==================== design 1
**Design 1: I/O nets highlighted**

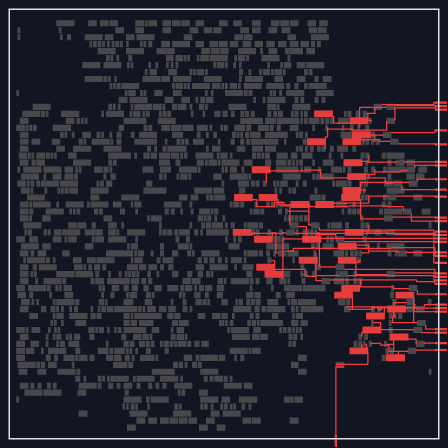
File: src/rtl/fp_operand_align.sv
// Single-precision operand aligner: unpacks and classifies A/B, orders them by magnitude,
// and right-shifts the smaller significand one bit per cycle with a sticky LSB.
//  state | meaning
//  IDLE  | waiting for an operand pair (in_ready=1)
//  SHIFT | shifting mantSmall right one bit per cycle until count expires
//  DONE  | result held on the outputs until out_ready
module fp_operand_align #(
    parameter int MAX_SHIFT = 26
) (
    input  logic        clock,
    input  logic        reset,
    input  logic        in_valid,
    output logic        in_ready,
    input  logic [31:0] A,
    input  logic [31:0] B,
    output logic        out_valid,
    input  logic        out_ready,
    output logic [31:0] opA,
    output logic [31:0] opB,
    output logic        ANaN,
    output logic        BNaN,
    output logic        Ainf,
    output logic        Binf,
    output logic        Azero,
    output logic        Bzero,
    output logic        signA,
    output logic        signB,
    output logic        swapped,
    output logic [7:0]  exponentOut,
    output logic [31:0] mantLarge,
    output logic [31:0] mantSmall
);
    typedef enum logic [1:0] {IDLE, SHIFT, DONE} state_t;
    localparam logic [7:0] MAX_SHIFT_W = 8'(MAX_SHIFT);

    state_t      state_q, state_d;
    logic [7:0]  count_q, count_d;
    logic [31:0] mant_small_q, mant_small_d;
    logic [31:0] op_a_q, op_b_q, mant_large_q;
    logic [5:0]  flags_q;
    logic [1:0]  signs_q;
    logic        swapped_q;
    logic [7:0]  exp_out_q;

    logic [7:0]  exp_a, exp_b, eff_a, eff_b, e_large, e_small, diff;
    logic [22:0] frac_a, frac_b;
    logic [31:0] sig_a, sig_b, sig_large, sig_small;
    logic        a_nan, b_nan, a_inf, b_inf, a_zero, b_zero;
    logic        b_larger, special, accept;

    assign exp_a  = A[30:23];
    assign exp_b  = B[30:23];
    assign frac_a = A[22:0];
    assign frac_b = B[22:0];
    assign eff_a  = (exp_a == 8'h00) ? 8'h01 : exp_a;
    assign eff_b  = (exp_b == 8'h00) ? 8'h01 : exp_b;
    assign sig_a  = {exp_a != 8'h00, frac_a, 8'h00};
    assign sig_b  = {exp_b != 8'h00, frac_b, 8'h00};

    assign a_nan  = (exp_a == 8'hFF) && (frac_a != 23'd0);
    assign b_nan  = (exp_b == 8'hFF) && (frac_b != 23'd0);
    assign a_inf  = (exp_a == 8'hFF) && (frac_a == 23'd0);
    assign b_inf  = (exp_b == 8'hFF) && (frac_b == 23'd0);
    assign a_zero = (exp_a == 8'h00) && (frac_a == 23'd0);
    assign b_zero = (exp_b == 8'h00) && (frac_b == 23'd0);

    // A wins ties so equal magnitudes never report swapped
    assign b_larger  = {eff_b, frac_b} > {eff_a, frac_a};
    assign e_large   = b_larger ? eff_b : eff_a;
    assign e_small   = b_larger ? eff_a : eff_b;
    assign sig_large = b_larger ? sig_b : sig_a;
    assign sig_small = b_larger ? sig_a : sig_b;
    assign diff      = e_large - e_small;
    assign special   = a_nan | b_nan | a_inf | b_inf | a_zero | b_zero;

    assign in_ready  = (state_q == IDLE) && !reset;
    assign accept    = in_valid && in_ready;

    always_comb begin
        state_d      = state_q;
        count_d      = count_q;
        mant_small_d = mant_small_q;
        case (state_q)
            IDLE: begin
                if (accept) begin
                    count_d      = diff;
                    mant_small_d = sig_small;
                    if (special || diff == 8'd0) begin
                        state_d = DONE;
                    end else if (diff > MAX_SHIFT_W) begin
                        mant_small_d = (sig_small != 32'd0) ? 32'h1 : 32'h0;
                        state_d      = DONE;
                    end else begin
                        state_d = SHIFT;
                    end
                end
            end
            SHIFT: begin
                mant_small_d = {1'b0, mant_small_q[31:2], mant_small_q[1] | mant_small_q[0]};
                count_d      = count_q - 8'd1;
                if (count_q == 8'd1) state_d = DONE;
            end
            DONE: begin
                if (out_ready) state_d = IDLE;
            end
            default: state_d = IDLE;
        endcase
    end

    always_ff @(posedge clock) begin
        if (reset) begin
            state_q      <= IDLE;
            count_q      <= 8'd0;
            mant_small_q <= 32'd0;
            op_a_q       <= 32'd0;
            op_b_q       <= 32'd0;
            mant_large_q <= 32'd0;
            flags_q      <= 6'd0;
            signs_q      <= 2'd0;
            swapped_q    <= 1'b0;
            exp_out_q    <= 8'd0;
        end else begin
            state_q      <= state_d;
            count_q      <= count_d;
            mant_small_q <= mant_small_d;
            if (accept) begin
                op_a_q       <= A;
                op_b_q       <= B;
                mant_large_q <= sig_large;
                flags_q      <= {a_nan, b_nan, a_inf, b_inf, a_zero, b_zero};
                signs_q      <= {A[31], B[31]};
                swapped_q    <= b_larger;
                exp_out_q    <= e_large;
            end
        end
    end

    assign out_valid   = (state_q == DONE);
    assign opA         = op_a_q;
    assign opB         = op_b_q;
    assign {ANaN, BNaN, Ainf, Binf, Azero, Bzero} = flags_q;
    assign {signA, signB} = signs_q;
    assign swapped     = swapped_q;
    assign exponentOut = exp_out_q;
    assign mantLarge   = mant_large_q;
    assign mantSmall   = mant_small_q;
endmodule

File: config.mk
export PLATFORM = sky130hd
export DESIGN_NAME = fp_operand_align
export DESIGN_NICKNAME = d
export VERILOG_FILES = /design/src/rtl/fp_operand_align.sv
export SDC_FILE = /design/constraint.sdc
export NUM_CORES = 1
export LEC_CHECK = 0
export CORE_MARGIN = 2
export CORE_UTILIZATION = 30
export CTS_BUF_LIST = sky130_fd_sc_hd__clkbuf_4 sky130_fd_sc_hd__clkbuf_8 sky130_fd_sc_hd__clkbuf_16
export CTS_CLUSTER_SIZE = 10
export DETAILED_ROUTE_END_ITERATION = 16
export PLACE_DENSITY_LB_ADDON = 0.25
export SYNTH_ARGS = -nofsm -noshare
export SYNTH_HDL_FRONTEND = slang
export SYNTH_SLANG_ARGS = --single-unit
export TNS_END_PERCENT = 5
File: constraint.sdc
create_clock -name clock -period 7.86 [get_ports clock]
set_input_delay 1.179 -clock clock [delete_from_list [all_inputs] [get_ports clock]]
set_output_delay 1.179 -clock clock [all_outputs]
set_load 0.005 [all_outputs]
==> GITHUB_STEP_SUMMARY <==
### Yosys + OpenROAD results

| Metric | Value |
|---|---|
| Run status | completed |
| Invs w/o clock | 43 |
| Largest cells by area after synthesis | dfxtp_1 36%, nand2_1 12%, nand3_1 6.8% |
| Vias per cell | 5.281 |
| CP Capture Type | register |
| Mux share | 0.6277% |
| MaxCap Viol Count | 0 |
| Largest Pwr Group | combinational logic |
| Max Transition Viols Final | 0 |
| Io pins | 215 |
| Top logic family | simple AND/OR/NAND/NOR gates |
| Resized Gates After CTS | 0 |
| Syn Inst Count | 1079 |
| Main synth FF type | dfxtp_1 |
| Tightest Pin Transition | 1252 ps |
| Combinational Power Share | 35.2% |
| Pwr Density | 260.3 mW/mm^2 |
| Number of setup buffers added after CTS | 0 |
| WP data required | 8170 ps |
| Fin. Hold Viols | 0 |
| Ys async rst share | 0% |
| Initial antenna violation count | 0 |
| Core ar. | 0.02606 sq mm |
| Overall routed net length | 30120 um |
| DR vias | 8296 |
| Crit path launch type | input pin |
| Power Clock | 0.844 mW |
| Setup ws final | 1764 ps |
| Top area contributor share | 36.41% |
| Total power | 2.793 mW |
| Multi-input gate area | 0.004514 sq mm |
| Synth Seq Share | 36.41% |
| Initial DRC count | 630 |
| Comb_multi_in | 800 |
| Leakage | 4.093 nW |
| CTS root buf | clkbuf_16 |
| Most instantiated logic cells after routing | 246 x nand2_1, 205 x clkdlybuf4s50_1, 145 x dfxtp_1 |
| Sw frac | 35.83% |
## Picture notes: 'I/O nets highlighted' of design 1
| colour | port | bits | direction | edge | end cells | buffers | wire |
|---|---|---|---|---|---|---|---|
| red | mantSmall | 32 | output | 31 east, 1 south | 32 | 32 | 1490 um |

layer usage:
metal / GRT usage, % / wire, um / vias up
met5: 0 / 0 / -
met4: 8.358 / 864 / 0
met3: 4.539 / 2142 / 53
met2: 31.94 / 13230 / 322
met1: 29.63 / 13880 / 3873
li1: - / - / 4048
path summary, 6_finish.rpt:
check	to	slack (ps)	cells past startpoint
setup / recovery	state_q[1]	1760	22
setup reg to reg	mantLarge[31]	4910	5
hold / removal	opB[3]	460	2
hold reg to reg	opB[3]	460	2

==================== design 2
### config.mk
export PLATFORM = sky130hd
export DESIGN_NAME = trig_lut_scheduler
export DESIGN_NICKNAME = d
export VERILOG_FILES = /design/src/rtl/trig_lut_scheduler_pkg.sv /design/src/rtl/trig_angle_reduce.sv /design/src/rtl/trig_lut_scheduler.sv
export SDC_FILE = /design/constraint.sdc
export NUM_CORES = 1
export LEC_CHECK = 0
export CAP_MARGIN = 20
export CELL_PAD_IN_SITES_DETAIL_PLACEMENT = 1
export CELL_PAD_IN_SITES_GLOBAL_PLACEMENT = 1
export CORE_ASPECT_RATIO = 1.4
export CORE_UTILIZATION = 28
export CTS_CLUSTER_SIZE = 28
export DETAILED_ROUTE_END_ITERATION = 6
export GPL_TIMING_DRIVEN = 0
export PLACE_DENSITY_LB_ADDON = 0.1
export SKIP_LAST_GASP = 1
export SLEW_MARGIN = 20
export SYNTH_ARGS = -nofsm -noshare
export SYNTH_HDL_FRONTEND = slang
export SYNTH_SLANG_ARGS = --single-unit
### constraint.sdc
create_clock -name clk -period 4.39 [get_ports clk]
set_clock_uncertainty 0.2 [all_clocks]
set_input_delay 0.6585 -clock clk [delete_from_list [all_inputs] [get_ports clk]]
set_output_delay 0.6585 -clock clk [all_outputs]
set_load 0.02 [all_outputs]
### src/rtl/trig_lut_scheduler_pkg.sv
// Shared constants, state encoding and small helpers for the trig LUT scheduler.
package trig_lut_scheduler_pkg;

  localparam int DATA_WIDTH_DEF = 32;
  localparam int ANGLE_LIMIT    = 360;
  localparam int QUAD_SPAN      = 90;
  localparam int SIGN_BIT       = 63;

  typedef enum logic [1:0] {
    ST_IDLE  = 2'd0,
    ST_ISSUE = 2'd1,
    ST_WAIT  = 2'd2,
    ST_RESP  = 2'd3
  } state_e;

  // Fold a quadrant/remainder pair onto the first-quadrant cosine table index.
  function automatic logic [6:0] lut_index(input logic func, input logic [1:0] quad,
                                           input logic [6:0] rem);
    logic use_rem;
    use_rem = func ? quad[0] : ~quad[0];
    return use_rem ? rem : (7'(QUAD_SPAN) - rem);
  endfunction

  // Sign of the final result: cosine negative in q1/q2, sine negative in q2/q3.
  function automatic logic negate_result(input logic func, input logic [1:0] quad);
    return func ? quad[1] : (quad[1] ^ quad[0]);
  endfunction

endpackage

### src/rtl/trig_angle_reduce.sv
// Splits a whole-degree angle into quadrant and in-quadrant remainder.
module trig_angle_reduce
  import trig_lut_scheduler_pkg::*;
#(
  parameter int DATA_WIDTH = DATA_WIDTH_DEF
) (
  input  logic [DATA_WIDTH-1:0] angle,
  output logic [1:0]            quadrant,
  output logic [6:0]            remainder,
  output logic                  range_err
);

  localparam logic [8:0] SPAN1 = 9'(QUAD_SPAN);
  localparam logic [8:0] SPAN2 = 9'(2 * QUAD_SPAN);
  localparam logic [8:0] SPAN3 = 9'(3 * QUAD_SPAN);

  logic [8:0] angle9;

  // Divide by 90 with a compare/subtract chain on the low nine bits.
  always_comb begin
    range_err = (angle >= DATA_WIDTH'(ANGLE_LIMIT));
    angle9    = angle[8:0];
    quadrant  = 2'd0;
    remainder = angle9[6:0];
    if (angle9 >= SPAN3) begin
      quadrant  = 2'd3;
      remainder = 7'(angle9 - SPAN3);
    end else if (angle9 >= SPAN2) begin
      quadrant  = 2'd2;
      remainder = 7'(angle9 - SPAN2);
    end else if (angle9 >= SPAN1) begin
      quadrant  = 2'd1;
      remainder = 7'(angle9 - SPAN1);
    end
  end

endmodule

### src/rtl/trig_lut_scheduler.sv
// Arbitrates two requesters onto one shared cosine LUT and returns signed doubles.
module trig_lut_scheduler
  import trig_lut_scheduler_pkg::*;
#(
  parameter int DATA_WIDTH  = DATA_WIDTH_DEF,
  parameter int LUT_LATENCY = 1
) (
  input  logic                    clk,
  input  logic                    reset,
  input  logic [1:0]              req_valid,
  output logic [1:0]              req_ready,
  input  logic [1:0]              req_func,
  input  logic [DATA_WIDTH-1:0]   req_angle0,
  input  logic [DATA_WIDTH-1:0]   req_angle1,
  output logic                    rsp_valid,
  input  logic                    rsp_ready,
  output logic                    rsp_id,
  output logic                    rsp_err,
  output logic [2*DATA_WIDTH-1:0] rsp_data,
  output logic                    lut_en,
  output logic [1:0]              lut_quadrant,
  output logic [DATA_WIDTH-1:0]   lut_angle,
  input  logic [2*DATA_WIDTH-1:0] lut_data
);

  localparam int RW = 2 * DATA_WIDTH;

  state_e          state_q, state_d;
  logic            rr_ptr_q, rr_ptr_d;
  logic            id_q, id_d;
  logic            func_q, func_d;
  logic [1:0]      quad_q, quad_d;
  logic [6:0]      rem_q, rem_d;
  logic [2:0]      cnt_q, cnt_d;
  logic            rsp_err_q, rsp_err_d;
  logic [RW-1:0]   rsp_data_q, rsp_data_d;

  logic                  grant;
  logic [DATA_WIDTH-1:0] sel_angle;
  logic [1:0]            red_quad;
  logic [6:0]            red_rem;
  logic                  red_err;
  logic [6:0]            lut_idx;
  logic                  negate;

  trig_angle_reduce #(
    .DATA_WIDTH(DATA_WIDTH)
  ) u_reduce (
    .angle    (sel_angle),
    .quadrant (red_quad),
    .remainder(red_rem),
    .range_err(red_err)
  );

  assign sel_angle    = grant ? req_angle1 : req_angle0;
  assign lut_idx      = lut_index(func_q, quad_q, rem_q);
  assign negate       = negate_result(func_q, quad_q);
  assign lut_quadrant = 2'b00;
  assign rsp_id       = id_q;
  assign rsp_err      = rsp_err_q;
  assign rsp_data     = rsp_data_q;

  // Next-state, arbitration and output decode for the transaction FSM.
  always_comb begin
    state_d    = state_q;
    rr_ptr_d   = rr_ptr_q;
    id_d       = id_q;
    func_d     = func_q;
    quad_d     = quad_q;
    rem_d      = rem_q;
    cnt_d      = cnt_q;
    rsp_err_d  = rsp_err_q;
    rsp_data_d = rsp_data_q;
    req_ready  = 2'b00;
    rsp_valid  = 1'b0;
    lut_en     = 1'b0;
    lut_angle  = '0;
    grant      = (&req_valid) ? rr_ptr_q : req_valid[1];
    case (state_q)
      ST_IDLE: begin
        if ((|req_valid) && !reset) begin
          req_ready[grant] = 1'b1;
          id_d     = grant;
          func_d   = req_func[grant];
          rr_ptr_d = ~grant;
          if (red_err) begin
            rsp_err_d  = 1'b1;
            rsp_data_d = '0;
            state_d    = ST_RESP;
          end else begin
            rsp_err_d = 1'b0;
            quad_d    = red_quad;
            rem_d     = red_rem;
            state_d   = ST_ISSUE;
          end
        end
      end
      ST_ISSUE: begin
        lut_en    = 1'b1;
        lut_angle = DATA_WIDTH'(lut_idx);
        cnt_d     = 3'(LUT_LATENCY);
        state_d   = ST_WAIT;
      end
      ST_WAIT: begin
        if (cnt_q <= 3'd1) begin
          cnt_d      = 3'd0;
          rsp_data_d = lut_data;
          if (lut_data[SIGN_BIT-1:0] == '0) begin
            rsp_data_d[SIGN_BIT] = 1'b0;
          end else begin
            rsp_data_d[SIGN_BIT] = lut_data[SIGN_BIT] ^ negate;
          end
          state_d = ST_RESP;
        end else begin
          cnt_d = cnt_q - 3'd1;
        end
      end
      ST_RESP: begin
        rsp_valid = 1'b1;
        if (rsp_ready) begin
          state_d = ST_IDLE;
        end
      end
      default: state_d = ST_IDLE;
    endcase
  end

  // State and datapath registers with synchronous reset.
  always_ff @(posedge clk) begin
    if (reset) begin
      state_q    <= ST_IDLE;
      rr_ptr_q   <= 1'b0;
      id_q       <= 1'b0;
      func_q     <= 1'b0;
      quad_q     <= 2'd0;
      rem_q      <= 7'd0;
      cnt_q      <= 3'd0;
      rsp_err_q  <= 1'b0;
      rsp_data_q <= '0;
    end else begin
      state_q    <= state_d;
      rr_ptr_q   <= rr_ptr_d;
      id_q       <= id_d;
      func_q     <= func_d;
      quad_q     <= quad_d;
      rem_q      <= rem_d;
      cnt_q      <= cnt_d;
      rsp_err_q  <= rsp_err_d;
      rsp_data_q <= rsp_data_d;
    end
  end

endmodule

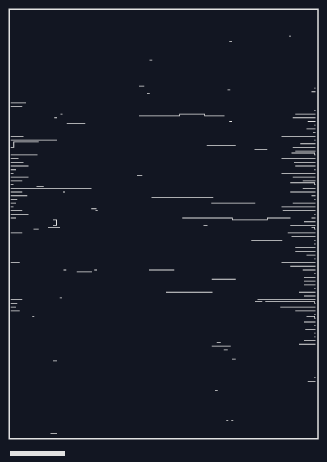
**Above:** design 2 (met3 routing).
Scale bar: 20 um.
main direction: horizontal
longest straight run: 29.2 um
nets with wire on the layer: 118

[state kept, by name (all words and copies together), names as in the netlist]
register  count
func_q        1
rsp_id        1
rr_ptr_q      1
rem_q         7
state_q       2
quad_q        2
cnt_q         3
rsp_data     64
rsp_err       1
[routing by layer]
metal	routed length [um]	GRT usage (%)	part of all wire, %	vias up
li1	-	-	-	2770
met1	7439	22.48	37	2706
met2	11120	45.41	56	147
met3	732	3.369	3.7	41
met4	623	10.03	3.1	0
met5	0	0	0	-
[tightest hold or removal path: cells and delay by family, from the launching register on]
kind | cells | cell delay (ps)
compound gates | 2 | 120
flops | 1 | 310
==> GITHUB_STEP_SUMMARY <==
### Yosys + OpenROAD results

| Metric | Value |
|---|---|
| Run status | completed |
| Hold Slack | 276.0 ps |
| Area after DPL | 0.007224 sq mm |
| Number of setup buffers added after CTS | 0 |
| Simple-gate portion of the synthesized area | 24.13% |
| Antenna diodes | 0 |
| Cell Rows | 56 |
| FF-to-FF Start | rr_ptr_q |
| CP cell instances | clkdlybuf4s50_1 > nand2b_1 > clkbuf_4 > nand2_2 > buf_4 > mux2i_4 > inv_1 > ha_1 > or3b_1 > a222oi_1 > a21oi_2 > or2_1 > buf_6 > o21ai_1 > a311oi_1 > a2111oi_2 |
| Setup crit start | req_valid[0] |
| Cycle use final | 94.35% |
| Largest cells by area after synthesis | dfxtp_1 34%, nand4_1 9.3%, a21oi_1 8.7% |
| Log Warnings | 36 |
| Crit path to | rem_q[5] |
| Util after Layout | 45.31% |
| Die height | 156.8 um |
| Late-Pin Clk Latency | 350 ps |
| Post-synthesis register bit count | 82 |
| Clock buffer count | 10 |
| TritonCTS clock tree | yes |
| Commonest Layout Cell | clkdlybuf4s50_1 |
| Rel. slew slack | 50.67% |
| Switching power total | 1.327 mW |
| Max Transition Viols Final | 0 |
| Main synth FF type | dfxtp_1 |
| Ys cells | 618 |
| Crit path kind | input pin to register |
| Power Clock | 0.852 mW |
| Overall routed net length | 19910 um |
| CP Capture Type | register |
| Critical Path AT | 4180 ps |
| DR vias | 5664 |
| Crit-path max FO | 10 |

==================== design 3
**Design 3: placed cells, one colour a class**

Fill, decap, tap and diode cells in grey.
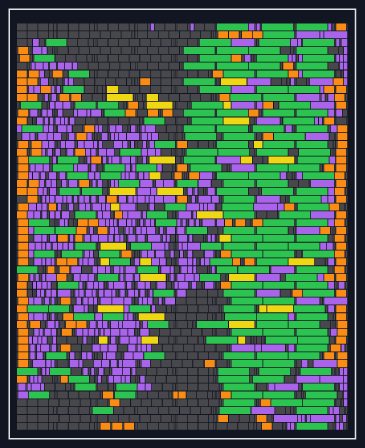
**Design 3: I/O nets highlighted**

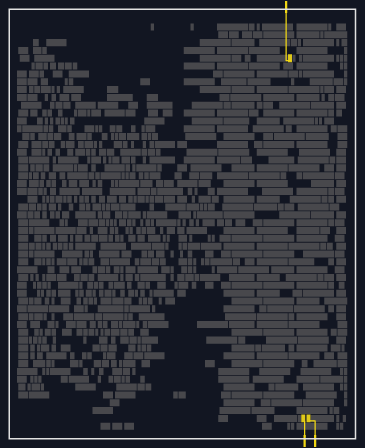
File: src/rtl/cnn_img_fetch.sv
// cnn_img_fetch: AHB-Lite read-only master that fetches a block of 32-bit
// words and streams them to the CNN core through a small output FIFO.
// Reads are issued only when the FIFO is guaranteed to have room for them.
module cnn_img_fetch #(
    parameter int FIFO_DEPTH = 4,
    parameter int W_CNT      = 16
) (
    input  logic             HCLK,
    input  logic             HRESET,
    input  logic             i_start,
    input  logic [31:0]      i_base_addr,
    input  logic [W_CNT-1:0] i_word_cnt,
    output logic [31:0]      HADDR,
    output logic [1:0]       HTRANS,
    output logic [2:0]       HBURST,
    output logic [2:0]       HSIZE,
    output logic             HWRITE,
    output logic [31:0]      HWDATA,
    input  logic             HREADY,
    input  logic [1:0]       HRESP,
    input  logic [31:0]      HRDATA,
    output logic             o_pix_valid,
    output logic [31:0]      o_pix_data,
    input  logic             i_pix_ready,
    output logic             o_busy,
    output logic             o_done,
    output logic             o_err
);
    localparam int PW = $clog2(FIFO_DEPTH);
    localparam int RW = PW + 2;
    localparam logic [1:0] TR_IDLE   = 2'b00;
    localparam logic [1:0] TR_NONSEQ = 2'b10;
    localparam logic [1:0] RESP_OKAY = 2'b00;

    typedef enum logic [1:0] {IDLE, RUN, DRAIN, DONE} state_t;

    state_t           state;
    logic [W_CNT-1:0] remaining;
    logic             dphase;

    logic [31:0]      mem [FIFO_DEPTH];
    logic [PW-1:0]    wr_ptr;
    logic [PW-1:0]    rd_ptr;
    logic [PW:0]      fifo_cnt;
    logic [PW:0]      fifo_cnt_next;

    logic             addr_done;
    logic             data_done;
    logic             resp_err;
    logic             push;
    logic             pop;
    logic             dphase_next;
    logic [W_CNT-1:0] rem_next;
    logic [RW-1:0]    reserved;
    logic             credit_ok;
    logic             issue;
    logic             unused_addr_lsb;

    assign HBURST = 3'b000;
    assign HSIZE  = 3'b010;
    assign HWRITE = 1'b0;
    assign HWDATA = 32'h0;

    assign o_pix_valid     = (fifo_cnt != '0);
    assign o_pix_data      = o_pix_valid ? mem[rd_ptr] : 32'h0;
    assign unused_addr_lsb = ^i_base_addr[1:0];

    // Bus phase bookkeeping and the credit check: words in the FIFO, the word
    // in its data phase and the next request must all fit after this edge.
    always_comb begin
        addr_done     = (HTRANS == TR_NONSEQ) && HREADY;
        data_done     = dphase && HREADY;
        resp_err      = dphase && (HRESP != RESP_OKAY);
        push          = data_done && !resp_err;
        pop           = o_pix_valid && i_pix_ready;
        fifo_cnt_next = fifo_cnt;
        if (push && !pop) begin
            fifo_cnt_next = fifo_cnt + 1'b1;
        end else if (!push && pop) begin
            fifo_cnt_next = fifo_cnt - 1'b1;
        end
        dphase_next = HREADY ? addr_done : dphase;
        rem_next    = remaining - W_CNT'(addr_done);
        reserved    = RW'(fifo_cnt_next) + RW'(dphase_next) + RW'(1);
        credit_ok   = (reserved <= RW'(FIFO_DEPTH));
        issue       = (rem_next != '0) && credit_ok && !resp_err;
    end

    // Control FSM; owns the address phase outputs and the status flags.
    always_ff @(posedge HCLK) begin
        if (HRESET) begin
            state     <= IDLE;
            HTRANS    <= TR_IDLE;
            HADDR     <= 32'h0;
            remaining <= '0;
            dphase    <= 1'b0;
            o_busy    <= 1'b0;
            o_done    <= 1'b0;
            o_err     <= 1'b0;
        end else begin
            case (state)
                IDLE: begin
                    o_done <= 1'b0;
                    if (i_start) begin
                        HADDR     <= {i_base_addr[31:2], 2'b00};
                        remaining <= i_word_cnt;
                        o_err     <= 1'b0;
                        if (i_word_cnt != '0) begin
                            state  <= RUN;
                            o_busy <= 1'b1;
                            HTRANS <= credit_ok ? TR_NONSEQ : TR_IDLE;
                        end else begin
                            state  <= DONE;
                            o_done <= 1'b1;
                        end
                    end
                end
                RUN, DRAIN: begin
                    if (resp_err && !HREADY) begin
                        // First error cycle: cancel any pending request.
                        HTRANS <= TR_IDLE;
                        o_err  <= 1'b1;
                    end else if (resp_err) begin
                        // Second error cycle: drop the word and finish.
                        HTRANS <= TR_IDLE;
                        dphase <= 1'b0;
                        state  <= DONE;
                        o_busy <= 1'b0;
                        o_done <= 1'b1;
                    end else if (HREADY) begin
                        dphase <= addr_done;
                        HTRANS <= issue ? TR_NONSEQ : TR_IDLE;
                        if (addr_done) begin
                            HADDR     <= HADDR + 32'd4;
                            remaining <= rem_next;
                        end
                        if (state == RUN && addr_done && remaining == W_CNT'(1)) begin
                            state <= DRAIN;
                        end
                        if (state == DRAIN && data_done) begin
                            state  <= DONE;
                            o_busy <= 1'b0;
                            o_done <= 1'b1;
                        end
                    end
                end
                DONE: begin
                    state  <= IDLE;
                    o_done <= 1'b0;
                end
                default: state <= IDLE;
            endcase
        end
    end

    // FIFO pointers and occupancy.
    always_ff @(posedge HCLK) begin
        if (HRESET) begin
            wr_ptr   <= '0;
            rd_ptr   <= '0;
            fifo_cnt <= '0;
        end else begin
            if (push) begin
                wr_ptr <= wr_ptr + 1'b1;
            end
            if (pop) begin
                rd_ptr <= rd_ptr + 1'b1;
            end
            fifo_cnt <= fifo_cnt_next;
        end
    end

    // FIFO storage; contents need no reset since occupancy gates the output.
    always_ff @(posedge HCLK) begin
        if (push) begin
            mem[wr_ptr] <= HRDATA;
        end
    end

endmodule

File: config.mk
export PLATFORM = sky130hd
export DESIGN_NAME = cnn_img_fetch
export DESIGN_NICKNAME = d
export VERILOG_FILES = /design/src/rtl/cnn_img_fetch.sv
export SDC_FILE = /design/constraint.sdc
export NUM_CORES = 1
export LEC_CHECK = 0
export ABC_AREA = 0
export CAP_MARGIN = 20
export CORE_ASPECT_RATIO = 1.25
export CORE_MARGIN = 2
export CORE_UTILIZATION = 55
export CTS_CLUSTER_SIZE = 10
export DETAILED_ROUTE_END_ITERATION = 10
export GPL_ROUTABILITY_DRIVEN = 0
export HOLD_SLACK_MARGIN = 0.08
export PLACE_DENSITY = 0.95
export SLEW_MARGIN = 20
export SYNTH_ARGS = -nofsm -noshare
export SYNTH_HDL_FRONTEND = slang
export SYNTH_SLANG_ARGS = --single-unit
File: constraint.sdc
create_clock -name HCLK -period 6.1 [get_ports HCLK]
set_clock_uncertainty 0.15 [all_clocks]
set_input_delay 1.22 -clock HCLK [delete_from_list [all_inputs] [get_ports HCLK]]
set_output_delay 1.22 -clock HCLK [all_outputs]
set_load 0.005 [all_outputs]
==> GITHUB_STEP_SUMMARY <==
### Yosys + OpenROAD results

| Metric | Value |
|---|---|
| Combinational Power Share | 42.2% |
| Overall routed net length | 21640 um |
| Seq_cells | 190 |
| Sw frac | 36.78% |
| Setup ws final | 1899 ps |
| FMAX | 238.0 MHz |
| Util after Layout | 69.19% |
| Area after DPL | 0.01068 sq mm |
| Crit path launch type | register |
| Multi-input gate area | 0.003677 sq mm |
| Clock buffer count | 17 |
| Synth Seq Share | 55.20% |
| Clock network area share | 5.036% |
| WP data required | 4730 ps |
| Run status | completed |
| First-pass GRT wire length | 34090 um |
| Placement Setup Slack | 1545 ps |
| Combinational power | 2.01 mW |
| Crit-path slowest cell | inv_1 |
| Longest Clk Path Bufs | 2 |
| Ys async rst share | 0% |
| Cell Rows | 52 |
| Crit path top cell by count | inv_1 |
| Overflow left after global routing | 0 |
| DR vias | 6784 |
| Ys cells | 807 |
| Syn Area/Cell | 11.41 sq um |
| Post-synth EDFFs | 128 |
| TritonCTS clock tree | yes |
| Pwr Density | 422.1 mW/mm^2 |
| Comb_multi_in | 543 |
| Hold Slack | 344.7 ps |
| Xor+xnor area frac | 0.7607% |
Notes on 'placed cells, one colour a class' of design 3 above:
| colour | class | cells | share of their area |
|---|---|---|---|
| yellow | clock drivers and dummy loads | 31 | 5.2% |
| orange | remaining buffers and delay cells | 160 | 14% |
| green | sequential cells | 190 | 46% |
| purple | combinational and other logic | 563 | 34% |

Notes on 'I/O nets highlighted' of design 3 above:
| colour | port | bits | direction | edge | end cells | buffers | wire |
|---|---|---|---|---|---|---|---|
| yellow | HBURST | 3 | output | 2 south, 1 north | 3 | 0 | 32.3 um |

==> routing by layer <==
metal | global-route usage, % | vias up
met5 | 0 | -
met4 | 6.588 | 2
met3 | 7.784 | 41
met2 | 43.54 | 346
met1 | 28.74 | 3213
li1 | - | 3182
==> registers in the layout, summed over array words and instances (netlist names), named ones only <==
| name | count |
|---|---|
| remaining | 16 |
| o_done | 1 |
| mem | 128 |
| HADDR | 30 |
| rd_ptr | 2 |
| o_busy | 1 |
| state | 2 |
| dphase | 1 |
| fifo_cnt | 3 |
| o_err | 1 |
| HTRANS | 1 |
| wr_ptr | 2 |

==================== design 4
**Design 4: met3 routing**

Scale bar: 10 um.
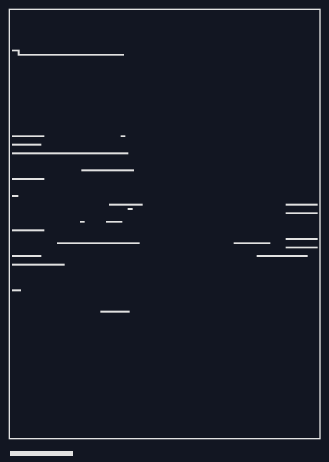
[src/rtl/traffic_demand_scheduler_if.sv]
// Signal bundle between an intersection controller and its scheduler.
// It carries the demand and preemption inputs and the registered head aspects and status.
interface traffic_demand_scheduler_if;
  logic [3:0] req;
  logic       emerg_valid;
  logic [1:0] emerg_dir;
  logic [1:0] r1, r2, r3, r4;
  logic [1:0] active_dir;
  logic [2:0] phase;

  modport master (output req, emerg_valid, emerg_dir,
                  input  r1, r2, r3, r4, active_dir, phase);
  modport slave  (input  req, emerg_valid, emerg_dir,
                  output r1, r2, r3, r4, active_dir, phase);
endinterface

[src/rtl/traffic_demand_scheduler.sv]
// Demand-actuated 4-way phase scheduler with round-robin fairness and emergency preemption.
// Head aspects are registered from the next state, so they change in the same cycle as the phase.
module traffic_demand_scheduler #(
  parameter int MIN_GREEN    = 3,
  parameter int MAX_GREEN    = 8,
  parameter int YELLOW_TIME  = 2,
  parameter int ALL_RED_TIME = 2,
  parameter int TIMER_W      = 8
) (
  input logic clk,
  input logic rst,
  traffic_demand_scheduler_if.slave bus
);
  typedef enum logic [2:0] {
    PH_ALL_RED = 3'd0,
    PH_GREEN   = 3'd1,
    PH_YELLOW  = 3'd2,
    PH_EMERG   = 3'd3
  } phase_e;

  localparam logic [TIMER_W-1:0] T_ONE = TIMER_W'(1);
  localparam logic [TIMER_W-1:0] MIN_T = TIMER_W'(MIN_GREEN - 1);
  localparam logic [TIMER_W-1:0] MAX_T = TIMER_W'(MAX_GREEN - 1);
  localparam logic [TIMER_W-1:0] Y_T   = TIMER_W'(YELLOW_TIME - 1);
  localparam logic [TIMER_W-1:0] AR_T  = TIMER_W'(ALL_RED_TIME - 1);

  phase_e             state_q, state_d;
  logic [TIMER_W-1:0] timer_q, timer_d;
  logic [1:0]         active_q, active_d;
  logic [1:0]         ptr_q, ptr_d;
  logic [3:0][1:0]    heads_q, heads_d;

  logic [3:0] other;
  logic [1:0] pick, idx;
  logic       found;
  logic       emerg_here;

  assign other      = bus.req & ~(4'b0001 << active_q);
  assign emerg_here = bus.emerg_valid && (bus.emerg_dir == active_q);

  // Round-robin: first requesting approach at or after ptr, wrapping mod 4.
  always_comb begin
    pick  = ptr_q;
    idx   = ptr_q;
    found = 1'b0;
    for (int k = 0; k < 4; k++) begin
      idx = ptr_q + 2'(k);
      if (!found && bus.req[idx]) begin
        pick  = idx;
        found = 1'b1;
      end
    end
  end

  always_comb begin
    state_d  = state_q;
    timer_d  = timer_q;
    active_d = active_q;
    ptr_d    = ptr_q;
    case (state_q)
      PH_ALL_RED: begin
        if (timer_q != AR_T) begin
          timer_d = timer_q + T_ONE;
        end else if (bus.emerg_valid) begin
          state_d  = PH_EMERG;
          active_d = bus.emerg_dir;
          timer_d  = '0;
        end else if (bus.req != 4'b0000) begin
          state_d  = PH_GREEN;
          active_d = pick;
          ptr_d    = pick + 2'd1;
          timer_d  = '0;
        end
      end
      PH_GREEN: begin
        if (bus.emerg_valid && !emerg_here) begin
          state_d = PH_YELLOW;
          timer_d = '0;
        end else if (emerg_here) begin
          state_d = PH_EMERG;
          timer_d = '0;
        end else if (other != 4'b0000 &&
                     ((timer_q >= MIN_T && !bus.req[active_q]) || timer_q == MAX_T)) begin
          state_d = PH_YELLOW;
          timer_d = '0;
        end else if (timer_q != MAX_T) begin
          timer_d = timer_q + T_ONE;
        end
      end
      PH_YELLOW: begin
        if (timer_q == Y_T) begin
          state_d = PH_ALL_RED;
          timer_d = '0;
        end else begin
          timer_d = timer_q + T_ONE;
        end
      end
      PH_EMERG: begin
        if (!emerg_here) begin
          state_d = PH_YELLOW;
          timer_d = '0;
        end
      end
      default: begin
        state_d = PH_ALL_RED;
        timer_d = '0;
      end
    endcase
  end

  always_comb begin
    heads_d = '0;
    case (state_d)
      PH_GREEN, PH_EMERG: heads_d[active_d] = 2'b10;
      PH_YELLOW:          heads_d[active_d] = 2'b01;
      default:            heads_d = '0;
    endcase
  end

  always_ff @(posedge clk or posedge rst) begin
    if (rst) begin
      state_q  <= PH_ALL_RED;
      timer_q  <= '0;
      active_q <= 2'd0;
      ptr_q    <= 2'd0;
      heads_q  <= '0;
    end else begin
      state_q  <= state_d;
      timer_q  <= timer_d;
      active_q <= active_d;
      ptr_q    <= ptr_d;
      heads_q  <= heads_d;
    end
  end

  assign bus.r1         = heads_q[0];
  assign bus.r2         = heads_q[1];
  assign bus.r3         = heads_q[2];
  assign bus.r4         = heads_q[3];
  assign bus.active_dir = active_q;
  assign bus.phase      = state_q;
endmodule

[src/flat_wrapper.sv]
// flat-port wrapper written by rule: the top's interface ports become plain ports
module traffic_demand_scheduler_flat 
#(
  parameter int MIN_GREEN    = 3,
  parameter int MAX_GREEN    = 8,
  parameter int YELLOW_TIME  = 2,
  parameter int ALL_RED_TIME = 2,
  parameter int TIMER_W      = 8
)
  (clk, rst, bus_req, bus_emerg_valid, bus_emerg_dir, bus_r1, bus_r2, bus_r3, bus_r4, bus_active_dir, bus_phase);
  traffic_demand_scheduler_if bus_i ();
  input logic clk;
  input logic rst;
  input wire logic [$bits(bus_i.req)-1:0] bus_req;
  input wire logic [$bits(bus_i.emerg_valid)-1:0] bus_emerg_valid;
  input wire logic [$bits(bus_i.emerg_dir)-1:0] bus_emerg_dir;
  output wire logic [$bits(bus_i.r1)-1:0] bus_r1;
  output wire logic [$bits(bus_i.r2)-1:0] bus_r2;
  output wire logic [$bits(bus_i.r3)-1:0] bus_r3;
  output wire logic [$bits(bus_i.r4)-1:0] bus_r4;
  output wire logic [$bits(bus_i.active_dir)-1:0] bus_active_dir;
  output wire logic [$bits(bus_i.phase)-1:0] bus_phase;
  assign bus_i.req = bus_req;
  assign bus_i.emerg_valid = bus_emerg_valid;
  assign bus_i.emerg_dir = bus_emerg_dir;
  assign bus_r1 = bus_i.r1;
  assign bus_r2 = bus_i.r2;
  assign bus_r3 = bus_i.r3;
  assign bus_r4 = bus_i.r4;
  assign bus_active_dir = bus_i.active_dir;
  assign bus_phase = bus_i.phase;
  traffic_demand_scheduler #(.MIN_GREEN(MIN_GREEN), .MAX_GREEN(MAX_GREEN), .YELLOW_TIME(YELLOW_TIME), .ALL_RED_TIME(ALL_RED_TIME), .TIMER_W(TIMER_W)) u_core (.clk(clk), .rst(rst), .bus(bus_i));
endmodule
[config.mk]
export PLATFORM = sky130hd
export DESIGN_NAME = traffic_demand_scheduler_flat
export DESIGN_NICKNAME = d
export VERILOG_FILES = /design/src/rtl/traffic_demand_scheduler_if.sv /design/src/rtl/traffic_demand_scheduler.sv /design/src/flat_wrapper.sv
export SDC_FILE = /design/constraint.sdc
export NUM_CORES = 1
export LEC_CHECK = 0
export ABC_AREA = 1
export CORE_ASPECT_RATIO = 1.4
export CORE_UTILIZATION = 53
export DETAILED_ROUTE_END_ITERATION = 10
export PLACE_DENSITY = 0.77
export SYNTH_ARGS = -nofsm -noshare
export SYNTH_HDL_FRONTEND = slang
export SYNTH_SLANG_ARGS = --single-unit
[constraint.sdc]
create_clock -name clk -period 2.6 [get_ports clk]
set_clock_uncertainty 0.15 [all_clocks]
set_input_delay 0.39 -clock clk [delete_from_list [all_inputs] [get_ports clk]]
set_output_delay 0.39 -clock clk [all_outputs]
set_load 0.02 [all_outputs]
==> GITHUB_STEP_SUMMARY <==
### Yosys + OpenROAD results

| Metric | Value |
|---|---|
| Run status | completed |
| DR vias | 1530 |
| Io pins | 22 |
| Capturing point of the worst reg2reg path | u_core.timer_q[7] |
| Log Warnings | 28 |
| Top logic family | simple AND/OR/NAND/NOR gates |
| DIE WIDTH | 49.13 um |
| Hpwl dp | 2596 um |
| Post-synth top area cell | dfrtp_1 |
| Pwr Density | 1005 mW/mm^2 |
| Met1 wire length | 1459 um |
| Largest Pwr Group | combinational logic |
| Crit path launch type | register |
| Largest Register | u_core.timer_q |
| Final instance area | 0.001928 sq mm |
| Die Size | 0.003339 sq mm |
| Crit path kind | register to register |
| CTS buffer count | 3 |
| Clock sink total | 23 |
| Netlist cell types | 34 |
| Largest cells by area after synthesis | dfrtp_1 35%, nand2_1 16%, nor2_1 5.9% |
| Cycle use final | 83.81% |
| Reg2reg setup slack | 420 ps |
| Top area contributor share | 34.93% |
| Clock Power Share | 11.2% |
| Simple-gate portion of the synthesized area | 41.69% |
| Slowest cell delay on critical path | 420 ps |
| Top cells by count, synth | 69 x nand2_1, 26 x nor2_1, 23 x dfrtp_1, 23 x inv_1 |
| Power Clock | 0.217 mW |
| Number of global-route vias before repair | 1507 |
| Initial antenna violation count | 0 |
| Mux share | 0% |
| Largest delay share family, worst path | simple AND/OR/NAND/NOR gates |
| Hold Slack | 315.1 ps |
| First-pass GRT wire length | 5740 um |
| Clock network area share | 2.336% |
| Crit path to | u_core.timer_q[7] |
| Maximum level of the CTS H-tree | 1 |
| Antenna diodes | 0 |
| Syn Inst Count | 238 |
| NonClk Buf Share | 11.68% |
| Util after Layout | 66.34% |
| Sw frac | 49.02% |
| WP data required | 2600 ps |
Notes on 'met3 routing' of design 4 above:
main direction: horizontal
nets with wire on the layer: 21
longest straight run: 18.2 um
share of all routed wire: 4.0%

-- per-stage QoR --
step / cells / setup WS (ps)
5_1_grt: 297 / 236.4
6_report: 297 / 420.8
3_3_place_gp: 293 / 309.8
2_1_floorplan: 238 / 650.0
3_5_place_dp: 293 / 235.1
4_1_cts: 297 / 426.1
-- logic make-up (layout without fill, tap and decap cells) --
logic type / Yosys count / after routing
xor+xnor: 4 / 4
flops: 23 / 23
other cells: 1 / 1
buf+inv: 38 / 60
compound gates: 23 / 23
simple gates: 146 / 146
fa+ha+maj: 3 / 3

==================== design 5
**Design 5: met3 routing**

Scale bar: 50 um.
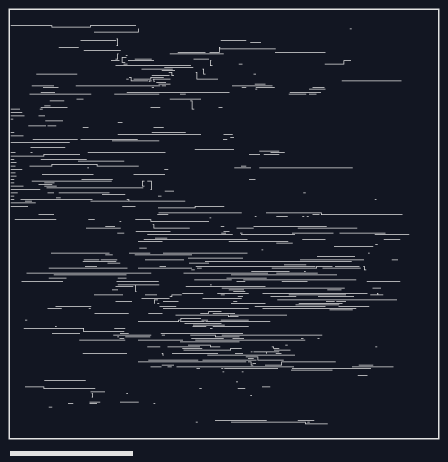
**Design 5: I/O nets highlighted**

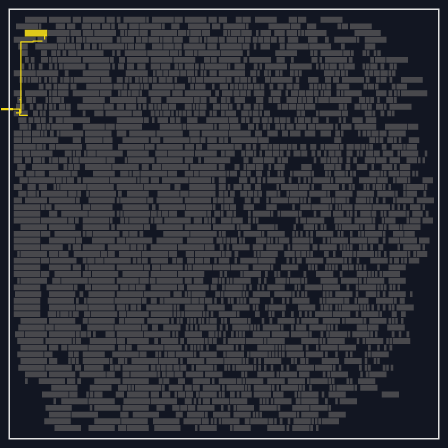
[src/rtl/nn_pkg.sv]
// rtl/nn_pkg.sv - shared state encoding, width derivation and score reduction for the dense argmax engine
package nn_pkg;

  localparam logic [2:0] S_IDLE    = 3'd0;
  localparam logic [2:0] S_LOAD_W  = 3'd1;
  localparam logic [2:0] S_LOAD_B  = 3'd2;
  localparam logic [2:0] S_LOAD_X  = 3'd3;
  localparam logic [2:0] S_COMPUTE = 3'd4;
  localparam logic [2:0] S_DONE    = 3'd5;

  function automatic int clog2(input int n);
    int r;
    r = 0;
    while ((1 << r) < n) r++;
    return r;
  endfunction

  function automatic int acc_width(input int n_in, input int data_w);
    return 2 * data_w + clog2(n_in) + 1;
  endfunction

  // Clamps to the signed data_w range when sat is set; otherwise the caller truncates (wraps).
  function automatic logic signed [63:0] fit_score(input logic signed [63:0] v,
                                                   input int data_w, input bit sat);
    logic signed [63:0] hi;
    logic signed [63:0] lo;
    hi = (64'sd1 <<< (data_w - 1)) - 64'sd1;
    lo = -(64'sd1 <<< (data_w - 1));
    if (sat && (v > hi)) return hi;
    if (sat && (v < lo)) return lo;
    return v;
  endfunction

endpackage

[src/rtl/dense_argmax_engine_if.sv]
// rtl/dense_argmax_engine_if.sv - valid/ready word stream carrying weights, biases and features
interface dense_argmax_engine_if #(
  parameter int DATA_W = 16
) ();
  logic                     in_valid;
  logic signed [DATA_W-1:0] in_data;
  logic                     in_ready;

  modport master (output in_valid, output in_data, input in_ready);
  modport slave  (input in_valid, input in_data, output in_ready);
endinterface

[src/rtl/dense_mac.sv]
// rtl/dense_mac.sv - signed MAC with bias load on the first term; SATURATE_EN selects clamped vs wrapped score
module dense_mac import nn_pkg::*; #(
  parameter int DATA_W = 16,
  parameter int FRAC_W = 8,
  parameter int ACC_W  = 35
) (
  input  logic                     clk,
  input  logic                     reset,
  input  logic                     en_i,
  input  logic                     clear_i,
  input  logic signed [DATA_W-1:0] w_i,
  input  logic signed [DATA_W-1:0] x_i,
  input  logic signed [DATA_W-1:0] b_i,
  output logic signed [DATA_W-1:0] score_o
);
`ifdef SATURATE_EN
  localparam bit SAT = 1'b1;
`else
  localparam bit SAT = 1'b0;
`endif

  logic signed [2*DATA_W-1:0] prod;
  logic signed [ACC_W-1:0]    prod_ext;
  logic signed [ACC_W-1:0]    bias_ext;
  logic signed [ACC_W-1:0]    acc_q;
  logic signed [ACC_W-1:0]    acc_d;
  logic signed [63:0]         acc_ext;

  assign prod     = w_i * x_i;
  assign prod_ext = {{(ACC_W-2*DATA_W){prod[2*DATA_W-1]}}, prod};
  assign bias_ext = {{(ACC_W-DATA_W){b_i[DATA_W-1]}}, b_i} <<< FRAC_W;
  assign acc_d    = clear_i ? (bias_ext + prod_ext) : (acc_q + prod_ext);

  always_ff @(posedge clk or negedge reset) begin
    if (!reset)    acc_q <= '0;
    else if (en_i) acc_q <= acc_d;
  end

  // Score is derived from the registered sum, so it is valid the cycle after a neuron's last MAC.
  assign acc_ext = {{(64-ACC_W){acc_q[ACC_W-1]}}, acc_q};
  assign score_o = DATA_W'(fit_score(acc_ext >>> FRAC_W, DATA_W, SAT));

endmodule

[src/rtl/dense_argmax_engine.sv]
// rtl/dense_argmax_engine.sv - fully connected layer plus argmax; weights retained across inferences (SATURATE_EN in dense_mac)
module dense_argmax_engine import nn_pkg::*; #(
  parameter int N_IN   = 3,
  parameter int N_OUT  = 2,
  parameter int DATA_W = 16,
  parameter int FRAC_W = 8
) (
  input  logic                      clk,
  input  logic                      reset,
  input  logic                      start_cfg,
  input  logic                      start_inf,
  dense_argmax_engine_if.slave      s,
  output logic                      busy,
  output logic                      cfg_loaded,
  output logic                      result_valid,
  output logic [clog2(N_OUT)-1:0]   max_idx,
  output logic [N_OUT-1:0]          max_onehot,
  output logic signed [DATA_W-1:0]  max_score,
  output logic                      err_nocfg
);
  localparam int IW    = (clog2(N_IN) < 1) ? 1 : clog2(N_IN);
  localparam int OW    = clog2(N_OUT);
  localparam int ACC_W = acc_width(N_IN, DATA_W);

  logic [2:0]    state_q, state_d;
  logic [IW-1:0] i_q, i_d;
  logic [OW-1:0] o_q, o_d;
  logic          fin_q, fin_d, cfg_q, cfg_d, rv_q, rv_d, err_q, err_d;
  logic          upd_q;
  logic [OW-1:0] upd_o_q;
  logic [OW-1:0] idx_q, idx_d;
  logic signed [DATA_W-1:0] max_q, max_d, score;
  logic          hs, i_last, o_last, mac_en;

  logic signed [DATA_W-1:0] w_q [N_OUT][N_IN];
  logic signed [DATA_W-1:0] b_q [N_OUT];
  logic signed [DATA_W-1:0] x_q [N_IN];

  assign s.in_ready = (state_q == S_LOAD_W) || (state_q == S_LOAD_B) || (state_q == S_LOAD_X);
  assign hs         = s.in_valid && s.in_ready;
  assign i_last     = (i_q == IW'(N_IN - 1));
  assign o_last     = (o_q == OW'(N_OUT - 1));

  always_comb begin
    state_d = state_q;
    i_d     = i_q;
    o_d     = o_q;
    fin_d   = fin_q;
    cfg_d   = cfg_q;
    rv_d    = rv_q;
    err_d   = 1'b0;
    mac_en  = 1'b0;
    case (state_q)
      S_IDLE, S_DONE: begin
        if (start_cfg) begin
          state_d = S_LOAD_W;
          cfg_d   = 1'b0;
          rv_d    = 1'b0;
          i_d     = '0;
          o_d     = '0;
        end else if (start_inf) begin
          if (cfg_q) begin
            state_d = S_LOAD_X;
            rv_d    = 1'b0;
            i_d     = '0;
            o_d     = '0;
          end else begin
            err_d = 1'b1;
          end
        end
      end
      S_LOAD_W: if (hs) begin
        i_d = i_last ? '0 : i_q + 1'b1;
        if (i_last) begin
          o_d = o_last ? '0 : o_q + 1'b1;
          if (o_last) state_d = S_LOAD_B;
        end
      end
      S_LOAD_B: if (hs) begin
        o_d = o_last ? '0 : o_q + 1'b1;
        if (o_last) begin
          cfg_d   = 1'b1;
          state_d = S_IDLE;
        end
      end
      S_LOAD_X: if (hs) begin
        i_d = i_last ? '0 : i_q + 1'b1;
        if (i_last) begin
          fin_d   = 1'b0;
          state_d = S_COMPUTE;
        end
      end
      S_COMPUTE: begin
        // One extra cycle after the last MAC lets the final neuron's score reach the argmax.
        if (fin_q) begin
          fin_d   = 1'b0;
          rv_d    = 1'b1;
          state_d = S_DONE;
        end else begin
          mac_en = 1'b1;
          i_d    = i_last ? '0 : i_q + 1'b1;
          if (i_last) begin
            o_d = o_last ? '0 : o_q + 1'b1;
            if (o_last) fin_d = 1'b1;
          end
        end
      end
      default: state_d = S_IDLE;
    endcase
  end

  dense_mac #(.DATA_W(DATA_W), .FRAC_W(FRAC_W), .ACC_W(ACC_W)) u_mac (
    .clk     (clk),
    .reset   (reset),
    .en_i    (mac_en),
    .clear_i (i_q == '0),
    .w_i     (w_q[o_q][i_q]),
    .x_i     (x_q[i_q]),
    .b_i     (b_q[o_q]),
    .score_o (score)
  );

  // Strict greater-than keeps the lowest index on ties.
  always_comb begin
    idx_d = idx_q;
    max_d = max_q;
    if (upd_q && ((upd_o_q == '0) || (score > max_q))) begin
      idx_d = upd_o_q;
      max_d = score;
    end
  end

  always_ff @(posedge clk or negedge reset) begin
    if (!reset) begin
      state_q <= S_IDLE;
      i_q     <= '0;
      o_q     <= '0;
      fin_q   <= 1'b0;
      cfg_q   <= 1'b0;
      rv_q    <= 1'b0;
      err_q   <= 1'b0;
      upd_q   <= 1'b0;
      upd_o_q <= '0;
      idx_q   <= '0;
      max_q   <= '0;
    end else begin
      state_q <= state_d;
      i_q     <= i_d;
      o_q     <= o_d;
      fin_q   <= fin_d;
      cfg_q   <= cfg_d;
      rv_q    <= rv_d;
      err_q   <= err_d;
      upd_q   <= mac_en && i_last;
      upd_o_q <= o_q;
      idx_q   <= idx_d;
      max_q   <= max_d;
    end
  end

  always_ff @(posedge clk) begin
    if (hs) begin
      case (state_q)
        S_LOAD_W: w_q[o_q][i_q] <= s.in_data;
        S_LOAD_B: b_q[o_q]      <= s.in_data;
        S_LOAD_X: x_q[i_q]      <= s.in_data;
        default:  ;
      endcase
    end
  end

  always_comb begin
    max_onehot = '0;
    for (int k = 0; k < N_OUT; k++) max_onehot[k] = rv_q && (idx_q == OW'(k));
  end

  assign busy         = !((state_q == S_IDLE) || (state_q == S_DONE));
  assign cfg_loaded   = cfg_q;
  assign result_valid = rv_q;
  assign max_idx      = idx_q;
  assign max_score    = max_q;
  assign err_nocfg    = err_q;

endmodule

[src/flat_wrapper.sv]
// flat-port wrapper written by rule: the top's interface ports become plain ports
module dense_argmax_engine_flat import nn_pkg::*;
#(
  parameter int N_IN   = 3,
  parameter int N_OUT  = 2,
  parameter int DATA_W = 16,
  parameter int FRAC_W = 8
)
  (clk, reset, start_cfg, start_inf, busy, cfg_loaded, result_valid, max_idx, max_onehot, max_score, err_nocfg, s_in_valid, s_in_data, s_in_ready);
  dense_argmax_engine_if #(.DATA_W(DATA_W)) s_i ();
  input  logic clk;
  input  logic reset;
  input  logic start_cfg;
  input  logic start_inf;
  output logic busy;
  output logic cfg_loaded;
  output logic result_valid;
  output logic [clog2(N_OUT)-1:0] max_idx;
  output logic [N_OUT-1:0] max_onehot;
  output logic signed [DATA_W-1:0] max_score;
  output logic err_nocfg;
  input wire logic [$bits(s_i.in_valid)-1:0] s_in_valid;
  input wire logic [$bits(s_i.in_data)-1:0] s_in_data;
  output wire logic [$bits(s_i.in_ready)-1:0] s_in_ready;
  assign s_i.in_valid = s_in_valid;
  assign s_i.in_data = s_in_data;
  assign s_in_ready = s_i.in_ready;
  dense_argmax_engine #(.N_IN(N_IN), .N_OUT(N_OUT), .DATA_W(DATA_W), .FRAC_W(FRAC_W)) u_core (.clk(clk), .reset(reset), .start_cfg(start_cfg), .start_inf(start_inf), .s(s_i), .busy(busy), .cfg_loaded(cfg_loaded), .result_valid(result_valid), .max_idx(max_idx), .max_onehot(max_onehot), .max_score(max_score), .err_nocfg(err_nocfg));
endmodule
[config.mk]
export PLATFORM = sky130hd
export DESIGN_NAME = dense_argmax_engine_flat
export DESIGN_NICKNAME = d
export VERILOG_FILES = /design/src/rtl/nn_pkg.sv /design/src/rtl/dense_argmax_engine_if.sv /design/src/rtl/dense_mac.sv /design/src/rtl/dense_argmax_engine.sv /design/src/flat_wrapper.sv
export SDC_FILE = /design/constraint.sdc
export NUM_CORES = 1
export LEC_CHECK = 0
export CORE_UTILIZATION = 64
export CTS_CLUSTER_DIAMETER = 30
export CTS_CLUSTER_SIZE = 8
export DETAILED_ROUTE_END_ITERATION = 10
export HOLD_SLACK_MARGIN = 0.05
export PLACE_DENSITY = 0.79
export SYNTH_ARGS = -nofsm -noshare
export SYNTH_HDL_FRONTEND = slang
export SYNTH_SLANG_ARGS = --single-unit
[constraint.sdc]
create_clock -name clk -period 9.74 [get_ports clk]
set_input_delay 1.948 -clock clk [delete_from_list [all_inputs] [get_ports clk]]
set_output_delay 1.948 -clock clk [all_outputs]
set_load 0.01 [all_outputs]
==> GITHUB_STEP_SUMMARY <==
### Yosys + OpenROAD results

| Metric | Value |
|---|---|
| FF-to-FF Start | u_core.i_q[1] |
| Post-DR wirelength/cell | 21.11 um |
| DR vias | 13850 |
| Initial antenna violation count | 1 |
| Max layer used | met4 |
| Largest cells by area after synthesis | edfxtp_1 28%, fa_1 20%, ha_1 8.5% |
| GR Util met3 | 5.359% |
| Synthesis area per yosys | 0.01892 sq mm |
| Core ar. | 0.02886 sq mm |
| CP Capture Type | register |
| Initial DRC count | 1439 |
| Largest delay share family, worst path | adder cells |
| Area after DPL | 0.01988 sq mm |
| Cell Rows | 62 |
| Main synth FF type | edfxtp_1 |
| First-pass GRT wire length | 77320 um |
| Grt peak-use layer | met2 |
| Endpoints failing setup | 0 |
| Pin count of the biggest net entering global routing | 62 |
| Met1 wire length | 18790 um |
| Rel. slew slack | 29.48% |
| Reg2reg setup slack | 580 ps |
| Fin Setup TNS | 0 ps |
| Log Warnings | 27 |
| Hold-fix buffers at CTS | 0 |
| Run status | completed |
| Worst Skew | 29.54 ps |
| Io pins | 45 |
| Overall routed net length | 48380 um |
## Picture notes: 'met3 routing' of design 5
main direction: horizontal
wire length on this layer: 4400 um

## Picture notes: 'I/O nets highlighted' of design 5
| colour | port | bits | direction | edge | end cells | buffers | wire |
|---|---|---|---|---|---|---|---|
| yellow | max_idx | 1 | output | west | 1 | 1 | 52.1 um |

cell type report:
type                    instances  area (sq um)
multi-input cells            1222         10970
inverters                     288          1081
clock inverters                20         326.6
fillers                      1899          7332
well taps                     384         480.5
clock buffers                  67          1324
repair buffers                 82         733.2
flip-flops and latches        229          6615
sequential cells by signal (all words and copies together), names as in the netlist, 2 cells and up:
| signal | count |
|---|---|
| u_core.state_q | 3 |
| u_core.max_score | 16 |
| u_core.b_q | 32 |
| u_core.x_q | 48 |
| u_core.i_q | 2 |
| u_core.w_q | 96 |
| u_core.u_mac.acc_q | 24 |

==================== design 6
**Design 6: met3 routing**

Scale bar: 50 um.
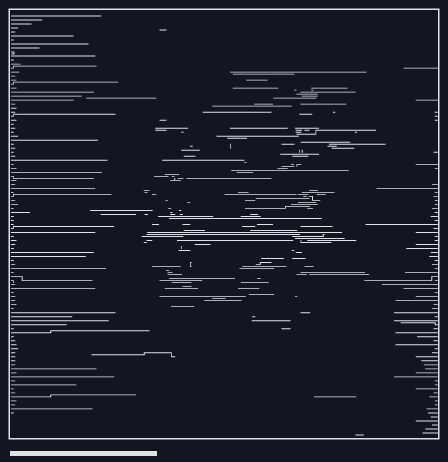
**Design 6: I/O nets highlighted**

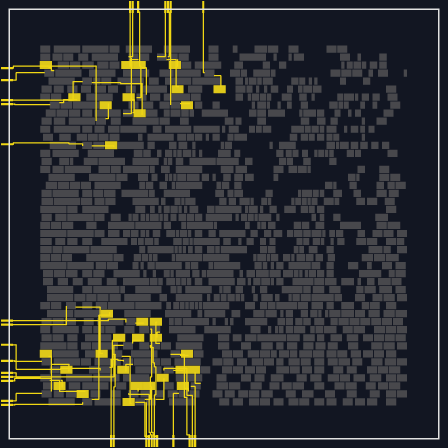
`src/rtl/regbank_pkg.sv`:
```
// regbank_pkg: shared widths and writeback request type for the register bank access path
package regbank_pkg;
  localparam int NUMREGS = 32;
  localparam int DATAWIDTH = 32;
  localparam int ADDRW = $clog2(NUMREGS) + 1;
  typedef logic [ADDRW-1:0] addr_t;
  typedef logic [DATAWIDTH-1:0] data_t;
  typedef struct packed {
    logic  valid;
    addr_t rd;
    data_t data;
  } wb_req_t;
endpackage

```
`src/rtl/regbank_scoreboard.sv`:
```
// regbank_scoreboard: per-register busy bits with set/clear and hazard lookup for three indices
module regbank_scoreboard #(
  parameter int NUMREGS = regbank_pkg::NUMREGS,
  parameter int ADDRW = $clog2(NUMREGS) + 1
) (
  input  logic             clk_i,
  input  logic             rst_i,
  input  logic             set_en,
  input  logic [ADDRW-1:0] set_idx,
  input  logic             clr_en,
  input  logic [ADDRW-1:0] clr_idx,
  input  logic [ADDRW-1:0] idx_a,
  input  logic [ADDRW-1:0] idx_b,
  input  logic [ADDRW-1:0] idx_c,
  output logic             hz_a,
  output logic             hz_b,
  output logic             hz_c
);
  logic [NUMREGS-1:0] busy, set_vec, clr_vec, hz_vec;
  always_comb begin
    set_vec = '0;
    clr_vec = '0;
    hz_a = 1'b0;
    hz_b = 1'b0;
    hz_c = 1'b0;
    for (int r = 0; r < NUMREGS; r++) begin
      set_vec[r] = set_en && set_idx == ADDRW'(r);
      clr_vec[r] = clr_en && clr_idx == ADDRW'(r);
    end
    hz_vec = busy & ~clr_vec;
    for (int r = 0; r < NUMREGS; r++) begin
      hz_a = hz_a | (hz_vec[r] && idx_a == ADDRW'(r));
      hz_b = hz_b | (hz_vec[r] && idx_b == ADDRW'(r));
      hz_c = hz_c | (hz_vec[r] && idx_c == ADDRW'(r));
    end
  end
  // set is applied after clear so a same-cycle set wins
  always_ff @(posedge clk_i or posedge rst_i)
    if (rst_i) busy <= '0;
    else busy <= (busy & ~clr_vec) | set_vec;
endmodule

```
`src/rtl/regbank_access_ctrl.sv`:
```
// regbank_access_ctrl: issue/operand read, LSU>ALU writeback arbitration and RAW/WAW scoreboard
// REGBANK_ZERO_REG_EN: when defined, register 0 reads as zero and is never written or marked busy
module regbank_access_ctrl #(
  parameter int NUMREGS = regbank_pkg::NUMREGS,
  parameter int DATAWIDTH = regbank_pkg::DATAWIDTH,
  parameter int ADDRW = $clog2(NUMREGS) + 1
) (
  input  logic                 clk_i,
  input  logic                 rst_i,
  input  logic                 iss_valid_i,
  output logic                 iss_ready_o,
  input  logic [ADDRW-1:0]     iss_rs1_i,
  input  logic [ADDRW-1:0]     iss_rs2_i,
  input  logic [ADDRW-1:0]     iss_rd_i,
  input  logic                 iss_rd_we_i,
  output logic                 op_valid_o,
  input  logic                 op_ready_i,
  output logic [DATAWIDTH-1:0] op_a_o,
  output logic [DATAWIDTH-1:0] op_b_o,
  output logic [ADDRW-1:0]     op_rd_o,
  output logic                 op_rd_we_o,
  output logic                 re_a_o,
  output logic [ADDRW-1:0]     raddr_a_o,
  input  logic [DATAWIDTH-1:0] rdata_a_i,
  output logic                 re_b_o,
  output logic [ADDRW-1:0]     raddr_b_o,
  input  logic [DATAWIDTH-1:0] rdata_b_i,
  output logic                 we_o,
  output logic [ADDRW-1:0]     waddr_o,
  output logic [DATAWIDTH-1:0] wdata_o,
  input  logic                 lsu_wb_valid_i,
  output logic                 lsu_wb_ready_o,
  input  logic [ADDRW-1:0]     lsu_wb_rd_i,
  input  logic [DATAWIDTH-1:0] lsu_wb_data_i,
  input  logic                 alu_wb_valid_i,
  output logic                 alu_wb_ready_o,
  input  logic [ADDRW-1:0]     alu_wb_rd_i,
  input  logic [DATAWIDTH-1:0] alu_wb_data_i
);
  import regbank_pkg::*;
  wb_req_t lsu_req, alu_req, win;
  logic hz_a, hz_b, hz_c, accept, set_en;
  logic [DATAWIDTH-1:0] a_in, b_in;
  assign lsu_req = '{valid: lsu_wb_valid_i, rd: lsu_wb_rd_i, data: lsu_wb_data_i};
  assign alu_req = '{valid: alu_wb_valid_i, rd: alu_wb_rd_i, data: alu_wb_data_i};
  assign win = lsu_req.valid ? lsu_req : alu_req;
  assign lsu_wb_ready_o = 1'b1;
  assign alu_wb_ready_o = !lsu_wb_valid_i;
  assign waddr_o = win.rd;
  assign wdata_o = win.data;
  assign raddr_a_o = iss_rs1_i;
  assign raddr_b_o = iss_rs2_i;
  assign iss_ready_o = !hz_a && !hz_b && !(iss_rd_we_i && hz_c) && (!op_valid_o || op_ready_i);
  assign accept = iss_valid_i && iss_ready_o;
`ifdef REGBANK_ZERO_REG_EN
  assign we_o = win.valid && win.rd != '0;
  assign set_en = accept && iss_rd_we_i && iss_rd_i != '0;
  assign re_a_o = accept && iss_rs1_i != '0;
  assign re_b_o = accept && iss_rs2_i != '0;
  assign a_in = iss_rs1_i == '0 ? '0 : rdata_a_i;
  assign b_in = iss_rs2_i == '0 ? '0 : rdata_b_i;
`else
  assign we_o = win.valid;
  assign set_en = accept && iss_rd_we_i;
  assign re_a_o = accept;
  assign re_b_o = accept;
  assign a_in = rdata_a_i;
  assign b_in = rdata_b_i;
`endif
  regbank_scoreboard #(.NUMREGS(NUMREGS), .ADDRW(ADDRW)) u_sb (
    .clk_i  (clk_i),
    .rst_i  (rst_i),
    .set_en (set_en),
    .set_idx(iss_rd_i),
    .clr_en (we_o),
    .clr_idx(waddr_o),
    .idx_a  (iss_rs1_i),
    .idx_b  (iss_rs2_i),
    .idx_c  (iss_rd_i),
    .hz_a   (hz_a),
    .hz_b   (hz_b),
    .hz_c   (hz_c)
  );
  // regbank read ports are combinational, so operands are captured on the accepting edge
  always_ff @(posedge clk_i or posedge rst_i)
    if (rst_i) begin
      op_valid_o <= 1'b0;
      op_a_o <= '0;
      op_b_o <= '0;
      op_rd_o <= '0;
      op_rd_we_o <= 1'b0;
    end else if (accept) begin
      op_valid_o <= 1'b1;
      op_a_o <= a_in;
      op_b_o <= b_in;
      op_rd_o <= iss_rd_i;
      op_rd_we_o <= iss_rd_we_i;
    end else if (op_ready_i) begin
      op_valid_o <= 1'b0;
    end
  a_iss_idx: assert property (@(posedge clk_i) disable iff (rst_i)
    iss_valid_i |-> !(iss_rs1_i[ADDRW-1] || iss_rs2_i[ADDRW-1] || iss_rd_i[ADDRW-1]));
  a_lsu_idx: assert property (@(posedge clk_i) disable iff (rst_i)
    lsu_wb_valid_i |-> !lsu_wb_rd_i[ADDRW-1]);
  a_alu_idx: assert property (@(posedge clk_i) disable iff (rst_i)
    alu_wb_valid_i |-> !alu_wb_rd_i[ADDRW-1]);
endmodule

```
`config.mk`:
```
export PLATFORM = sky130hd
export DESIGN_NAME = regbank_access_ctrl
export DESIGN_NICKNAME = d
export VERILOG_FILES = /design/src/rtl/regbank_pkg.sv /design/src/rtl/regbank_scoreboard.sv /design/src/rtl/regbank_access_ctrl.sv
export SDC_FILE = /design/constraint.sdc
export NUM_CORES = 1
export LEC_CHECK = 0
export CORE_MARGIN = 10
export CORE_UTILIZATION = 40
export DETAILED_ROUTE_END_ITERATION = 10
export MAX_ROUTING_LAYER = met4
export PLACE_DENSITY_LB_ADDON = 0.2
export RECOVER_POWER = 100
export SKIP_CTS_REPAIR_TIMING = 1
export SLEW_MARGIN = 0
export SYNTH_ARGS = -nofsm -noshare
export SYNTH_HDL_FRONTEND = slang
export SYNTH_SLANG_ARGS = --single-unit
```
`constraint.sdc`:
```
create_clock -name clk_i -period 3.85 [get_ports clk_i]
set_input_delay 0.5775 -clock clk_i [delete_from_list [all_inputs] [get_ports clk_i]]
set_output_delay 0.5775 -clock clk_i [all_outputs]
set_load 0.005 [all_outputs]
```
==> GITHUB_STEP_SUMMARY <==
### Yosys + OpenROAD results

| Metric | Value |
|---|---|
| HP Start | op_a_o[19] |
| Ys async rst share | 100.0% |
| PortBufs | 291 |
| Number of global-route vias before repair | 7012 |
| Clock network area share | 2.838% |
| Overflow left after global routing | 0 |
| Max Transition Viols Final | 68 |
| Maximum level of the CTS H-tree | 3 |
| CTS buffer count | 9 |
| Min-delay worst type | register to register |
| Hpwl dp | 22640 um |
| Aoi share | 16.51% |
| Pwr Density | 410.9 mW/mm^2 |
| Top logic family | multiplexers |
| Fin. Hold Viols | 0 |
| Die height | 145.2 um |
| FMAX | 265.5 MHz |
| Post-route minimum period | 3766 ps |
| CP Capture Type | primary output |
| Clock buffer count | 13 |
| Commonest Layout Cell | clkdlybuf4s50_1 |
| Post-DR wirelength/cell | 23.40 um |
| MaxCap Viol Count | 1 |
| Initial antenna violation count | 0 |
| Crit path launch type | input pin |
| NonClk Buf Share | 37.64% |
| Violated checks | capacitance limit, slew limit |
| Combinational Power Share | 42.7% |
| Nets | 1158 |
| Pint | 3.047 mW |
| Clock sink total | 104 |
| Netlist cell types | 67 |
| Run status | complete, but fails checks |
| Die Size | 0.02107 sq mm |
Notes on 'met3 routing' of design 6 above:
share of all routed wire: 10%
wire length on this layer: 2860 um
longest straight run: 65.8 um
main direction: horizontal
nets with wire on the layer: 274

Notes on 'I/O nets highlighted' of design 6 above:
| colour | port | bits | direction | edge | end cells | buffers | wire |
|---|---|---|---|---|---|---|---|
| yellow | rdata_a_i | 32 | input | 14 west, 11 south, 7 north | 32 | 32 | 1110 um |

## stage by stage
step	cells	cell area, sq um	util [%]	hold WS (ps)
final	1209	10710	70.20	485.5
after global routing	1209	10710	70.20	500.0
after CTS	1197	10410	68.22	493.9
after detailed placement	1181	10110	66.23	478.4
after global placement	1181	10110	66.23	467.4
after floorplan	604	6266	-	468.0
## layer usage
layer	share of wire [%]	wire length [um]	track usage, %	vias up
met5	0	0	-	-
met4	2.7	770	7.685	0
met3	10	2855	8.910	58
met2	48	13580	42.53	427
met1	39	11080	30.04	3240
li1	-	-	-	3012

==================== design 7
==> config.mk <==
export PLATFORM = sky130hd
export DESIGN_NAME = calib_trim_writer
export DESIGN_NICKNAME = d
export VERILOG_FILES = /design/src/rtl/calib_trim_writer.sv
export SDC_FILE = /design/constraint.sdc
export NUM_CORES = 1
export LEC_CHECK = 0
export CAP_MARGIN = 0
export CORE_MARGIN = 3
export CORE_UTILIZATION = 35
export CTS_CLUSTER_SIZE = 40
export DETAILED_ROUTE_END_ITERATION = 7
export HOLD_SLACK_MARGIN = 0.06
export PLACE_DENSITY = 0.62
export SYNTH_ARGS = -nofsm -noshare
export SYNTH_HDL_FRONTEND = slang
export SYNTH_SLANG_ARGS = --single-unit
==> constraint.sdc <==
create_clock -name clk -period 7.3 [get_ports clk]
set_clock_uncertainty 0.2 [all_clocks]
set_input_delay 0.73 -clock clk [delete_from_list [all_inputs] [get_ports clk]]
set_output_delay 0.73 -clock clk [all_outputs]
set_load 0.02 [all_outputs]
==> src/rtl/calib_trim_writer.sv <==
// Streams the five sensor trim-register writes ({addr, value} frames) to a byte-level
// SPI master after a rising edge on the calibration trigger, with idle gaps between frames.
module calib_trim_writer #(
    parameter logic [7:0]  MBIT_ADDR  = 8'h03,
    parameter logic [7:0]  BIAS_ADDR  = 8'h04,
    parameter logic [7:0]  CLK_ADDR   = 8'h06,
    parameter logic [7:0]  BPA_ADDR   = 8'h07,
    parameter logic [7:0]  PU_ADDR    = 8'h09,
    parameter logic [7:0]  mbit_calib = 8'h00,
    parameter logic [7:0]  bias_calib = 8'h00,
    parameter logic [7:0]  clk_calib  = 8'h00,
    parameter logic [7:0]  bpa_calib  = 8'h00,
    parameter logic [7:0]  pu_calib   = 8'h00,
    parameter int unsigned GAP_CYCLES = 16
) (
    input  logic       clk,
    input  logic       rst,
    input  logic       trigger_spi_transfer,
    output logic [7:0] tx_data,
    output logic       tx_valid,
    output logic       tx_last,
    input  logic       tx_ready,
    output logic       busy,
    output logic       done,
    output logic [2:0] frame_idx
);

    localparam int unsigned DATA_W = 8;
    localparam int unsigned IDX_W  = 3;
    localparam int unsigned CNT_W  = 16;

    localparam logic [2:0] ST_IDLE      = 3'd0;
    localparam logic [2:0] ST_SEND_ADDR = 3'd1;
    localparam logic [2:0] ST_SEND_DATA = 3'd2;
    localparam logic [2:0] ST_GAP       = 3'd3;
    localparam logic [2:0] ST_DONE      = 3'd4;

    localparam logic [IDX_W-1:0] LAST_FRAME = IDX_W'(4);
    localparam logic [CNT_W-1:0] GAP_LOAD   = CNT_W'(GAP_CYCLES - 1);

    logic [2:0]        state, state_nxt;
    logic [CNT_W-1:0]  gap_cnt, gap_cnt_nxt;
    logic [DATA_W-1:0] tx_data_nxt;
    logic              tx_valid_nxt, tx_last_nxt, busy_nxt, done_nxt;
    logic [IDX_W-1:0]  frame_idx_nxt;
    logic              trig_prev;
    logic              start;
    logic              handshake;

    assign start     = trigger_spi_transfer & ~trig_prev;
    assign handshake = tx_valid & tx_ready;

    // Frame table: fixed order MBIT, BIAS, CLK, BPA, PU
    function automatic logic [DATA_W-1:0] frame_addr(input logic [IDX_W-1:0] idx);
        case (idx)
            IDX_W'(0): frame_addr = MBIT_ADDR;
            IDX_W'(1): frame_addr = BIAS_ADDR;
            IDX_W'(2): frame_addr = CLK_ADDR;
            IDX_W'(3): frame_addr = BPA_ADDR;
            default:   frame_addr = PU_ADDR;
        endcase
    endfunction

    function automatic logic [DATA_W-1:0] frame_value(input logic [IDX_W-1:0] idx);
        case (idx)
            IDX_W'(0): frame_value = mbit_calib;
            IDX_W'(1): frame_value = bias_calib;
            IDX_W'(2): frame_value = clk_calib;
            IDX_W'(3): frame_value = bpa_calib;
            default:   frame_value = pu_calib;
        endcase
    endfunction

    // Next-state and next-output logic; outputs are registered from these values
    always_comb begin
        state_nxt     = state;
        gap_cnt_nxt   = gap_cnt;
        tx_data_nxt   = tx_data;
        tx_valid_nxt  = tx_valid;
        tx_last_nxt   = tx_last;
        busy_nxt      = busy;
        done_nxt      = 1'b0;
        frame_idx_nxt = frame_idx;

        case (state)
            ST_IDLE: begin
                if (start) begin
                    state_nxt     = ST_SEND_ADDR;
                    frame_idx_nxt = IDX_W'(0);
                    busy_nxt      = 1'b1;
                    tx_valid_nxt  = 1'b1;
                    tx_last_nxt   = 1'b0;
                    tx_data_nxt   = frame_addr(IDX_W'(0));
                end
            end
            ST_SEND_ADDR: begin
                if (handshake) begin
                    state_nxt   = ST_SEND_DATA;
                    tx_data_nxt = frame_value(frame_idx);
                    tx_last_nxt = 1'b1;
                end
            end
            ST_SEND_DATA: begin
                if (handshake) begin
                    state_nxt    = ST_GAP;
                    tx_valid_nxt = 1'b0;
                    tx_last_nxt  = 1'b0;
                    gap_cnt_nxt  = GAP_LOAD;
                end
            end
            ST_GAP: begin
                if (gap_cnt != CNT_W'(0)) begin
                    gap_cnt_nxt = gap_cnt - CNT_W'(1);
                end else if (frame_idx != LAST_FRAME) begin
                    state_nxt     = ST_SEND_ADDR;
                    frame_idx_nxt = frame_idx + IDX_W'(1);
                    tx_valid_nxt  = 1'b1;
                    tx_last_nxt   = 1'b0;
                    tx_data_nxt   = frame_addr(frame_idx + IDX_W'(1));
                end else begin
                    state_nxt = ST_DONE;
                    busy_nxt  = 1'b0;
                    done_nxt  = 1'b1;
                end
            end
            ST_DONE: begin
                state_nxt = ST_IDLE;
            end
            default: begin
                state_nxt    = ST_IDLE;
                tx_valid_nxt = 1'b0;
                tx_last_nxt  = 1'b0;
                busy_nxt     = 1'b0;
            end
        endcase
    end

    always_ff @(posedge clk) begin
        if (rst) begin
            state     <= ST_IDLE;
            gap_cnt   <= '0;
            tx_data   <= '0;
            tx_valid  <= 1'b0;
            tx_last   <= 1'b0;
            busy      <= 1'b0;
            done      <= 1'b0;
            frame_idx <= '0;
            trig_prev <= 1'b0;
        end else begin
            state     <= state_nxt;
            gap_cnt   <= gap_cnt_nxt;
            tx_data   <= tx_data_nxt;
            tx_valid  <= tx_valid_nxt;
            tx_last   <= tx_last_nxt;
            busy      <= busy_nxt;
            done      <= done_nxt;
            frame_idx <= frame_idx_nxt;
            trig_prev <= trigger_spi_transfer;
        end
    end

endmodule

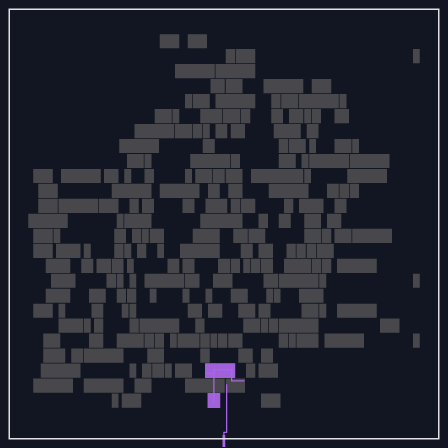
**Above:** design 7 (I/O nets highlighted).
| colour | port | bits | direction | edge | end cells | buffers | wire |
|---|---|---|---|---|---|---|---|
| purple | trigger_spi_transfer | 1 | input | south | 3 | 1 | 24.7 um |

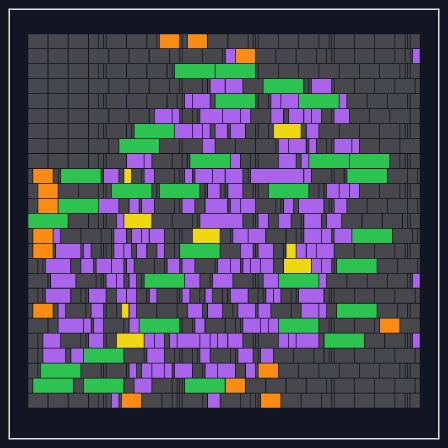
**Above:** design 7 (placed cells, one colour a class).
Fill, decap, tap and diode cells in grey.
| colour | class | cells | share of their area |
|---|---|---|---|
| orange | remaining buffers and delay cells | 14 | 7.2% |
| purple | combinational and other logic | 169 | 57% |
| yellow | clock drivers and dummy loads | 8 | 4.2% |
| green | sequential cells | 31 | 32% |

==> GITHUB_STEP_SUMMARY <==
### Yosys + OpenROAD results

| Metric | Value |
|---|---|
| Resized Gates After CTS | 0 |
| Yosys adder share | 4.167% |
| Simple-gate portion of the synthesized area | 28.13% |
| Main synth FF type | dfxtp_1 |
| Met1 wire length | 1929 um |
| DIE WIDTH | 77.75 um |
| Sequential share of power | 47.4% |
| Capturing point of the worst reg2reg path | frame_idx[0] |
| CTS buffer count | 5 |
| Setup ws final | 4532 ps |
| Setup crit start | gap_cnt[6] |
| Top area contributor share | 34.44% |
| Run status | completed |
| Power Clock | 0.129 mW |
| Pin count of the biggest net entering global routing | 23 |
| Crit path kind | register to register |
cell type report:
class | count | area, sq um | share of cell area, %
clock buffer | 7 | 76.32 | 3.745
sequential | 31 | 620.6 | 30.45
multi-input combinational | 161 | 1082 | 53.10
tap | 67 | 83.83 | 4.113
timing repair buffer | 14 | 140.1 | 6.875
clock inverter | 1 | 5.005 | 0.2455
inverter | 8 | 30.03 | 1.473
worst register-to-register path, delay by kind of cell (launching register included):
| kind | cells | cell delay, ps |
|---|---|---|
| AND/OR/NAND/NOR | 3 | 1690 |
| multiplexers | 1 | 300 |
| flip-flops | 1 | 360 |
| AND-OR/OR-AND | 1 | 120 |

==================== design 8
File: config.mk
export PLATFORM = sky130hd
export DESIGN_NAME = if_fetch
export DESIGN_NICKNAME = d
export VERILOG_FILES = /design/src/rtl/if_fetch_pkg.sv /design/src/rtl/if_fetch_icache_dm.sv /design/src/rtl/if_fetch.sv
export SDC_FILE = /design/constraint.sdc
export NUM_CORES = 2
export LEC_CHECK = 0
export CELL_PAD_IN_SITES_DETAIL_PLACEMENT = 0
export CELL_PAD_IN_SITES_GLOBAL_PLACEMENT = 1
export CORE_ASPECT_RATIO = 0.6
export CORE_MARGIN = 4
export CORE_UTILIZATION = 37
export DETAILED_ROUTE_END_ITERATION = 6
export PLACE_DENSITY_LB_ADDON = 0.15
export SLEW_MARGIN = 0
export SYNTH_ARGS = -nofsm -noshare
export SYNTH_HDL_FRONTEND = slang
export SYNTH_SLANG_ARGS = --single-unit
File: constraint.sdc
create_clock -name clk -period 6.8 [get_ports clk]
set_input_delay 1.02 -clock clk [delete_from_list [all_inputs] [get_ports clk]]
set_output_delay 1.02 -clock clk [all_outputs]
set_load 0.05 [all_outputs]
File: src/rtl/if_fetch_pkg.sv
// Shared types, widths and defaults for the instruction-fetch stage.
// Holds the fetch FSM encoding and the instruction/address bus types.
package if_fetch_pkg;

    localparam int unsigned INST_ADDR_W            = 32;
    localparam int unsigned INST_W                 = 32;
    localparam int unsigned ICACHE_ENTRIES_DEFAULT = 64;

    typedef logic [INST_ADDR_W-1:0] inst_addr_bus_t;
    typedef logic [INST_W-1:0]      inst_bus_t;

    localparam inst_addr_bus_t RESET_PC_DEFAULT = 32'h0000_0000;

    typedef enum logic [1:0] {
        FETCH_LOOKUP = 2'd0,
        FETCH_REQ    = 2'd1,
        FETCH_WAIT   = 2'd2
    } fetch_state_e;

    // Instruction/PC pair handed to the IF/ID register.
    typedef struct packed {
        inst_addr_bus_t pc;
        inst_bus_t      inst;
    } fetch_pair_t;

    // Sequential successor; wraps modulo 2^32 and keeps the low two bits.
    function automatic inst_addr_bus_t pc_next(input inst_addr_bus_t pc);
        return pc + INST_ADDR_W'(4);
    endfunction

endpackage

File: src/rtl/if_fetch_icache_dm.sv
// Direct-mapped one-word-per-line instruction cache.
// Combinational lookup, registered write port, valid bits async-cleared on rst.
module icache_dm
    import if_fetch_pkg::*;
#(
    parameter int unsigned ENTRIES = ICACHE_ENTRIES_DEFAULT
) (
    input  logic                                        clk,
    input  logic                                        rst,
    input  logic [$clog2(ENTRIES)-1:0]                  rd_idx,
    input  logic [INST_ADDR_W-$clog2(ENTRIES)-2-1:0]    rd_tag,
    output logic                                        hit_c,
    output inst_bus_t                                   rd_data_c,
    input  logic                                        wr_en,
    input  logic [$clog2(ENTRIES)-1:0]                  wr_idx,
    input  logic [INST_ADDR_W-$clog2(ENTRIES)-2-1:0]    wr_tag,
    input  inst_bus_t                                   wr_data
);

    localparam int unsigned IDX_W = $clog2(ENTRIES);
    localparam int unsigned TAG_W = INST_ADDR_W - IDX_W - 2;

    logic [ENTRIES-1:0] valid_q, valid_d;
    logic [TAG_W-1:0]   tag_q  [ENTRIES];
    logic [TAG_W-1:0]   tag_d  [ENTRIES];
    inst_bus_t          data_q [ENTRIES];
    inst_bus_t          data_d [ENTRIES];

    assign hit_c     = valid_q[rd_idx] && (tag_q[rd_idx] == rd_tag);
    assign rd_data_c = data_q[rd_idx];

    always_comb begin
        valid_d = valid_q;
        tag_d   = tag_q;
        data_d  = data_q;
        if (wr_en) begin
            valid_d[wr_idx] = 1'b1;
            tag_d[wr_idx]   = wr_tag;
            data_d[wr_idx]  = wr_data;
        end
    end

    always_ff @(posedge clk or posedge rst) begin
        if (rst) begin
            valid_q <= '0;
        end else begin
            valid_q <= valid_d;
        end
    end

    // Tag/data storage needs no reset: every read is qualified by valid.
    always_ff @(posedge clk) begin
        tag_q  <= tag_d;
        data_q <= data_d;
    end

endmodule

File: src/rtl/if_fetch.sv
// Instruction-fetch stage: owns the PC, looks up a direct-mapped icache and
// refills it from the memory controller on a miss; honours stall and redirect.
module if_fetch
    import if_fetch_pkg::*;
#(
    parameter int unsigned    ICACHE_ENTRIES = ICACHE_ENTRIES_DEFAULT,
    parameter inst_addr_bus_t RESET_PC       = RESET_PC_DEFAULT
) (
    input  logic           clk,
    input  logic           rst,
    input  logic           stall_in,
    input  logic           branch_flag_in,
    input  inst_addr_bus_t branch_target_in,
    input  logic           mem_busy_in,
    input  logic           get_inst_in,
    input  inst_addr_bus_t inst_pc_in,
    input  inst_bus_t      inst_in,
    output logic           if_req_out,
    output inst_addr_bus_t addr_if_out,
    output inst_addr_bus_t pc_out,
    output inst_bus_t      inst_out,
    output logic           inst_valid_out,
    output logic           if_stall_req_out
);

    localparam int unsigned IDX_W = $clog2(ICACHE_ENTRIES);
    localparam int unsigned TAG_W = INST_ADDR_W - IDX_W - 2;

    fetch_state_e   state_q, state_d;
    inst_addr_bus_t pc_q, pc_d;
    inst_addr_bus_t pending_pc_q, pending_pc_d;
    inst_addr_bus_t addr_if_q, addr_if_d;
    fetch_pair_t    out_q, out_d;
    logic           discard_q, discard_d;
    logic           if_req_q, if_req_d;
    logic           inst_valid_q, inst_valid_d;
    logic           if_stall_req_q, if_stall_req_d;

    logic             hit_c;
    inst_bus_t        rd_data_c;
    logic             cache_wr_en_c;
    logic             resp_c;
    logic             latch_c;
    logic [IDX_W-1:0] rd_idx_c, wr_idx_c;
    logic [TAG_W-1:0] rd_tag_c, wr_tag_c;

    assign rd_idx_c = pc_q[IDX_W+1:2];
    assign rd_tag_c = pc_q[INST_ADDR_W-1:IDX_W+2];
    assign wr_idx_c = pending_pc_q[IDX_W+1:2];
    assign wr_tag_c = pending_pc_q[INST_ADDR_W-1:IDX_W+2];

    icache_dm #(
        .ENTRIES (ICACHE_ENTRIES)
    ) u_icache (
        .clk       (clk),
        .rst       (rst),
        .rd_idx    (rd_idx_c),
        .rd_tag    (rd_tag_c),
        .hit_c     (hit_c),
        .rd_data_c (rd_data_c),
        .wr_en     (cache_wr_en_c),
        .wr_idx    (wr_idx_c),
        .wr_tag    (wr_tag_c),
        .wr_data   (inst_in)
    );

    // Controller has latched our request / returned our instruction.
    assign latch_c = mem_busy_in && !get_inst_in && (inst_pc_in == pc_q);
    assign resp_c  = get_inst_in && (inst_pc_in == pending_pc_q);

    always_comb begin
        state_d       = state_q;
        pc_d          = pc_q;
        pending_pc_d  = pending_pc_q;
        discard_d     = discard_q;
        out_d         = out_q;
        inst_valid_d  = stall_in ? inst_valid_q : 1'b0;
        cache_wr_en_c = 1'b0;

        case (state_q)
            FETCH_LOOKUP: begin
                if (!branch_flag_in) begin
                    if (!hit_c) begin
                        state_d = FETCH_REQ;
                    end else if (!stall_in) begin
                        out_d.pc     = pc_q;
                        out_d.inst   = rd_data_c;
                        inst_valid_d = 1'b1;
                        pc_d         = pc_next(pc_q);
                    end
                end
            end
            FETCH_REQ: begin
                if (branch_flag_in) begin
                    state_d = FETCH_LOOKUP;
                end else if (latch_c) begin
                    state_d      = FETCH_WAIT;
                    pending_pc_d = pc_q;
                end
            end
            FETCH_WAIT: begin
                if (resp_c) begin
                    // Refill always lands; delivery only when nothing overrides it.
                    cache_wr_en_c = 1'b1;
                    state_d       = FETCH_LOOKUP;
                    discard_d     = 1'b0;
                    if (!branch_flag_in && !discard_q && !stall_in) begin
                        out_d.pc     = pending_pc_q;
                        out_d.inst   = inst_in;
                        inst_valid_d = 1'b1;
                        pc_d         = pc_next(pending_pc_q);
                    end
                end else if (!mem_busy_in) begin
                    state_d   = branch_flag_in ? FETCH_LOOKUP : FETCH_REQ;
                    discard_d = 1'b0;
                end else if (branch_flag_in) begin
                    discard_d = 1'b1;
                end
            end
            default: begin
                state_d = FETCH_LOOKUP;
            end
        endcase

        if (branch_flag_in) begin
            pc_d         = branch_target_in;
            inst_valid_d = 1'b0;
        end

        if_req_d       = (state_d == FETCH_REQ);
        addr_if_d      = if_req_d ? pc_d : addr_if_q;
        if_stall_req_d = (state_d != FETCH_LOOKUP);
    end

    always_ff @(posedge clk or posedge rst) begin
        if (rst) begin
            state_q        <= FETCH_LOOKUP;
            pc_q           <= RESET_PC;
            pending_pc_q   <= '0;
            discard_q      <= 1'b0;
            out_q          <= '0;
            inst_valid_q   <= 1'b0;
            if_req_q       <= 1'b0;
            addr_if_q      <= '0;
            if_stall_req_q <= 1'b0;
        end else begin
            state_q        <= state_d;
            pc_q           <= pc_d;
            pending_pc_q   <= pending_pc_d;
            discard_q      <= discard_d;
            out_q          <= out_d;
            inst_valid_q   <= inst_valid_d;
            if_req_q       <= if_req_d;
            addr_if_q      <= addr_if_d;
            if_stall_req_q <= if_stall_req_d;
        end
    end

    assign if_req_out       = if_req_q;
    assign addr_if_out      = addr_if_q;
    assign pc_out           = out_q.pc;
    assign inst_out         = out_q.inst;
    assign inst_valid_out   = inst_valid_q;
    assign if_stall_req_out = if_stall_req_q;

endmodule

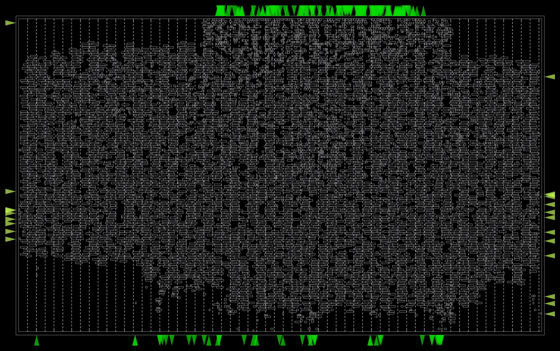
**Above:** design 8 (placement view).
Tap Cells: 5369
Util after Layout: 42.92%
seq_cells: 3814
Cell Rows: 180

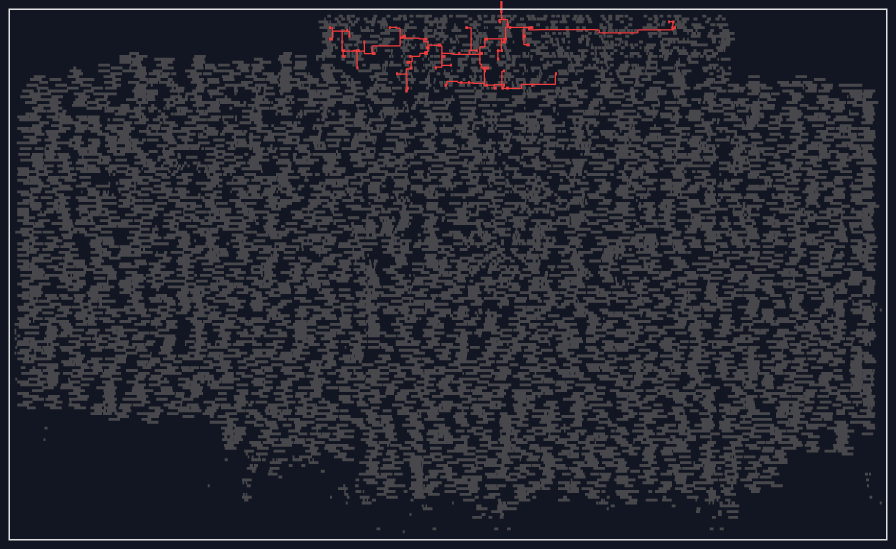
**Above:** design 8 (I/O nets highlighted).
| colour | port | bits | direction | edge | end cells | buffers | wire |
|---|---|---|---|---|---|---|---|
| red | branch_flag_in | 1 | input | north | 60 | 2 | 908 um |

==> GITHUB_STEP_SUMMARY <==
### Yosys + OpenROAD results

| Metric | Value |
|---|---|
| Syn Area/Cell | 21.68 sq um |
| First-pass GRT wire length | 669200 um |
| Pin count of the biggest net entering global routing | 95 |
| Met2 GRT Util | 33.08% |
| Area delta synth->final | 15.52% |
| Maximum level of the CTS H-tree | 5 |
| Max Transition Viols Final | 0 |
| Leakage | 59.04 nW |
| Met1 wire length | 232700 um |
| Ys async rst share | 6.030% |
| Number of global-route vias before repair | 75310 |
| Fin. Hold Viols | 0 |
| Critical Path AT | 6900 ps |
| Biggest Area Class | sequential cells |
| Main synth FF type | edfxtp_1 |
| Cell with the most instances after synthesis | edfxtp_1 |
| Capturing point of the worst reg2reg path | pc_out[18] |
| Xor+xnor area frac | 0.7174% |
| Late-Pin Clk Latency | 940 ps |
| Resized Gates After CTS | 0 |
| Worst reg2reg path depth | 17 |
| Synthesis Warnings | 0 |
| Ratio of cells with drive above 1 in the final layout | 28.16% |
| Syn Std Cell Area | 0.1489 sq mm |
| FF-to-FF Start | pc_q[3] |
| Run status | completed |
| Comb/total area | 19.77% |
| Number of fill cells | 34520 |
flip-flops by register name (all words and copies together) (netlist names), 2 cells and up:
signal and count:
addr_if_out 32, inst_out 32, pc_out 32, pc_q 32, pending_pc_q 32, state_q 2, u_icache.data_q 2048, u_icache.tag_q 1536
u_icache.valid_q 64
cell families after synthesis:
group,after synthesis
flip-flops,3814
AND/OR/NAND/NOR,670
adder cells (fa/ha/maj),2
multiplexers,1342
XOR/XNOR,122
buffers and inverters,438
AND-OR/OR-AND,481

==================== design 9
File: src/rtl/regwrite_arbiter.sv
// Register-bank write arbiter: requester A vs. a one-entry buffered requester B with a
// starvation bound, B-pending scoreboard for decode stalls; optional bypass via REGWR_BYPASS_EN.
module regwrite_arbiter #(
    parameter int unsigned STARVE_MAX = 4
) (
    input  logic        clk,
    input  logic        reset,
    input  logic        wa_valid,
    input  logic [4:0]  wa_reg,
    input  logic [31:0] wa_data,
    output logic        wa_ack,
    input  logic        wb_valid,
    input  logic [4:0]  wb_reg,
    input  logic [31:0] wb_data,
    output logic        wb_ready,
    input  logic        iss_valid,
    input  logic [4:0]  iss_reg,
    input  logic [4:0]  RegLe1,
    input  logic [4:0]  RegLe2,
    output logic        stall,
    output logic [4:0]  RegEscr,
    output logic        EscrReg,
    output logic [31:0] datain,
    output logic        fwd_hit1,
    output logic        fwd_hit2,
    output logic [31:0] fwd_data
);

    localparam logic [3:0] STARVE_LIM = STARVE_MAX[3:0];

    typedef enum logic {EMPTY = 1'b0, FULL = 1'b1} buf_state_t;

    buf_state_t  state, state_next;
    logic [3:0]  starve_cnt;
    logic [4:0]  buf_reg;
    logic [31:0] buf_data;
    logic        grant_a, grant_b, load_b;
    logic        from_b;
    logic [31:0] pending, pending_next;

    always_ff @(posedge clk) begin
        if (reset) state <= EMPTY;
        else       state <= state_next;
    end

    always_comb begin
        state_next = state;
        unique case (state)
            EMPTY: if (wb_valid) state_next = FULL;
            FULL:  if (grant_b)  state_next = EMPTY;
        endcase
    end

    always_comb begin
        grant_a = 1'b0;
        grant_b = 1'b0;
        load_b  = 1'b0;
        if (!reset) begin
            unique case (state)
                EMPTY: begin
                    grant_a = wa_valid;
                    load_b  = wb_valid;
                end
                FULL: begin
                    if (!wa_valid || starve_cnt == STARVE_LIM) grant_b = 1'b1;
                    else                                       grant_a = 1'b1;
                end
            endcase
        end
    end

    assign wa_ack   = grant_a;
    assign wb_ready = (state == EMPTY);

    // NOTE: payload flops carry no reset; they are only observed while state is FULL.
    always_ff @(posedge clk) begin
        if (load_b) begin
            buf_reg  <= wb_reg;
            buf_data <= wb_data;
        end
    end

    // NOTE: default first so every path assigns pending_next and no latch is inferred.
    always_comb begin
        pending_next = pending;
        if (EscrReg && from_b)               pending_next[RegEscr] = 1'b0;
        if (iss_valid && iss_reg != 5'd0)    pending_next[iss_reg] = 1'b1;
    end

    always_ff @(posedge clk) begin
        if (reset) begin
            starve_cnt <= '0;
            pending    <= '0;
            EscrReg    <= 1'b0;
            RegEscr    <= '0;
            datain     <= '0;
            from_b     <= 1'b0;
        end else begin
            pending <= pending_next;
            if (grant_b)                      starve_cnt <= '0;
            else if (grant_a && state == FULL) starve_cnt <= starve_cnt + 4'd1;

            if (grant_a) begin
                RegEscr <= wa_reg;
                datain  <= wa_data;
                EscrReg <= |wa_reg;
                from_b  <= 1'b0;
            end else if (grant_b) begin
                RegEscr <= buf_reg;
                datain  <= buf_data;
                EscrReg <= |buf_reg;
                from_b  <= 1'b1;
            end else begin
                EscrReg <= 1'b0;
                from_b  <= 1'b0;
            end
        end
    end

`ifdef REGWR_BYPASS_EN
    always_comb begin
        fwd_hit1 = !reset && state == FULL && buf_reg != 5'd0 && buf_reg == RegLe1;
        fwd_hit2 = !reset && state == FULL && buf_reg != 5'd0 && buf_reg == RegLe2;
        fwd_data = (!reset && state == FULL) ? buf_data : '0;
    end
`else
    always_comb begin
        fwd_hit1 = 1'b0;
        fwd_hit2 = 1'b0;
        fwd_data = '0;
    end
`endif

    // A forwarded read port never waits on the bank write.
    assign stall = !reset && ((pending[RegLe1] && !fwd_hit1) || (pending[RegLe2] && !fwd_hit2));

endmodule

File: config.mk
export PLATFORM = sky130hd
export DESIGN_NAME = regwrite_arbiter
export DESIGN_NICKNAME = d
export VERILOG_FILES = /design/src/rtl/regwrite_arbiter.sv
export SDC_FILE = /design/constraint.sdc
export NUM_CORES = 1
export LEC_CHECK = 0
export ABC_AREA = 1
export CAP_MARGIN = 25
export CORE_MARGIN = 2
export CORE_UTILIZATION = 43
export CTS_CLUSTER_SIZE = 25
export DETAILED_ROUTE_END_ITERATION = 6
export HOLD_SLACK_MARGIN = 0.06
export PLACE_DENSITY = 0.78
export SLEW_MARGIN = 20
export SYNTH_ARGS = -nofsm -noshare
export SYNTH_HDL_FRONTEND = slang
export SYNTH_SLANG_ARGS = --single-unit
export TNS_END_PERCENT = 1
File: constraint.sdc
create_clock -name clk -period 11.3 [get_ports clk]
set_clock_uncertainty 0.15 [all_clocks]
set_input_delay 2.26 -clock clk [delete_from_list [all_inputs] [get_ports clk]]
set_output_delay 2.26 -clock clk [all_outputs]
set_load 0.02 [all_outputs]
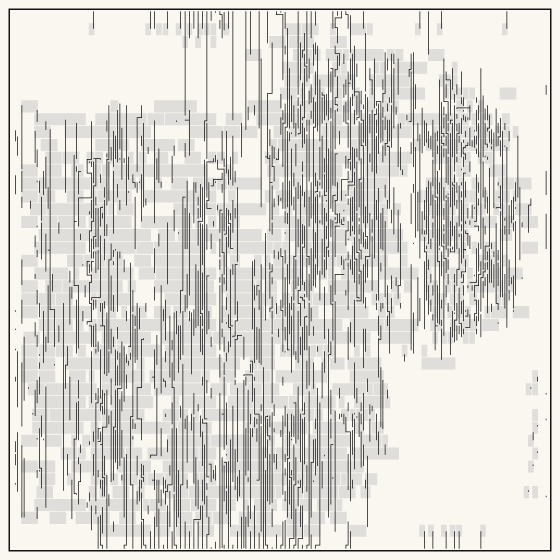
**Above:** design 9 (signal wires on met2).
Cells faint in the background.
share of all routed wire: 50%
wire length on this layer: 7510 um
nets with wire on the layer: 728
longest straight run: 54.7 um
main direction: vertical

==> GITHUB_STEP_SUMMARY <==
### Yosys + OpenROAD results

| Metric | Value |
|---|---|
| DIE WIDTH | 114.2 um |
| FMAX | 137.3 MHz |
| Crit path launch type | input pin |
| Overflow left after global routing | 0 |
| Top area contributor share | 29.13% |
| Reg clk slew, reported paths | 50 ps |
| Comb/total area | 30.21% |
| Crit-path slowest cell | clkdlybuf4s50_1 |
| Switching power total | 0.2929 mW |
| DRC | 0 |
| Biggest Area Class | sequential cells |
| Hpwl dp | 10530 um |
| Rel. slew slack | 28.58% |
| Buffers excl. clock | 141 |
| Initial antenna violation count | 0 |
| Crit path kind | input pin to primary output |
| Die Size | 0.01305 sq mm |
| Worst reg2reg path depth | 8 |
| Xor+xnor area frac | 0.3353% |
| Number of setup buffers added after CTS | 0 |
| Cycle use final | 64.45% |
| Max layer used | met4 |
| Post-synth EDFFs | 37 |
| MaxCap Viol Count | 0 |
| Log Warnings | 27 |
| Placement Setup Slack | 3961 ps |
| PortBufs | 134 |
| Leakage | 2.721 nW |
| Hold-fix buffers at CTS | 0 |
| Met1 Track Usage GR | 26.88% |
| Syn Inst Count | 651 |
| Grt peak-use layer | met2 |
| Post-route insts no fill | 941 |
| Run status | completed |
| Synth Seq Share | 50.40% |
| Largest cells by area after synthesis | dfxtp_1 29%, edfxtp_1 21%, nand2_1 9.6% |
kinds of logic after synthesis:
logic type | count (synthesis)
flip-flops | 113
AND/OR/NAND/NOR | 290
adder cells (fa/ha/maj) | 2
other | 1
XOR/XNOR | 2
buffers and inverters | 100
AND-OR/OR-AND | 143
power by group through the flow:
stage / Sequential, mW / Combinational (mW) / Clock [mW]
2_1_floorplan: 0.472 / 0.0749 / 0
3_3_place_gp: 0.461 / 0.149 / 0
3_5_place_dp: 0.461 / 0.152 / 0
4_1_cts: 0.453 / 0.153 / 0.591
5_1_grt: 0.455 / 0.167 / 0.610
6_report: 0.454 / 0.154 / 0.587

==================== design 10
**Design 10: placement view**

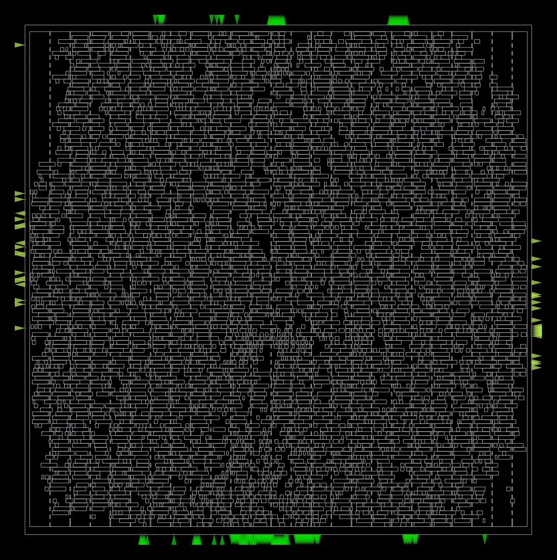
File: src/rtl/regfile_pkg.sv
// Shared defaults, types and constants for the multi-port register file.
// Optional feature macro: RF_BYPASS_EN (same-cycle write-to-read forwarding).
package regfile_pkg;

    localparam int unsigned XLEN_DEFAULT  = 32;
    localparam int unsigned NREGS_DEFAULT = 32;
    localparam int unsigned NRD_DEFAULT   = 2;
    localparam int unsigned NWR_DEFAULT   = 1;
    localparam int unsigned AW_DEFAULT    = $clog2(NREGS_DEFAULT);

    typedef logic [AW_DEFAULT-1:0]   reg_addr_t;
    typedef logic [XLEN_DEFAULT-1:0] reg_data_t;

    // x0 is hardwired to zero: never stored, never reserved.
    localparam int unsigned ZERO_REG = 0;

endpackage

File: src/rtl/regfile_scoreboard.sv
// Pending-write scoreboard: one busy bit per architectural register.
// A reserve sets a bit, a write clears it; set wins over clear because the
// reserve belongs to a younger instruction than the retiring write.
module regfile_scoreboard
    import regfile_pkg::*;
#(
    parameter int unsigned NREGS = NREGS_DEFAULT,
    parameter int unsigned NWR   = NWR_DEFAULT,
    localparam int unsigned AW   = $clog2(NREGS)
) (
    input  logic               clk,
    input  logic               rst,
    input  logic               set_en,
    input  logic [AW-1:0]      set_addr,
    input  logic [NWR-1:0]     clr_en,
    input  logic [NWR*AW-1:0]  clr_addr,
    output logic [NREGS-1:0]   busy_vec
);

    logic [NREGS-1:0] busy_q;
    logic [NREGS-1:0] busy_d;

    // Next scoreboard: apply all clears, then the set, then pin x0 low.
    always_comb begin
        busy_d = busy_q;
        for (int unsigned w = 0; w < NWR; w++) begin
            if (clr_en[w]) begin
                busy_d[clr_addr[w*AW +: AW]] = 1'b0;
            end
        end
        if (set_en && (set_addr != AW'(ZERO_REG))) begin
            busy_d[set_addr] = 1'b1;
        end
        busy_d[ZERO_REG] = 1'b0;
    end

    // Scoreboard state, synchronously cleared by reset.
    always_ff @(posedge clk) begin
        if (rst) begin
            busy_q <= '0;
        end else begin
            busy_q <= busy_d;
        end
    end

    assign busy_vec = busy_q;

endmodule

File: src/rtl/regfile_mp.sv
// Multi-port integer register file with pending-write scoreboard.
// NRD registered read ports with per-port enable (hold on stall), up to two
// write ports where port 1 wins on an address collision.
// Optional macro RF_BYPASS_EN forwards same-cycle write data and post-write
// busy state to the read ports; without it reads see pre-edge state.
module regfile_mp
    import regfile_pkg::*;
#(
    parameter int unsigned XLEN  = XLEN_DEFAULT,
    parameter int unsigned NREGS = NREGS_DEFAULT,
    parameter int unsigned NRD   = NRD_DEFAULT,
    parameter int unsigned NWR   = NWR_DEFAULT,
    localparam int unsigned AW   = $clog2(NREGS)
) (
    input  logic                 clk,
    input  logic                 rst,
    input  logic [NRD-1:0]       rd_en,
    input  logic [NRD*AW-1:0]    rd_addr,
    output logic [NRD*XLEN-1:0]  rd_data,
    output logic [NRD-1:0]       rd_busy,
    input  logic [NWR-1:0]       wr_en,
    input  logic [NWR*AW-1:0]    wr_addr,
    input  logic [NWR*XLEN-1:0]  wr_data,
    input  logic                 rsv_en,
    input  logic [AW-1:0]        rsv_addr,
    output logic [NREGS-1:0]     busy_vec
);

    logic [XLEN-1:0]     mem_q [NREGS];
    logic [NWR-1:0]      wr_act;
    logic [AW-1:0]       rd_a [NRD];
    logic [XLEN-1:0]     rd_val [NRD];
    logic [NRD-1:0]      rd_bsy;
    logic [NRD*XLEN-1:0] rd_data_q;
    logic [NRD-1:0]      rd_busy_q;

    // Write qualification: x0 writes are dropped at the source.
    always_comb begin
        wr_act = '0;
        for (int unsigned w = 0; w < NWR; w++) begin
            wr_act[w] = wr_en[w] && (wr_addr[w*AW +: AW] != AW'(ZERO_REG));
        end
    end

    // Data array; later write ports are applied last so port 1 wins.
    always_ff @(posedge clk) begin
        if (rst) begin
            for (int unsigned i = 0; i < NREGS; i++) begin
                mem_q[i] <= '0;
            end
        end else begin
            for (int unsigned w = 0; w < NWR; w++) begin
                if (wr_act[w]) begin
                    mem_q[wr_addr[w*AW +: AW]] <= wr_data[w*XLEN +: XLEN];
                end
            end
        end
    end

    regfile_scoreboard #(
        .NREGS (NREGS),
        .NWR   (NWR)
    ) u_scoreboard (
        .clk      (clk),
        .rst      (rst),
        .set_en   (rsv_en),
        .set_addr (rsv_addr),
        .clr_en   (wr_act),
        .clr_addr (wr_addr),
        .busy_vec (busy_vec)
    );

    // Per-port read value and busy flag, optionally forwarded from this cycle's writes.
    always_comb begin
        for (int unsigned p = 0; p < NRD; p++) begin
            rd_a[p]   = rd_addr[p*AW +: AW];
            rd_val[p] = mem_q[rd_a[p]];
            rd_bsy[p] = busy_vec[rd_a[p]];
`ifdef RF_BYPASS_EN
            for (int unsigned w = 0; w < NWR; w++) begin
                if (wr_act[w] && (wr_addr[w*AW +: AW] == rd_a[p])) begin
                    rd_val[p] = wr_data[w*XLEN +: XLEN];
                    // Write clears busy unless a younger reserve lands on it too.
                    rd_bsy[p] = rsv_en && (rsv_addr == rd_a[p]);
                end
            end
`endif
            if (rd_a[p] == AW'(ZERO_REG)) begin
                rd_val[p] = '0;
                rd_bsy[p] = 1'b0;
            end
        end
    end

    // Read output registers; a deasserted enable holds the last result.
    always_ff @(posedge clk) begin
        if (rst) begin
            rd_data_q <= '0;
            rd_busy_q <= '0;
        end else begin
            for (int unsigned p = 0; p < NRD; p++) begin
                if (rd_en[p]) begin
                    rd_data_q[p*XLEN +: XLEN] <= rd_val[p];
                    rd_busy_q[p]              <= rd_bsy[p];
                end
            end
        end
    end

    assign rd_data = rd_data_q;
    assign rd_busy = rd_busy_q;

endmodule

File: config.mk
export PLATFORM = sky130hd
export DESIGN_NAME = regfile_mp
export DESIGN_NICKNAME = d
export VERILOG_FILES = /design/src/rtl/regfile_pkg.sv /design/src/rtl/regfile_scoreboard.sv /design/src/rtl/regfile_mp.sv
export SDC_FILE = /design/constraint.sdc
export NUM_CORES = 2
export LEC_CHECK = 0
export CAP_MARGIN = 10
export CELL_PAD_IN_SITES_DETAIL_PLACEMENT = 1
export CELL_PAD_IN_SITES_GLOBAL_PLACEMENT = 2
export CORE_AREA = 3 3 345 347
export CTS_BUF_LIST = sky130_fd_sc_hd__clkbuf_8
export DETAILED_ROUTE_END_ITERATION = 7
export DIE_AREA = 0 0 348 350
export PLACE_DENSITY_LB_ADDON = 0.1
export SLEW_MARGIN = 40
export SYNTH_ARGS = -nofsm -noshare
export SYNTH_HDL_FRONTEND = slang
export SYNTH_SLANG_ARGS = --single-unit
export TNS_END_PERCENT = 50
File: constraint.sdc
create_clock -name clk -period 6.2 [get_ports clk]
set_input_delay 0.93 -clock clk [delete_from_list [all_inputs] [get_ports clk]]
set_output_delay 0.93 -clock clk [all_outputs]
set_load 0.01 [all_outputs]
==> GITHUB_STEP_SUMMARY <==
### Yosys + OpenROAD results

| Metric | Value |
|---|---|
| Setup ws final | 2666 ps |
| Rel. slew slack | 38.93% |
| Run status | completed |
| Synth Seq Share | 56.31% |
| Post-synth EDFFs | 1024 |
| Maximum vdd drop | 0.1695 mV |
| Dpl cells | 5191 |
| CTS root buf | clkbuf_8 |
| NonClk Buf Share | 4.093% |
| Reg clk slew, reported paths | 70 ps |
| Placement Setup Slack | 1840 ps |
| Initial DRC count | 4457 |
| Number of fill cells | 10760 |
| Critical Path AT | 4280 ps |
| Seq group | 8.98 mW |
| CTS buffer count | 191 |
| Min-delay worst type | input pin to register |
| Buffers excl. clock | 276 |
| Area after DPL | 0.06134 sq mm |
| DIE WIDTH | 348 um |
| Main synth FF type | edfxtp_1 |
| Hold-fix buffers at CTS | 0 |
| Crit-path slowest cell | nor2_2 |
| Worst reg2reg path depth | 5 |
| Vias per cell | 6.547 |
| Top cells by count, synth | 1024 x edfxtp_1, 994 x and2_1, 584 x mux4_2 |
| Post-route insts no fill | 5559 |
| Grt peak-use layer | met2 |
| FF-to-FF Start | mem_q[25][16] |
| Ys cells | 3736 |
| Largest Register | mem_q |
Notes on 'placement view' of design 10 above:
Util after Layout: 55.98%
Tap Cells: 1524
seq_cells: 1121
Cell Rows: 125

[logic make-up (layout without fill, tap and decap cells)]
| group | after synthesis | count (layout) | synth area share, % |
|---|---|---|---|
| simple gates | 1197 | 1197 | 12.30 |
| flops | 1121 | 1121 | 56.31 |
| mux | 727 | 727 | 25.19 |
| buf+inv | 473 | 732 | 3.610 |
| compound gates | 217 | 217 | 2.580 |
| other cells | 1 | 41 | 0.006459 |
[critical path: cells and delay by family]
kind | cells | cell delay [ps]
simple gates | 4 | 2300
buf+inv | 2 | 1020

==================== design 11
**Design 11: signal wires on met2**

Cells faint in the background.
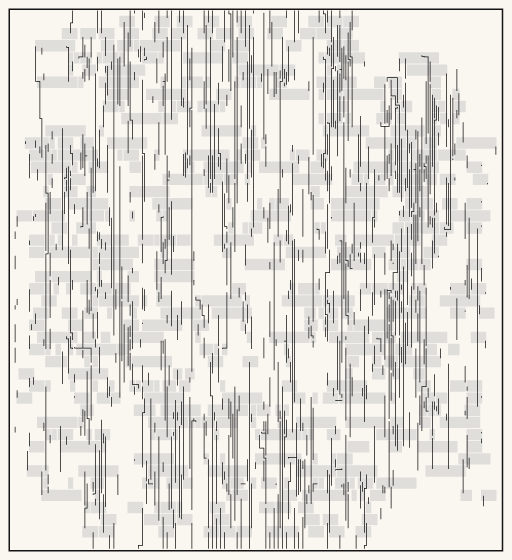
$ cat src/rtl/mips_run_controller.sv
// Run sequencer for one mips_cpu_harvard: reset pulse, liveness check, bounded run, v0 compare.
// Optional macro RUN_CTRL_STALL_INJECT_EN adds LFSR-driven clock-enable stalls during RUN.
module mips_run_controller #(
   parameter int RESET_CYCLES   = 2,
   parameter int TIMEOUT_CYCLES = 40,
   parameter int DATA_W         = 32,
   parameter int CNT_W          = $clog2(TIMEOUT_CYCLES + 1)
) (
   input  logic              clk,
   input  logic              rst_n,
   input  logic              start,
   input  logic [DATA_W-1:0] expected_v0,
   input  logic              cpu_active,
   input  logic [DATA_W-1:0] cpu_register_v0,
   output logic              cpu_reset,
   output logic              cpu_clk_enable,
   output logic              busy,
   output logic              done,
   output logic              pass,
   output logic              timeout,
   output logic              err_inactive,
   output logic [DATA_W-1:0] result_v0,
   output logic [CNT_W-1:0]  cycle_count
);

   typedef enum logic [2:0] {S_IDLE, S_RESET, S_CHECK, S_RUN, S_DONE} state_t;

   localparam int                RST_W    = (RESET_CYCLES > 1) ? $clog2(RESET_CYCLES) : 1;
   localparam logic [RST_W-1:0]  RST_LAST = RST_W'(RESET_CYCLES - 1);
   localparam logic [CNT_W-1:0]  CNT_MAX  = CNT_W'(TIMEOUT_CYCLES);

   state_t              state, next_state;
   logic [RST_W-1:0]    rst_cnt;
   logic [DATA_W-1:0]   expected_q;
   logic [CNT_W-1:0]    cnt_inc;
   logic                accept, run_tick, run_complete, run_timeout;
   logic                run_en_nx;

   assign accept       = (state == S_IDLE) && start;
   assign run_tick     = (state == S_RUN) && cpu_clk_enable;
   assign cnt_inc      = (cycle_count == CNT_MAX) ? cycle_count : cycle_count + 1'b1;
   // Completion is tested first, so an active-fall on the limit cycle is not a timeout.
   assign run_complete = run_tick && !cpu_active;
   assign run_timeout  = run_tick && cpu_active && (cnt_inc == CNT_MAX);

`ifdef RUN_CTRL_STALL_INJECT_EN
   localparam logic [15:0] LFSR_SEED = 16'hACE1;

   logic [15:0] lfsr, lfsr_nx, lfsr_step;

   assign lfsr_nx   = {lfsr[14:0], lfsr[15] ^ lfsr[13] ^ lfsr[12] ^ lfsr[10]};
   assign lfsr_step = (state == S_RUN) ? lfsr_nx : lfsr;
   assign run_en_nx = |lfsr_step[1:0];

   always_ff @(posedge clk or negedge rst_n) begin
      if (!rst_n)              lfsr <= LFSR_SEED;
      else if (accept)         lfsr <= LFSR_SEED;
      else if (state == S_RUN) lfsr <= lfsr_nx;
   end
`else
   assign run_en_nx = 1'b1;
`endif

   always_comb begin
      // NOTE: next_state gets its default before the case so no branch can leave it unassigned (no latch).
      next_state = state;
      case (state)
         S_IDLE:  if (start) next_state = S_RESET;
         S_RESET: if (rst_cnt == RST_LAST) next_state = S_CHECK;
         S_CHECK: next_state = cpu_active ? S_RUN : S_DONE;
         S_RUN:   if (run_complete || run_timeout) next_state = S_DONE;
         S_DONE:  next_state = S_IDLE;
         default: next_state = S_IDLE;
      endcase
   end

   always_ff @(posedge clk or negedge rst_n) begin
      if (!rst_n) begin
         state          <= S_IDLE;
         rst_cnt        <= '0;
         expected_q     <= '0;
         cpu_reset      <= 1'b0;
         cpu_clk_enable <= 1'b0;
         busy           <= 1'b0;
         done           <= 1'b0;
         pass           <= 1'b0;
         timeout        <= 1'b0;
         err_inactive   <= 1'b0;
         result_v0      <= '0;
         cycle_count    <= '0;
      end else begin
         // NOTE: non-blocking assignments so every flop here samples pre-edge values, whatever the order.
         state          <= next_state;
         rst_cnt        <= (state == S_RESET) ? rst_cnt + 1'b1 : '0;
         // CPU-facing controls are decoded from next_state so they are clean flop outputs.
         cpu_reset      <= (next_state == S_RESET);
         cpu_clk_enable <= (next_state == S_RESET) || (next_state == S_CHECK) ||
                           ((next_state == S_RUN) && run_en_nx);
         busy           <= (next_state != S_IDLE);
         done           <= (next_state == S_DONE);

         if (accept) begin
            expected_q   <= expected_v0;
            pass         <= 1'b0;
            timeout      <= 1'b0;
            err_inactive <= 1'b0;
            result_v0    <= '0;
            cycle_count  <= '0;
         end

         if ((state == S_CHECK) && !cpu_active) err_inactive <= 1'b1;

         if (run_tick) begin
            cycle_count <= cnt_inc;
            if (run_complete) begin
               result_v0 <= cpu_register_v0;
               pass      <= (cpu_register_v0 == expected_q);
            end else if (run_timeout) begin
               result_v0 <= cpu_register_v0;
               timeout   <= 1'b1;
               pass      <= 1'b0;
            end
         end
      end
   end

endmodule
$ cat config.mk
export PLATFORM = sky130hd
export DESIGN_NAME = mips_run_controller
export DESIGN_NICKNAME = d
export VERILOG_FILES = /design/src/rtl/mips_run_controller.sv
export SDC_FILE = /design/constraint.sdc
export NUM_CORES = 1
export LEC_CHECK = 0
export CAP_MARGIN = 20
export CORE_ASPECT_RATIO = 1.1
export CORE_UTILIZATION = 30
export CTS_CLUSTER_SIZE = 12
export DETAILED_ROUTE_END_ITERATION = 6
export PLACE_DENSITY_LB_ADDON = 0.05
export SLEW_MARGIN = 20
export SYNTH_ARGS = -nofsm -noshare
export SYNTH_HDL_FRONTEND = slang
export SYNTH_SLANG_ARGS = --single-unit
$ cat constraint.sdc
create_clock -name clk -period 1.9 [get_ports clk]
set_input_delay 0.19 -clock clk [delete_from_list [all_inputs] [get_ports clk]]
set_output_delay 0.19 -clock clk [all_outputs]
set_load 0.02 [all_outputs]
==> GITHUB_STEP_SUMMARY <==
### Yosys + OpenROAD results

| Metric | Value |
|---|---|
| Run status | complete, but fails checks |
| Violated checks | setup timing |
| Resized Gates After CTS | 5 |
| Endpoints failing setup | 6 |
| FMAX | 515.9 MHz |
| Largest delay share family, worst path | simple AND/OR/NAND/NOR gates |
| Crit path to | cpu_clk_enable |
| Netlist cell types | 45 |
| Top flop regs | expected_q: 32 flops, result_v0: 32 flops, cycle_count: 6 flops |
| Combinational power | 3.17 mW |
| Clock Power Share | 23.3% |
| Comb_multi_in | 266 |
| Synthesis Warnings | 0 |
| Late-Pin Clk Latency | 340 ps |
| TritonCTS clock tree | yes |
| Clock buffer count | 12 |
| Die Size | 0.01331 sq mm |
| Leakage | 2.893 nW |
| Largest cells by area after synthesis | dfrtp_1 53%, nand2_1 13%, mux2i_1 8.3% |
| Main synth FF type | dfrtp_1 |
| DR vias | 3192 |
| Crit path buffers/inverters | 1 |
| Dpl cells | 681 |
| NonClk Buf Share | 24.67% |
| Top cells by count, synth | 134 x nand2_1, 81 x dfrtp_1, 36 x inv_1 |
| Synthesis area per yosys | 0.003855 sq mm |
| Tap Cells | 157 |
| Pint | 5.032 mW |
| Area delta synth->final | 48.69% |
| Crit path launch type | register |
| Initial DRC count | 127 |
| Setup ws final | -38.28 ps |
| Pin count of the biggest net entering global routing | 40 |
| Syn Inst Count | 402 |
| Overall routed net length | 10410 um |
| Antenna diodes | 0 |
| Rel. slew slack | 69.22% |
| MaxCap Viol Count | 0 |
| Vias per cell | 4.547 |
| Routability-driven placement congestion ratio | 0.7625 |
| Unrepaired setup endpoints after global routing | yes |
| Sequential share of power | 36.1% |
| Critical Path AT | 2150 ps |
| Crit path kind | register to register |
Notes on 'signal wires on met2' of design 11 above:
nets with wire on the layer: 499
share of all routed wire: 51%
main direction: vertical
wire length on this layer: 5310 um

## kinds of logic after synthesis
family,after synthesis,share of synthesized area [%]
AOI/OAI and AO/OA,24,4.707
muxes,32,8.309
and+or+nand+nor,175,19.90
buffers and inverters,55,6.361
xor gates and xnor gates,33,7.497
DFF,81,52.58
adders and majority gates,2,0.6490
## layer usage
layer  GRT usage, %  wire length, um
met1          19.76             4426
met2          28.87             5305
met3          3.169              490
met4          7.500              189
met5              0                0

==================== design 12
**Design 12: placement view**

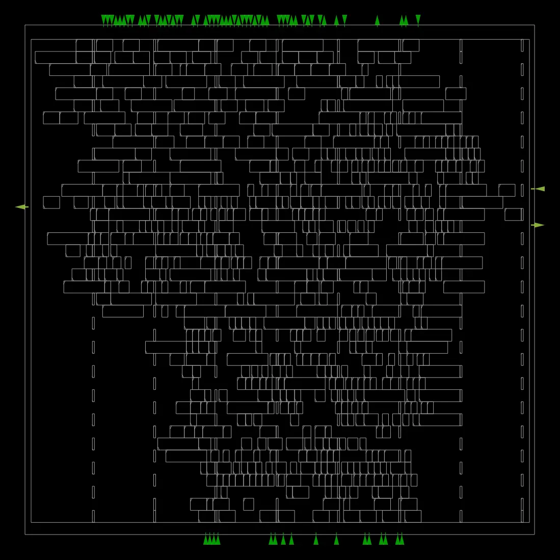
**Design 12: met3 routing**

Scale bar: 20 um.
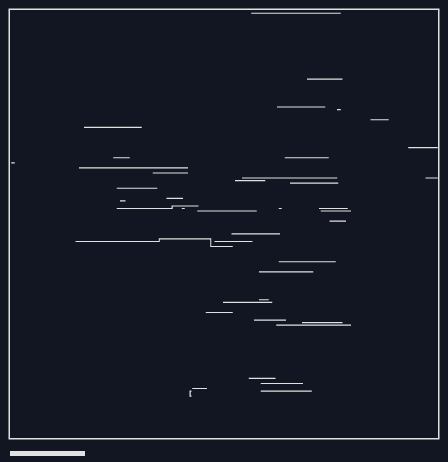
$ cat config.mk
export PLATFORM = sky130hd
export DESIGN_NAME = kinase_valve_sequencer
export DESIGN_NICKNAME = d
export VERILOG_FILES = /design/src/rtl/kinase_valve_sequencer.sv
export SDC_FILE = /design/constraint.sdc
export NUM_CORES = 1
export LEC_CHECK = 0
export ABC_AREA = 1
export CAP_MARGIN = 20
export CORE_UTILIZATION = 35
export CTS_CLUSTER_SIZE = 14
export DETAILED_ROUTE_END_ITERATION = 16
export PLACE_DENSITY = 0.65
export SLEW_MARGIN = 0
export SYNTH_ARGS = -nofsm -noshare
export SYNTH_HDL_FRONTEND = slang
export SYNTH_SLANG_ARGS = --single-unit
$ cat constraint.sdc
create_clock -name clk -period 3.1 [get_ports clk]
set_input_delay 0.62 -clock clk [delete_from_list [all_inputs] [get_ports clk]]
set_output_delay 0.62 -clock clk [all_outputs]
set_load 0.01 [all_outputs]
$ cat src/rtl/kinase_valve_sequencer.sv
// Pneumatic valve sequencer for the kinase_activity_2 chip: static valve
// states, 3-phase peristaltic pumping on p1..p3, timed waits and settling.
module kinase_valve_sequencer #(
    parameter int STEP_TICKS   = 1000,
    parameter int WAIT_TICKS   = 1000,
    parameter int SETTLE_TICKS = 500,
    parameter int CNT_W        = 16
) (
    input  logic             clk,
    input  logic             rst,
    input  logic             cmd_valid,
    output logic             cmd_ready,
    input  logic [1:0]       cmd_op,
    input  logic [21:0]      cmd_arg,
    input  logic [CNT_W-1:0] cmd_count,
    input  logic             abort,
    output logic [12:0]      c,
    output logic [3:0]       s,
    output logic [4:0]       p,
    output logic             busy,
    output logic             done,
    output logic             aborted,
    output logic             err
);

    localparam int MAX_SW = (STEP_TICKS > WAIT_TICKS) ? STEP_TICKS : WAIT_TICKS;
    localparam int MAX_T  = (MAX_SW > SETTLE_TICKS) ? MAX_SW : SETTLE_TICKS;
    localparam int TW     = $clog2(MAX_T + 1);

    typedef enum logic [1:0] {
        ST_IDLE,
        ST_SETTLE,
        ST_PUMP,
        ST_WAIT
    } state_t;

    state_t           state, state_nx;
    logic [TW-1:0]    tick, tick_nx;
    logic [CNT_W-1:0] units, units_nx;
    logic [2:0]       phase, phase_nx;
    logic [2:0]       idx, idx_nx, idx_adv, idx_start;
    logic             dir, dir_nx;
    logic [12:0]      c_nx;
    logic [3:0]       s_nx;
    logic [4:0]       p_nx, p_hold, p_hold_nx;
    logic             done_nx, aborted_nx, err_nx;

    function automatic logic [2:0] pattern(input logic [2:0] i);
        case (i)
            3'd0:    pattern = 3'b001;
            3'd1:    pattern = 3'b011;
            3'd2:    pattern = 3'b010;
            3'd3:    pattern = 3'b110;
            3'd4:    pattern = 3'b100;
            default: pattern = 3'b101;
        endcase
    endfunction

    assign cmd_ready = (state == ST_IDLE);
    assign busy      = !cmd_ready;

    // Phase index walks the 6-entry table modulo 6 in either direction
    always_comb begin
        if (dir) idx_adv = (idx == 3'd0) ? 3'd5 : idx - 3'd1;
        else     idx_adv = (idx == 3'd5) ? 3'd0 : idx + 3'd1;
        idx_start = cmd_arg[0] ? 3'd5 : 3'd0;
    end

    always_comb begin
        state_nx   = state;
        tick_nx    = tick;
        units_nx   = units;
        phase_nx   = phase;
        idx_nx     = idx;
        dir_nx     = dir;
        c_nx       = c;
        s_nx       = s;
        p_nx       = p;
        p_hold_nx  = p_hold;
        done_nx    = 1'b0;
        aborted_nx = 1'b0;
        err_nx     = err;

        unique case (state)
            ST_IDLE: begin
                if (cmd_valid) begin
                    unique case (cmd_op)
                        2'd0: begin
                            c_nx      = cmd_arg[12:0];
                            s_nx      = cmd_arg[16:13];
                            p_nx      = cmd_arg[21:17];
                            p_hold_nx = cmd_arg[21:17];
                            tick_nx   = TW'(SETTLE_TICKS - 1);
                            state_nx  = ST_SETTLE;
                        end
                        2'd1: begin
                            // A zero-count pump behaves as a one-cycle wait
                            if (cmd_count == '0) begin
                                tick_nx  = '0;
                                units_nx = '0;
                                state_nx = ST_WAIT;
                            end else begin
                                dir_nx    = cmd_arg[0];
                                idx_nx    = idx_start;
                                p_nx[2:0] = pattern(idx_start);
                                tick_nx   = TW'(STEP_TICKS - 1);
                                units_nx  = cmd_count - 1'b1;
                                phase_nx  = 3'd0;
                                state_nx  = ST_PUMP;
                            end
                        end
                        2'd2: begin
                            if (cmd_count == '0) begin
                                tick_nx  = '0;
                                units_nx = '0;
                            end else begin
                                tick_nx  = TW'(WAIT_TICKS - 1);
                                units_nx = cmd_count - 1'b1;
                            end
                            state_nx = ST_WAIT;
                        end
                        default: err_nx = 1'b1;
                    endcase
                end
            end
            ST_SETTLE: begin
                if (tick == '0) begin
                    state_nx = ST_IDLE;
                    done_nx  = 1'b1;
                end else begin
                    tick_nx = tick - 1'b1;
                end
            end
            ST_PUMP: begin
                if (tick != '0) begin
                    tick_nx = tick - 1'b1;
                end else begin
                    tick_nx   = TW'(STEP_TICKS - 1);
                    idx_nx    = idx_adv;
                    p_nx[2:0] = pattern(idx_adv);
                    if (phase == 3'd5) begin
                        phase_nx = 3'd0;
                        if (units == '0) begin
                            state_nx  = ST_IDLE;
                            done_nx   = 1'b1;
                            p_nx[2:0] = p_hold[2:0];
                        end else begin
                            units_nx = units - 1'b1;
                        end
                    end else begin
                        phase_nx = phase + 3'd1;
                    end
                end
            end
            ST_WAIT: begin
                if (tick != '0) begin
                    tick_nx = tick - 1'b1;
                end else if (units == '0) begin
                    state_nx = ST_IDLE;
                    done_nx  = 1'b1;
                end else begin
                    units_nx = units - 1'b1;
                    tick_nx  = TW'(WAIT_TICKS - 1);
                end
            end
            default: state_nx = ST_IDLE;
        endcase

        // Abort wins over a completion landing in the same cycle
        if (abort && state != ST_IDLE) begin
            state_nx   = ST_IDLE;
            p_nx[2:0]  = p_hold[2:0];
            done_nx    = 1'b0;
            aborted_nx = 1'b1;
        end
    end

    always_ff @(posedge clk or posedge rst) begin
        if (rst) begin
            state   <= ST_IDLE;
            tick    <= '0;
            units   <= '0;
            phase   <= 3'd0;
            idx     <= 3'd0;
            dir     <= 1'b0;
            c       <= '0;
            s       <= '0;
            p       <= '0;
            p_hold  <= '0;
            done    <= 1'b0;
            aborted <= 1'b0;
            err     <= 1'b0;
        end else begin
            state   <= state_nx;
            tick    <= tick_nx;
            units   <= units_nx;
            phase   <= phase_nx;
            idx     <= idx_nx;
            dir     <= dir_nx;
            c       <= c_nx;
            s       <= s_nx;
            p       <= p_nx;
            p_hold  <= p_hold_nx;
            done    <= done_nx;
            aborted <= aborted_nx;
            err     <= err_nx;
        end
    end

endmodule

==> GITHUB_STEP_SUMMARY <==
### Yosys + OpenROAD results

| Metric | Value |
|---|---|
| Clock Power Share | 21.6% |
| Commonest Layout Cell | nand2_1 |
| Met1 Track Usage GR | 23.42% |
| FMAX | 404.3 MHz |
| Crit path top cell by count | inv_2 |
| Rel. slew slack | 45.60% |
| Syn Std Cell Area | 0.004451 sq mm |
| Grt peak-use layer | met2 |
| Synth Seq Share | 35.42% |
| Vias per cell | 4.819 |
| Post-synthesis register bit count | 63 |
| TritonCTS clock tree | yes |
| Largest delay share family, worst path | buffers and inverters |
| Syn Inst Count | 614 |
| Top area contributor share | 35.42% |
| Worst Skew | 5.694 ps |
| Maximum level of the CTS H-tree | 3 |
| Initial DRC count | 211 |
| CTS buffer count | 9 |
| Largest Register | units |
| Crit-path max FO | 13 |
| Run status | completed |
| Post-synth top area cell | dfrtp_1 |
| Hold EP | err |
| Max layer used | met4 |
| MaxCap Viol Count | 0 |
Notes on 'placement view' of design 12 above:
Cell Rows: 40
Tap Cells: 168
post-route insts no fill: 858

Notes on 'met3 routing' of design 12 above:
wire length on this layer: 444 um
main direction: horizontal
share of all routed wire: 4.1%

==> kinds of logic (layout without fill, tap and decap cells) <==
| kind of cell | Yosys count | count (layout) | synth area share [%] |
|---|---|---|---|
| xor+xnor | 16 | 16 | 3.149 |
| compound gates | 74 | 74 | 9.980 |
| fa+ha+maj | 10 | 10 | 2.811 |
| buf+inv | 97 | 173 | 9.868 |
| simple gates | 336 | 336 | 34.21 |
| flops | 63 | 63 | 35.42 |
| mux | 18 | 18 | 4.554 |


==> screenshots <==
Placement view.
picture 1
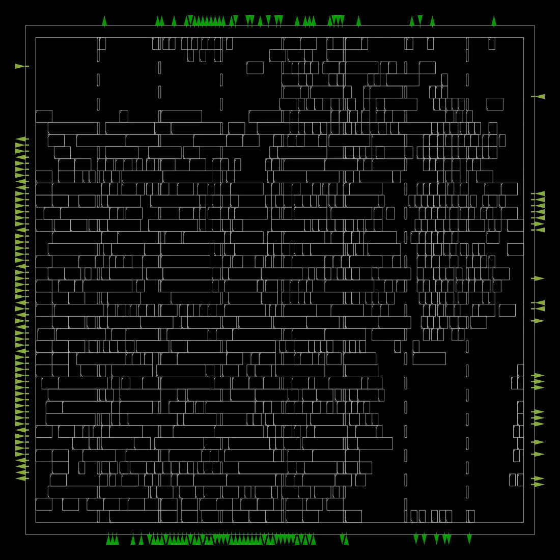
picture 2
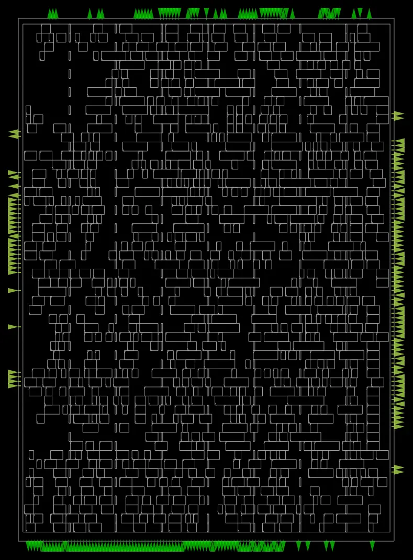
picture 3
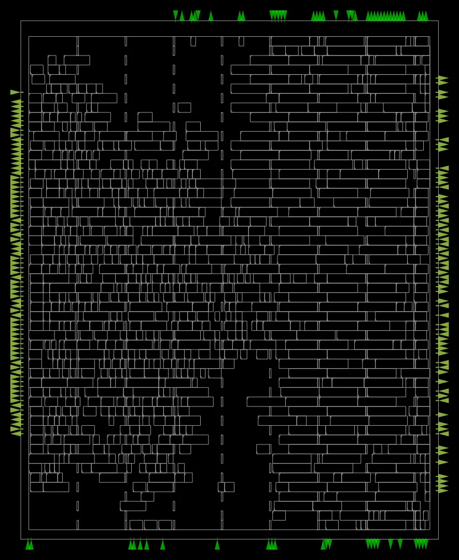
picture 4
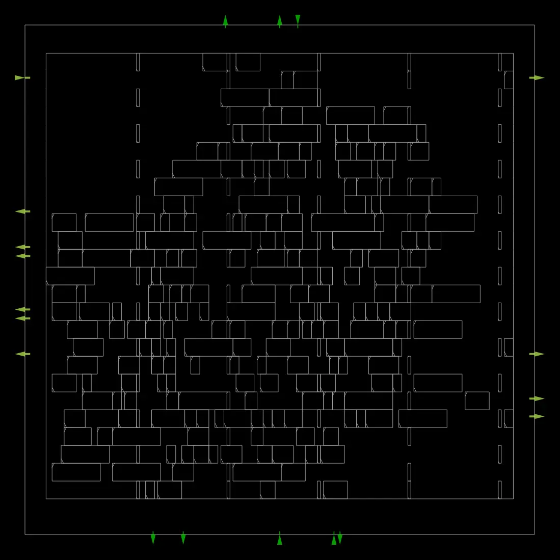
picture 5
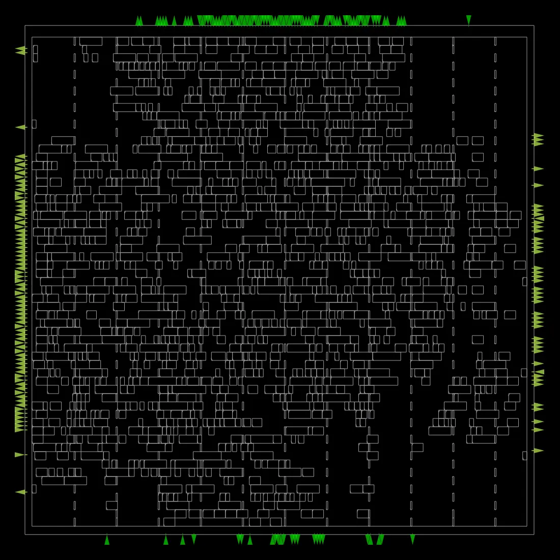
picture 6
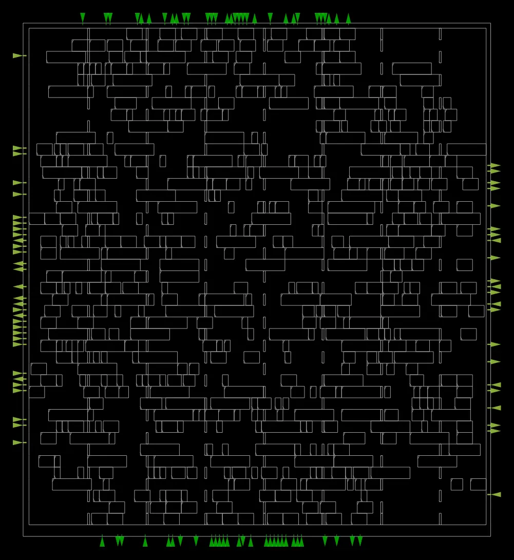
picture 5 -> design 1
picture 3 -> design 3
picture 4 -> design 7
picture 6 -> design 11
picture 1 -> design 9
picture 2 -> design 2
- fewest cells: picture 4
- most cells: picture 5


## Gallery

Placed cells, one colour a class.
Fill, decap, tap and diode cells in grey.
Plate I
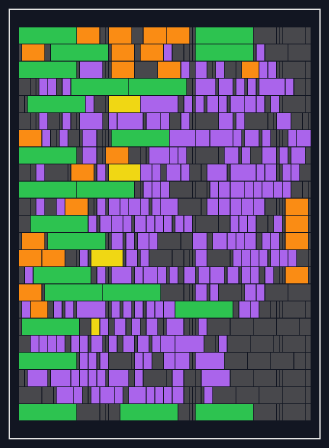
Plate II
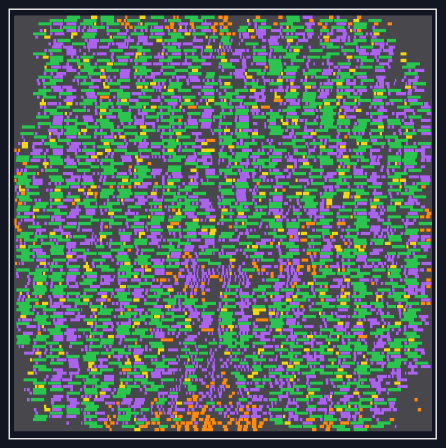
Plate III
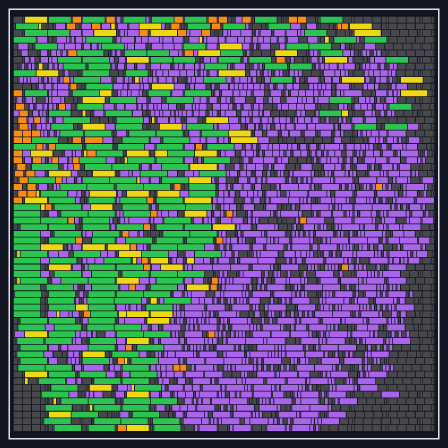
Plate IV
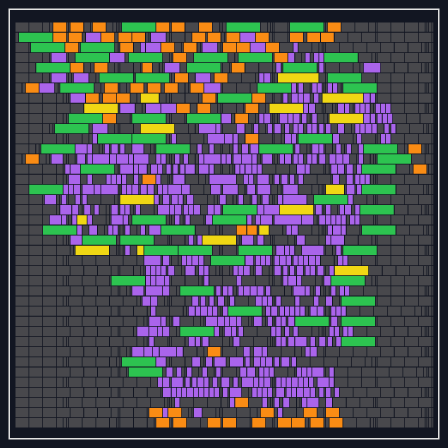
Plate V
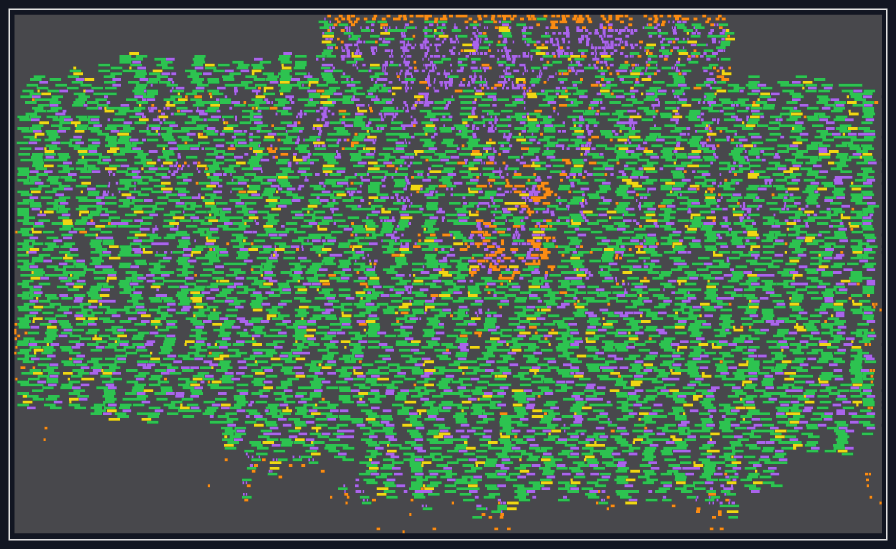
Plate VI
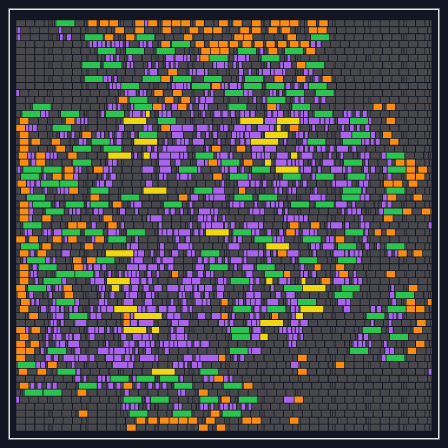
- design 5 = Plate III
- design 10 = Plate II
- design 4 = Plate I
- design 1 = Plate VI
- design 8 = Plate V
- design 12 = Plate IV
The one with the fewest sequential cells is Plate I.
The one with the fewest cells is Plate I.

Key to Plate II:
| colour | class | cells | share of their area |
|---|---|---|---|
| purple | combinational and other logic | 2272 | 38% |
| yellow | clock drivers and dummy loads | 358 | 5.8% |
| green | sequential cells | 1121 | 52% |
| orange | remaining buffers and delay cells | 276 | 4.2% |

Power figures rest on the tool's default switching activity, not on a simulated workload.
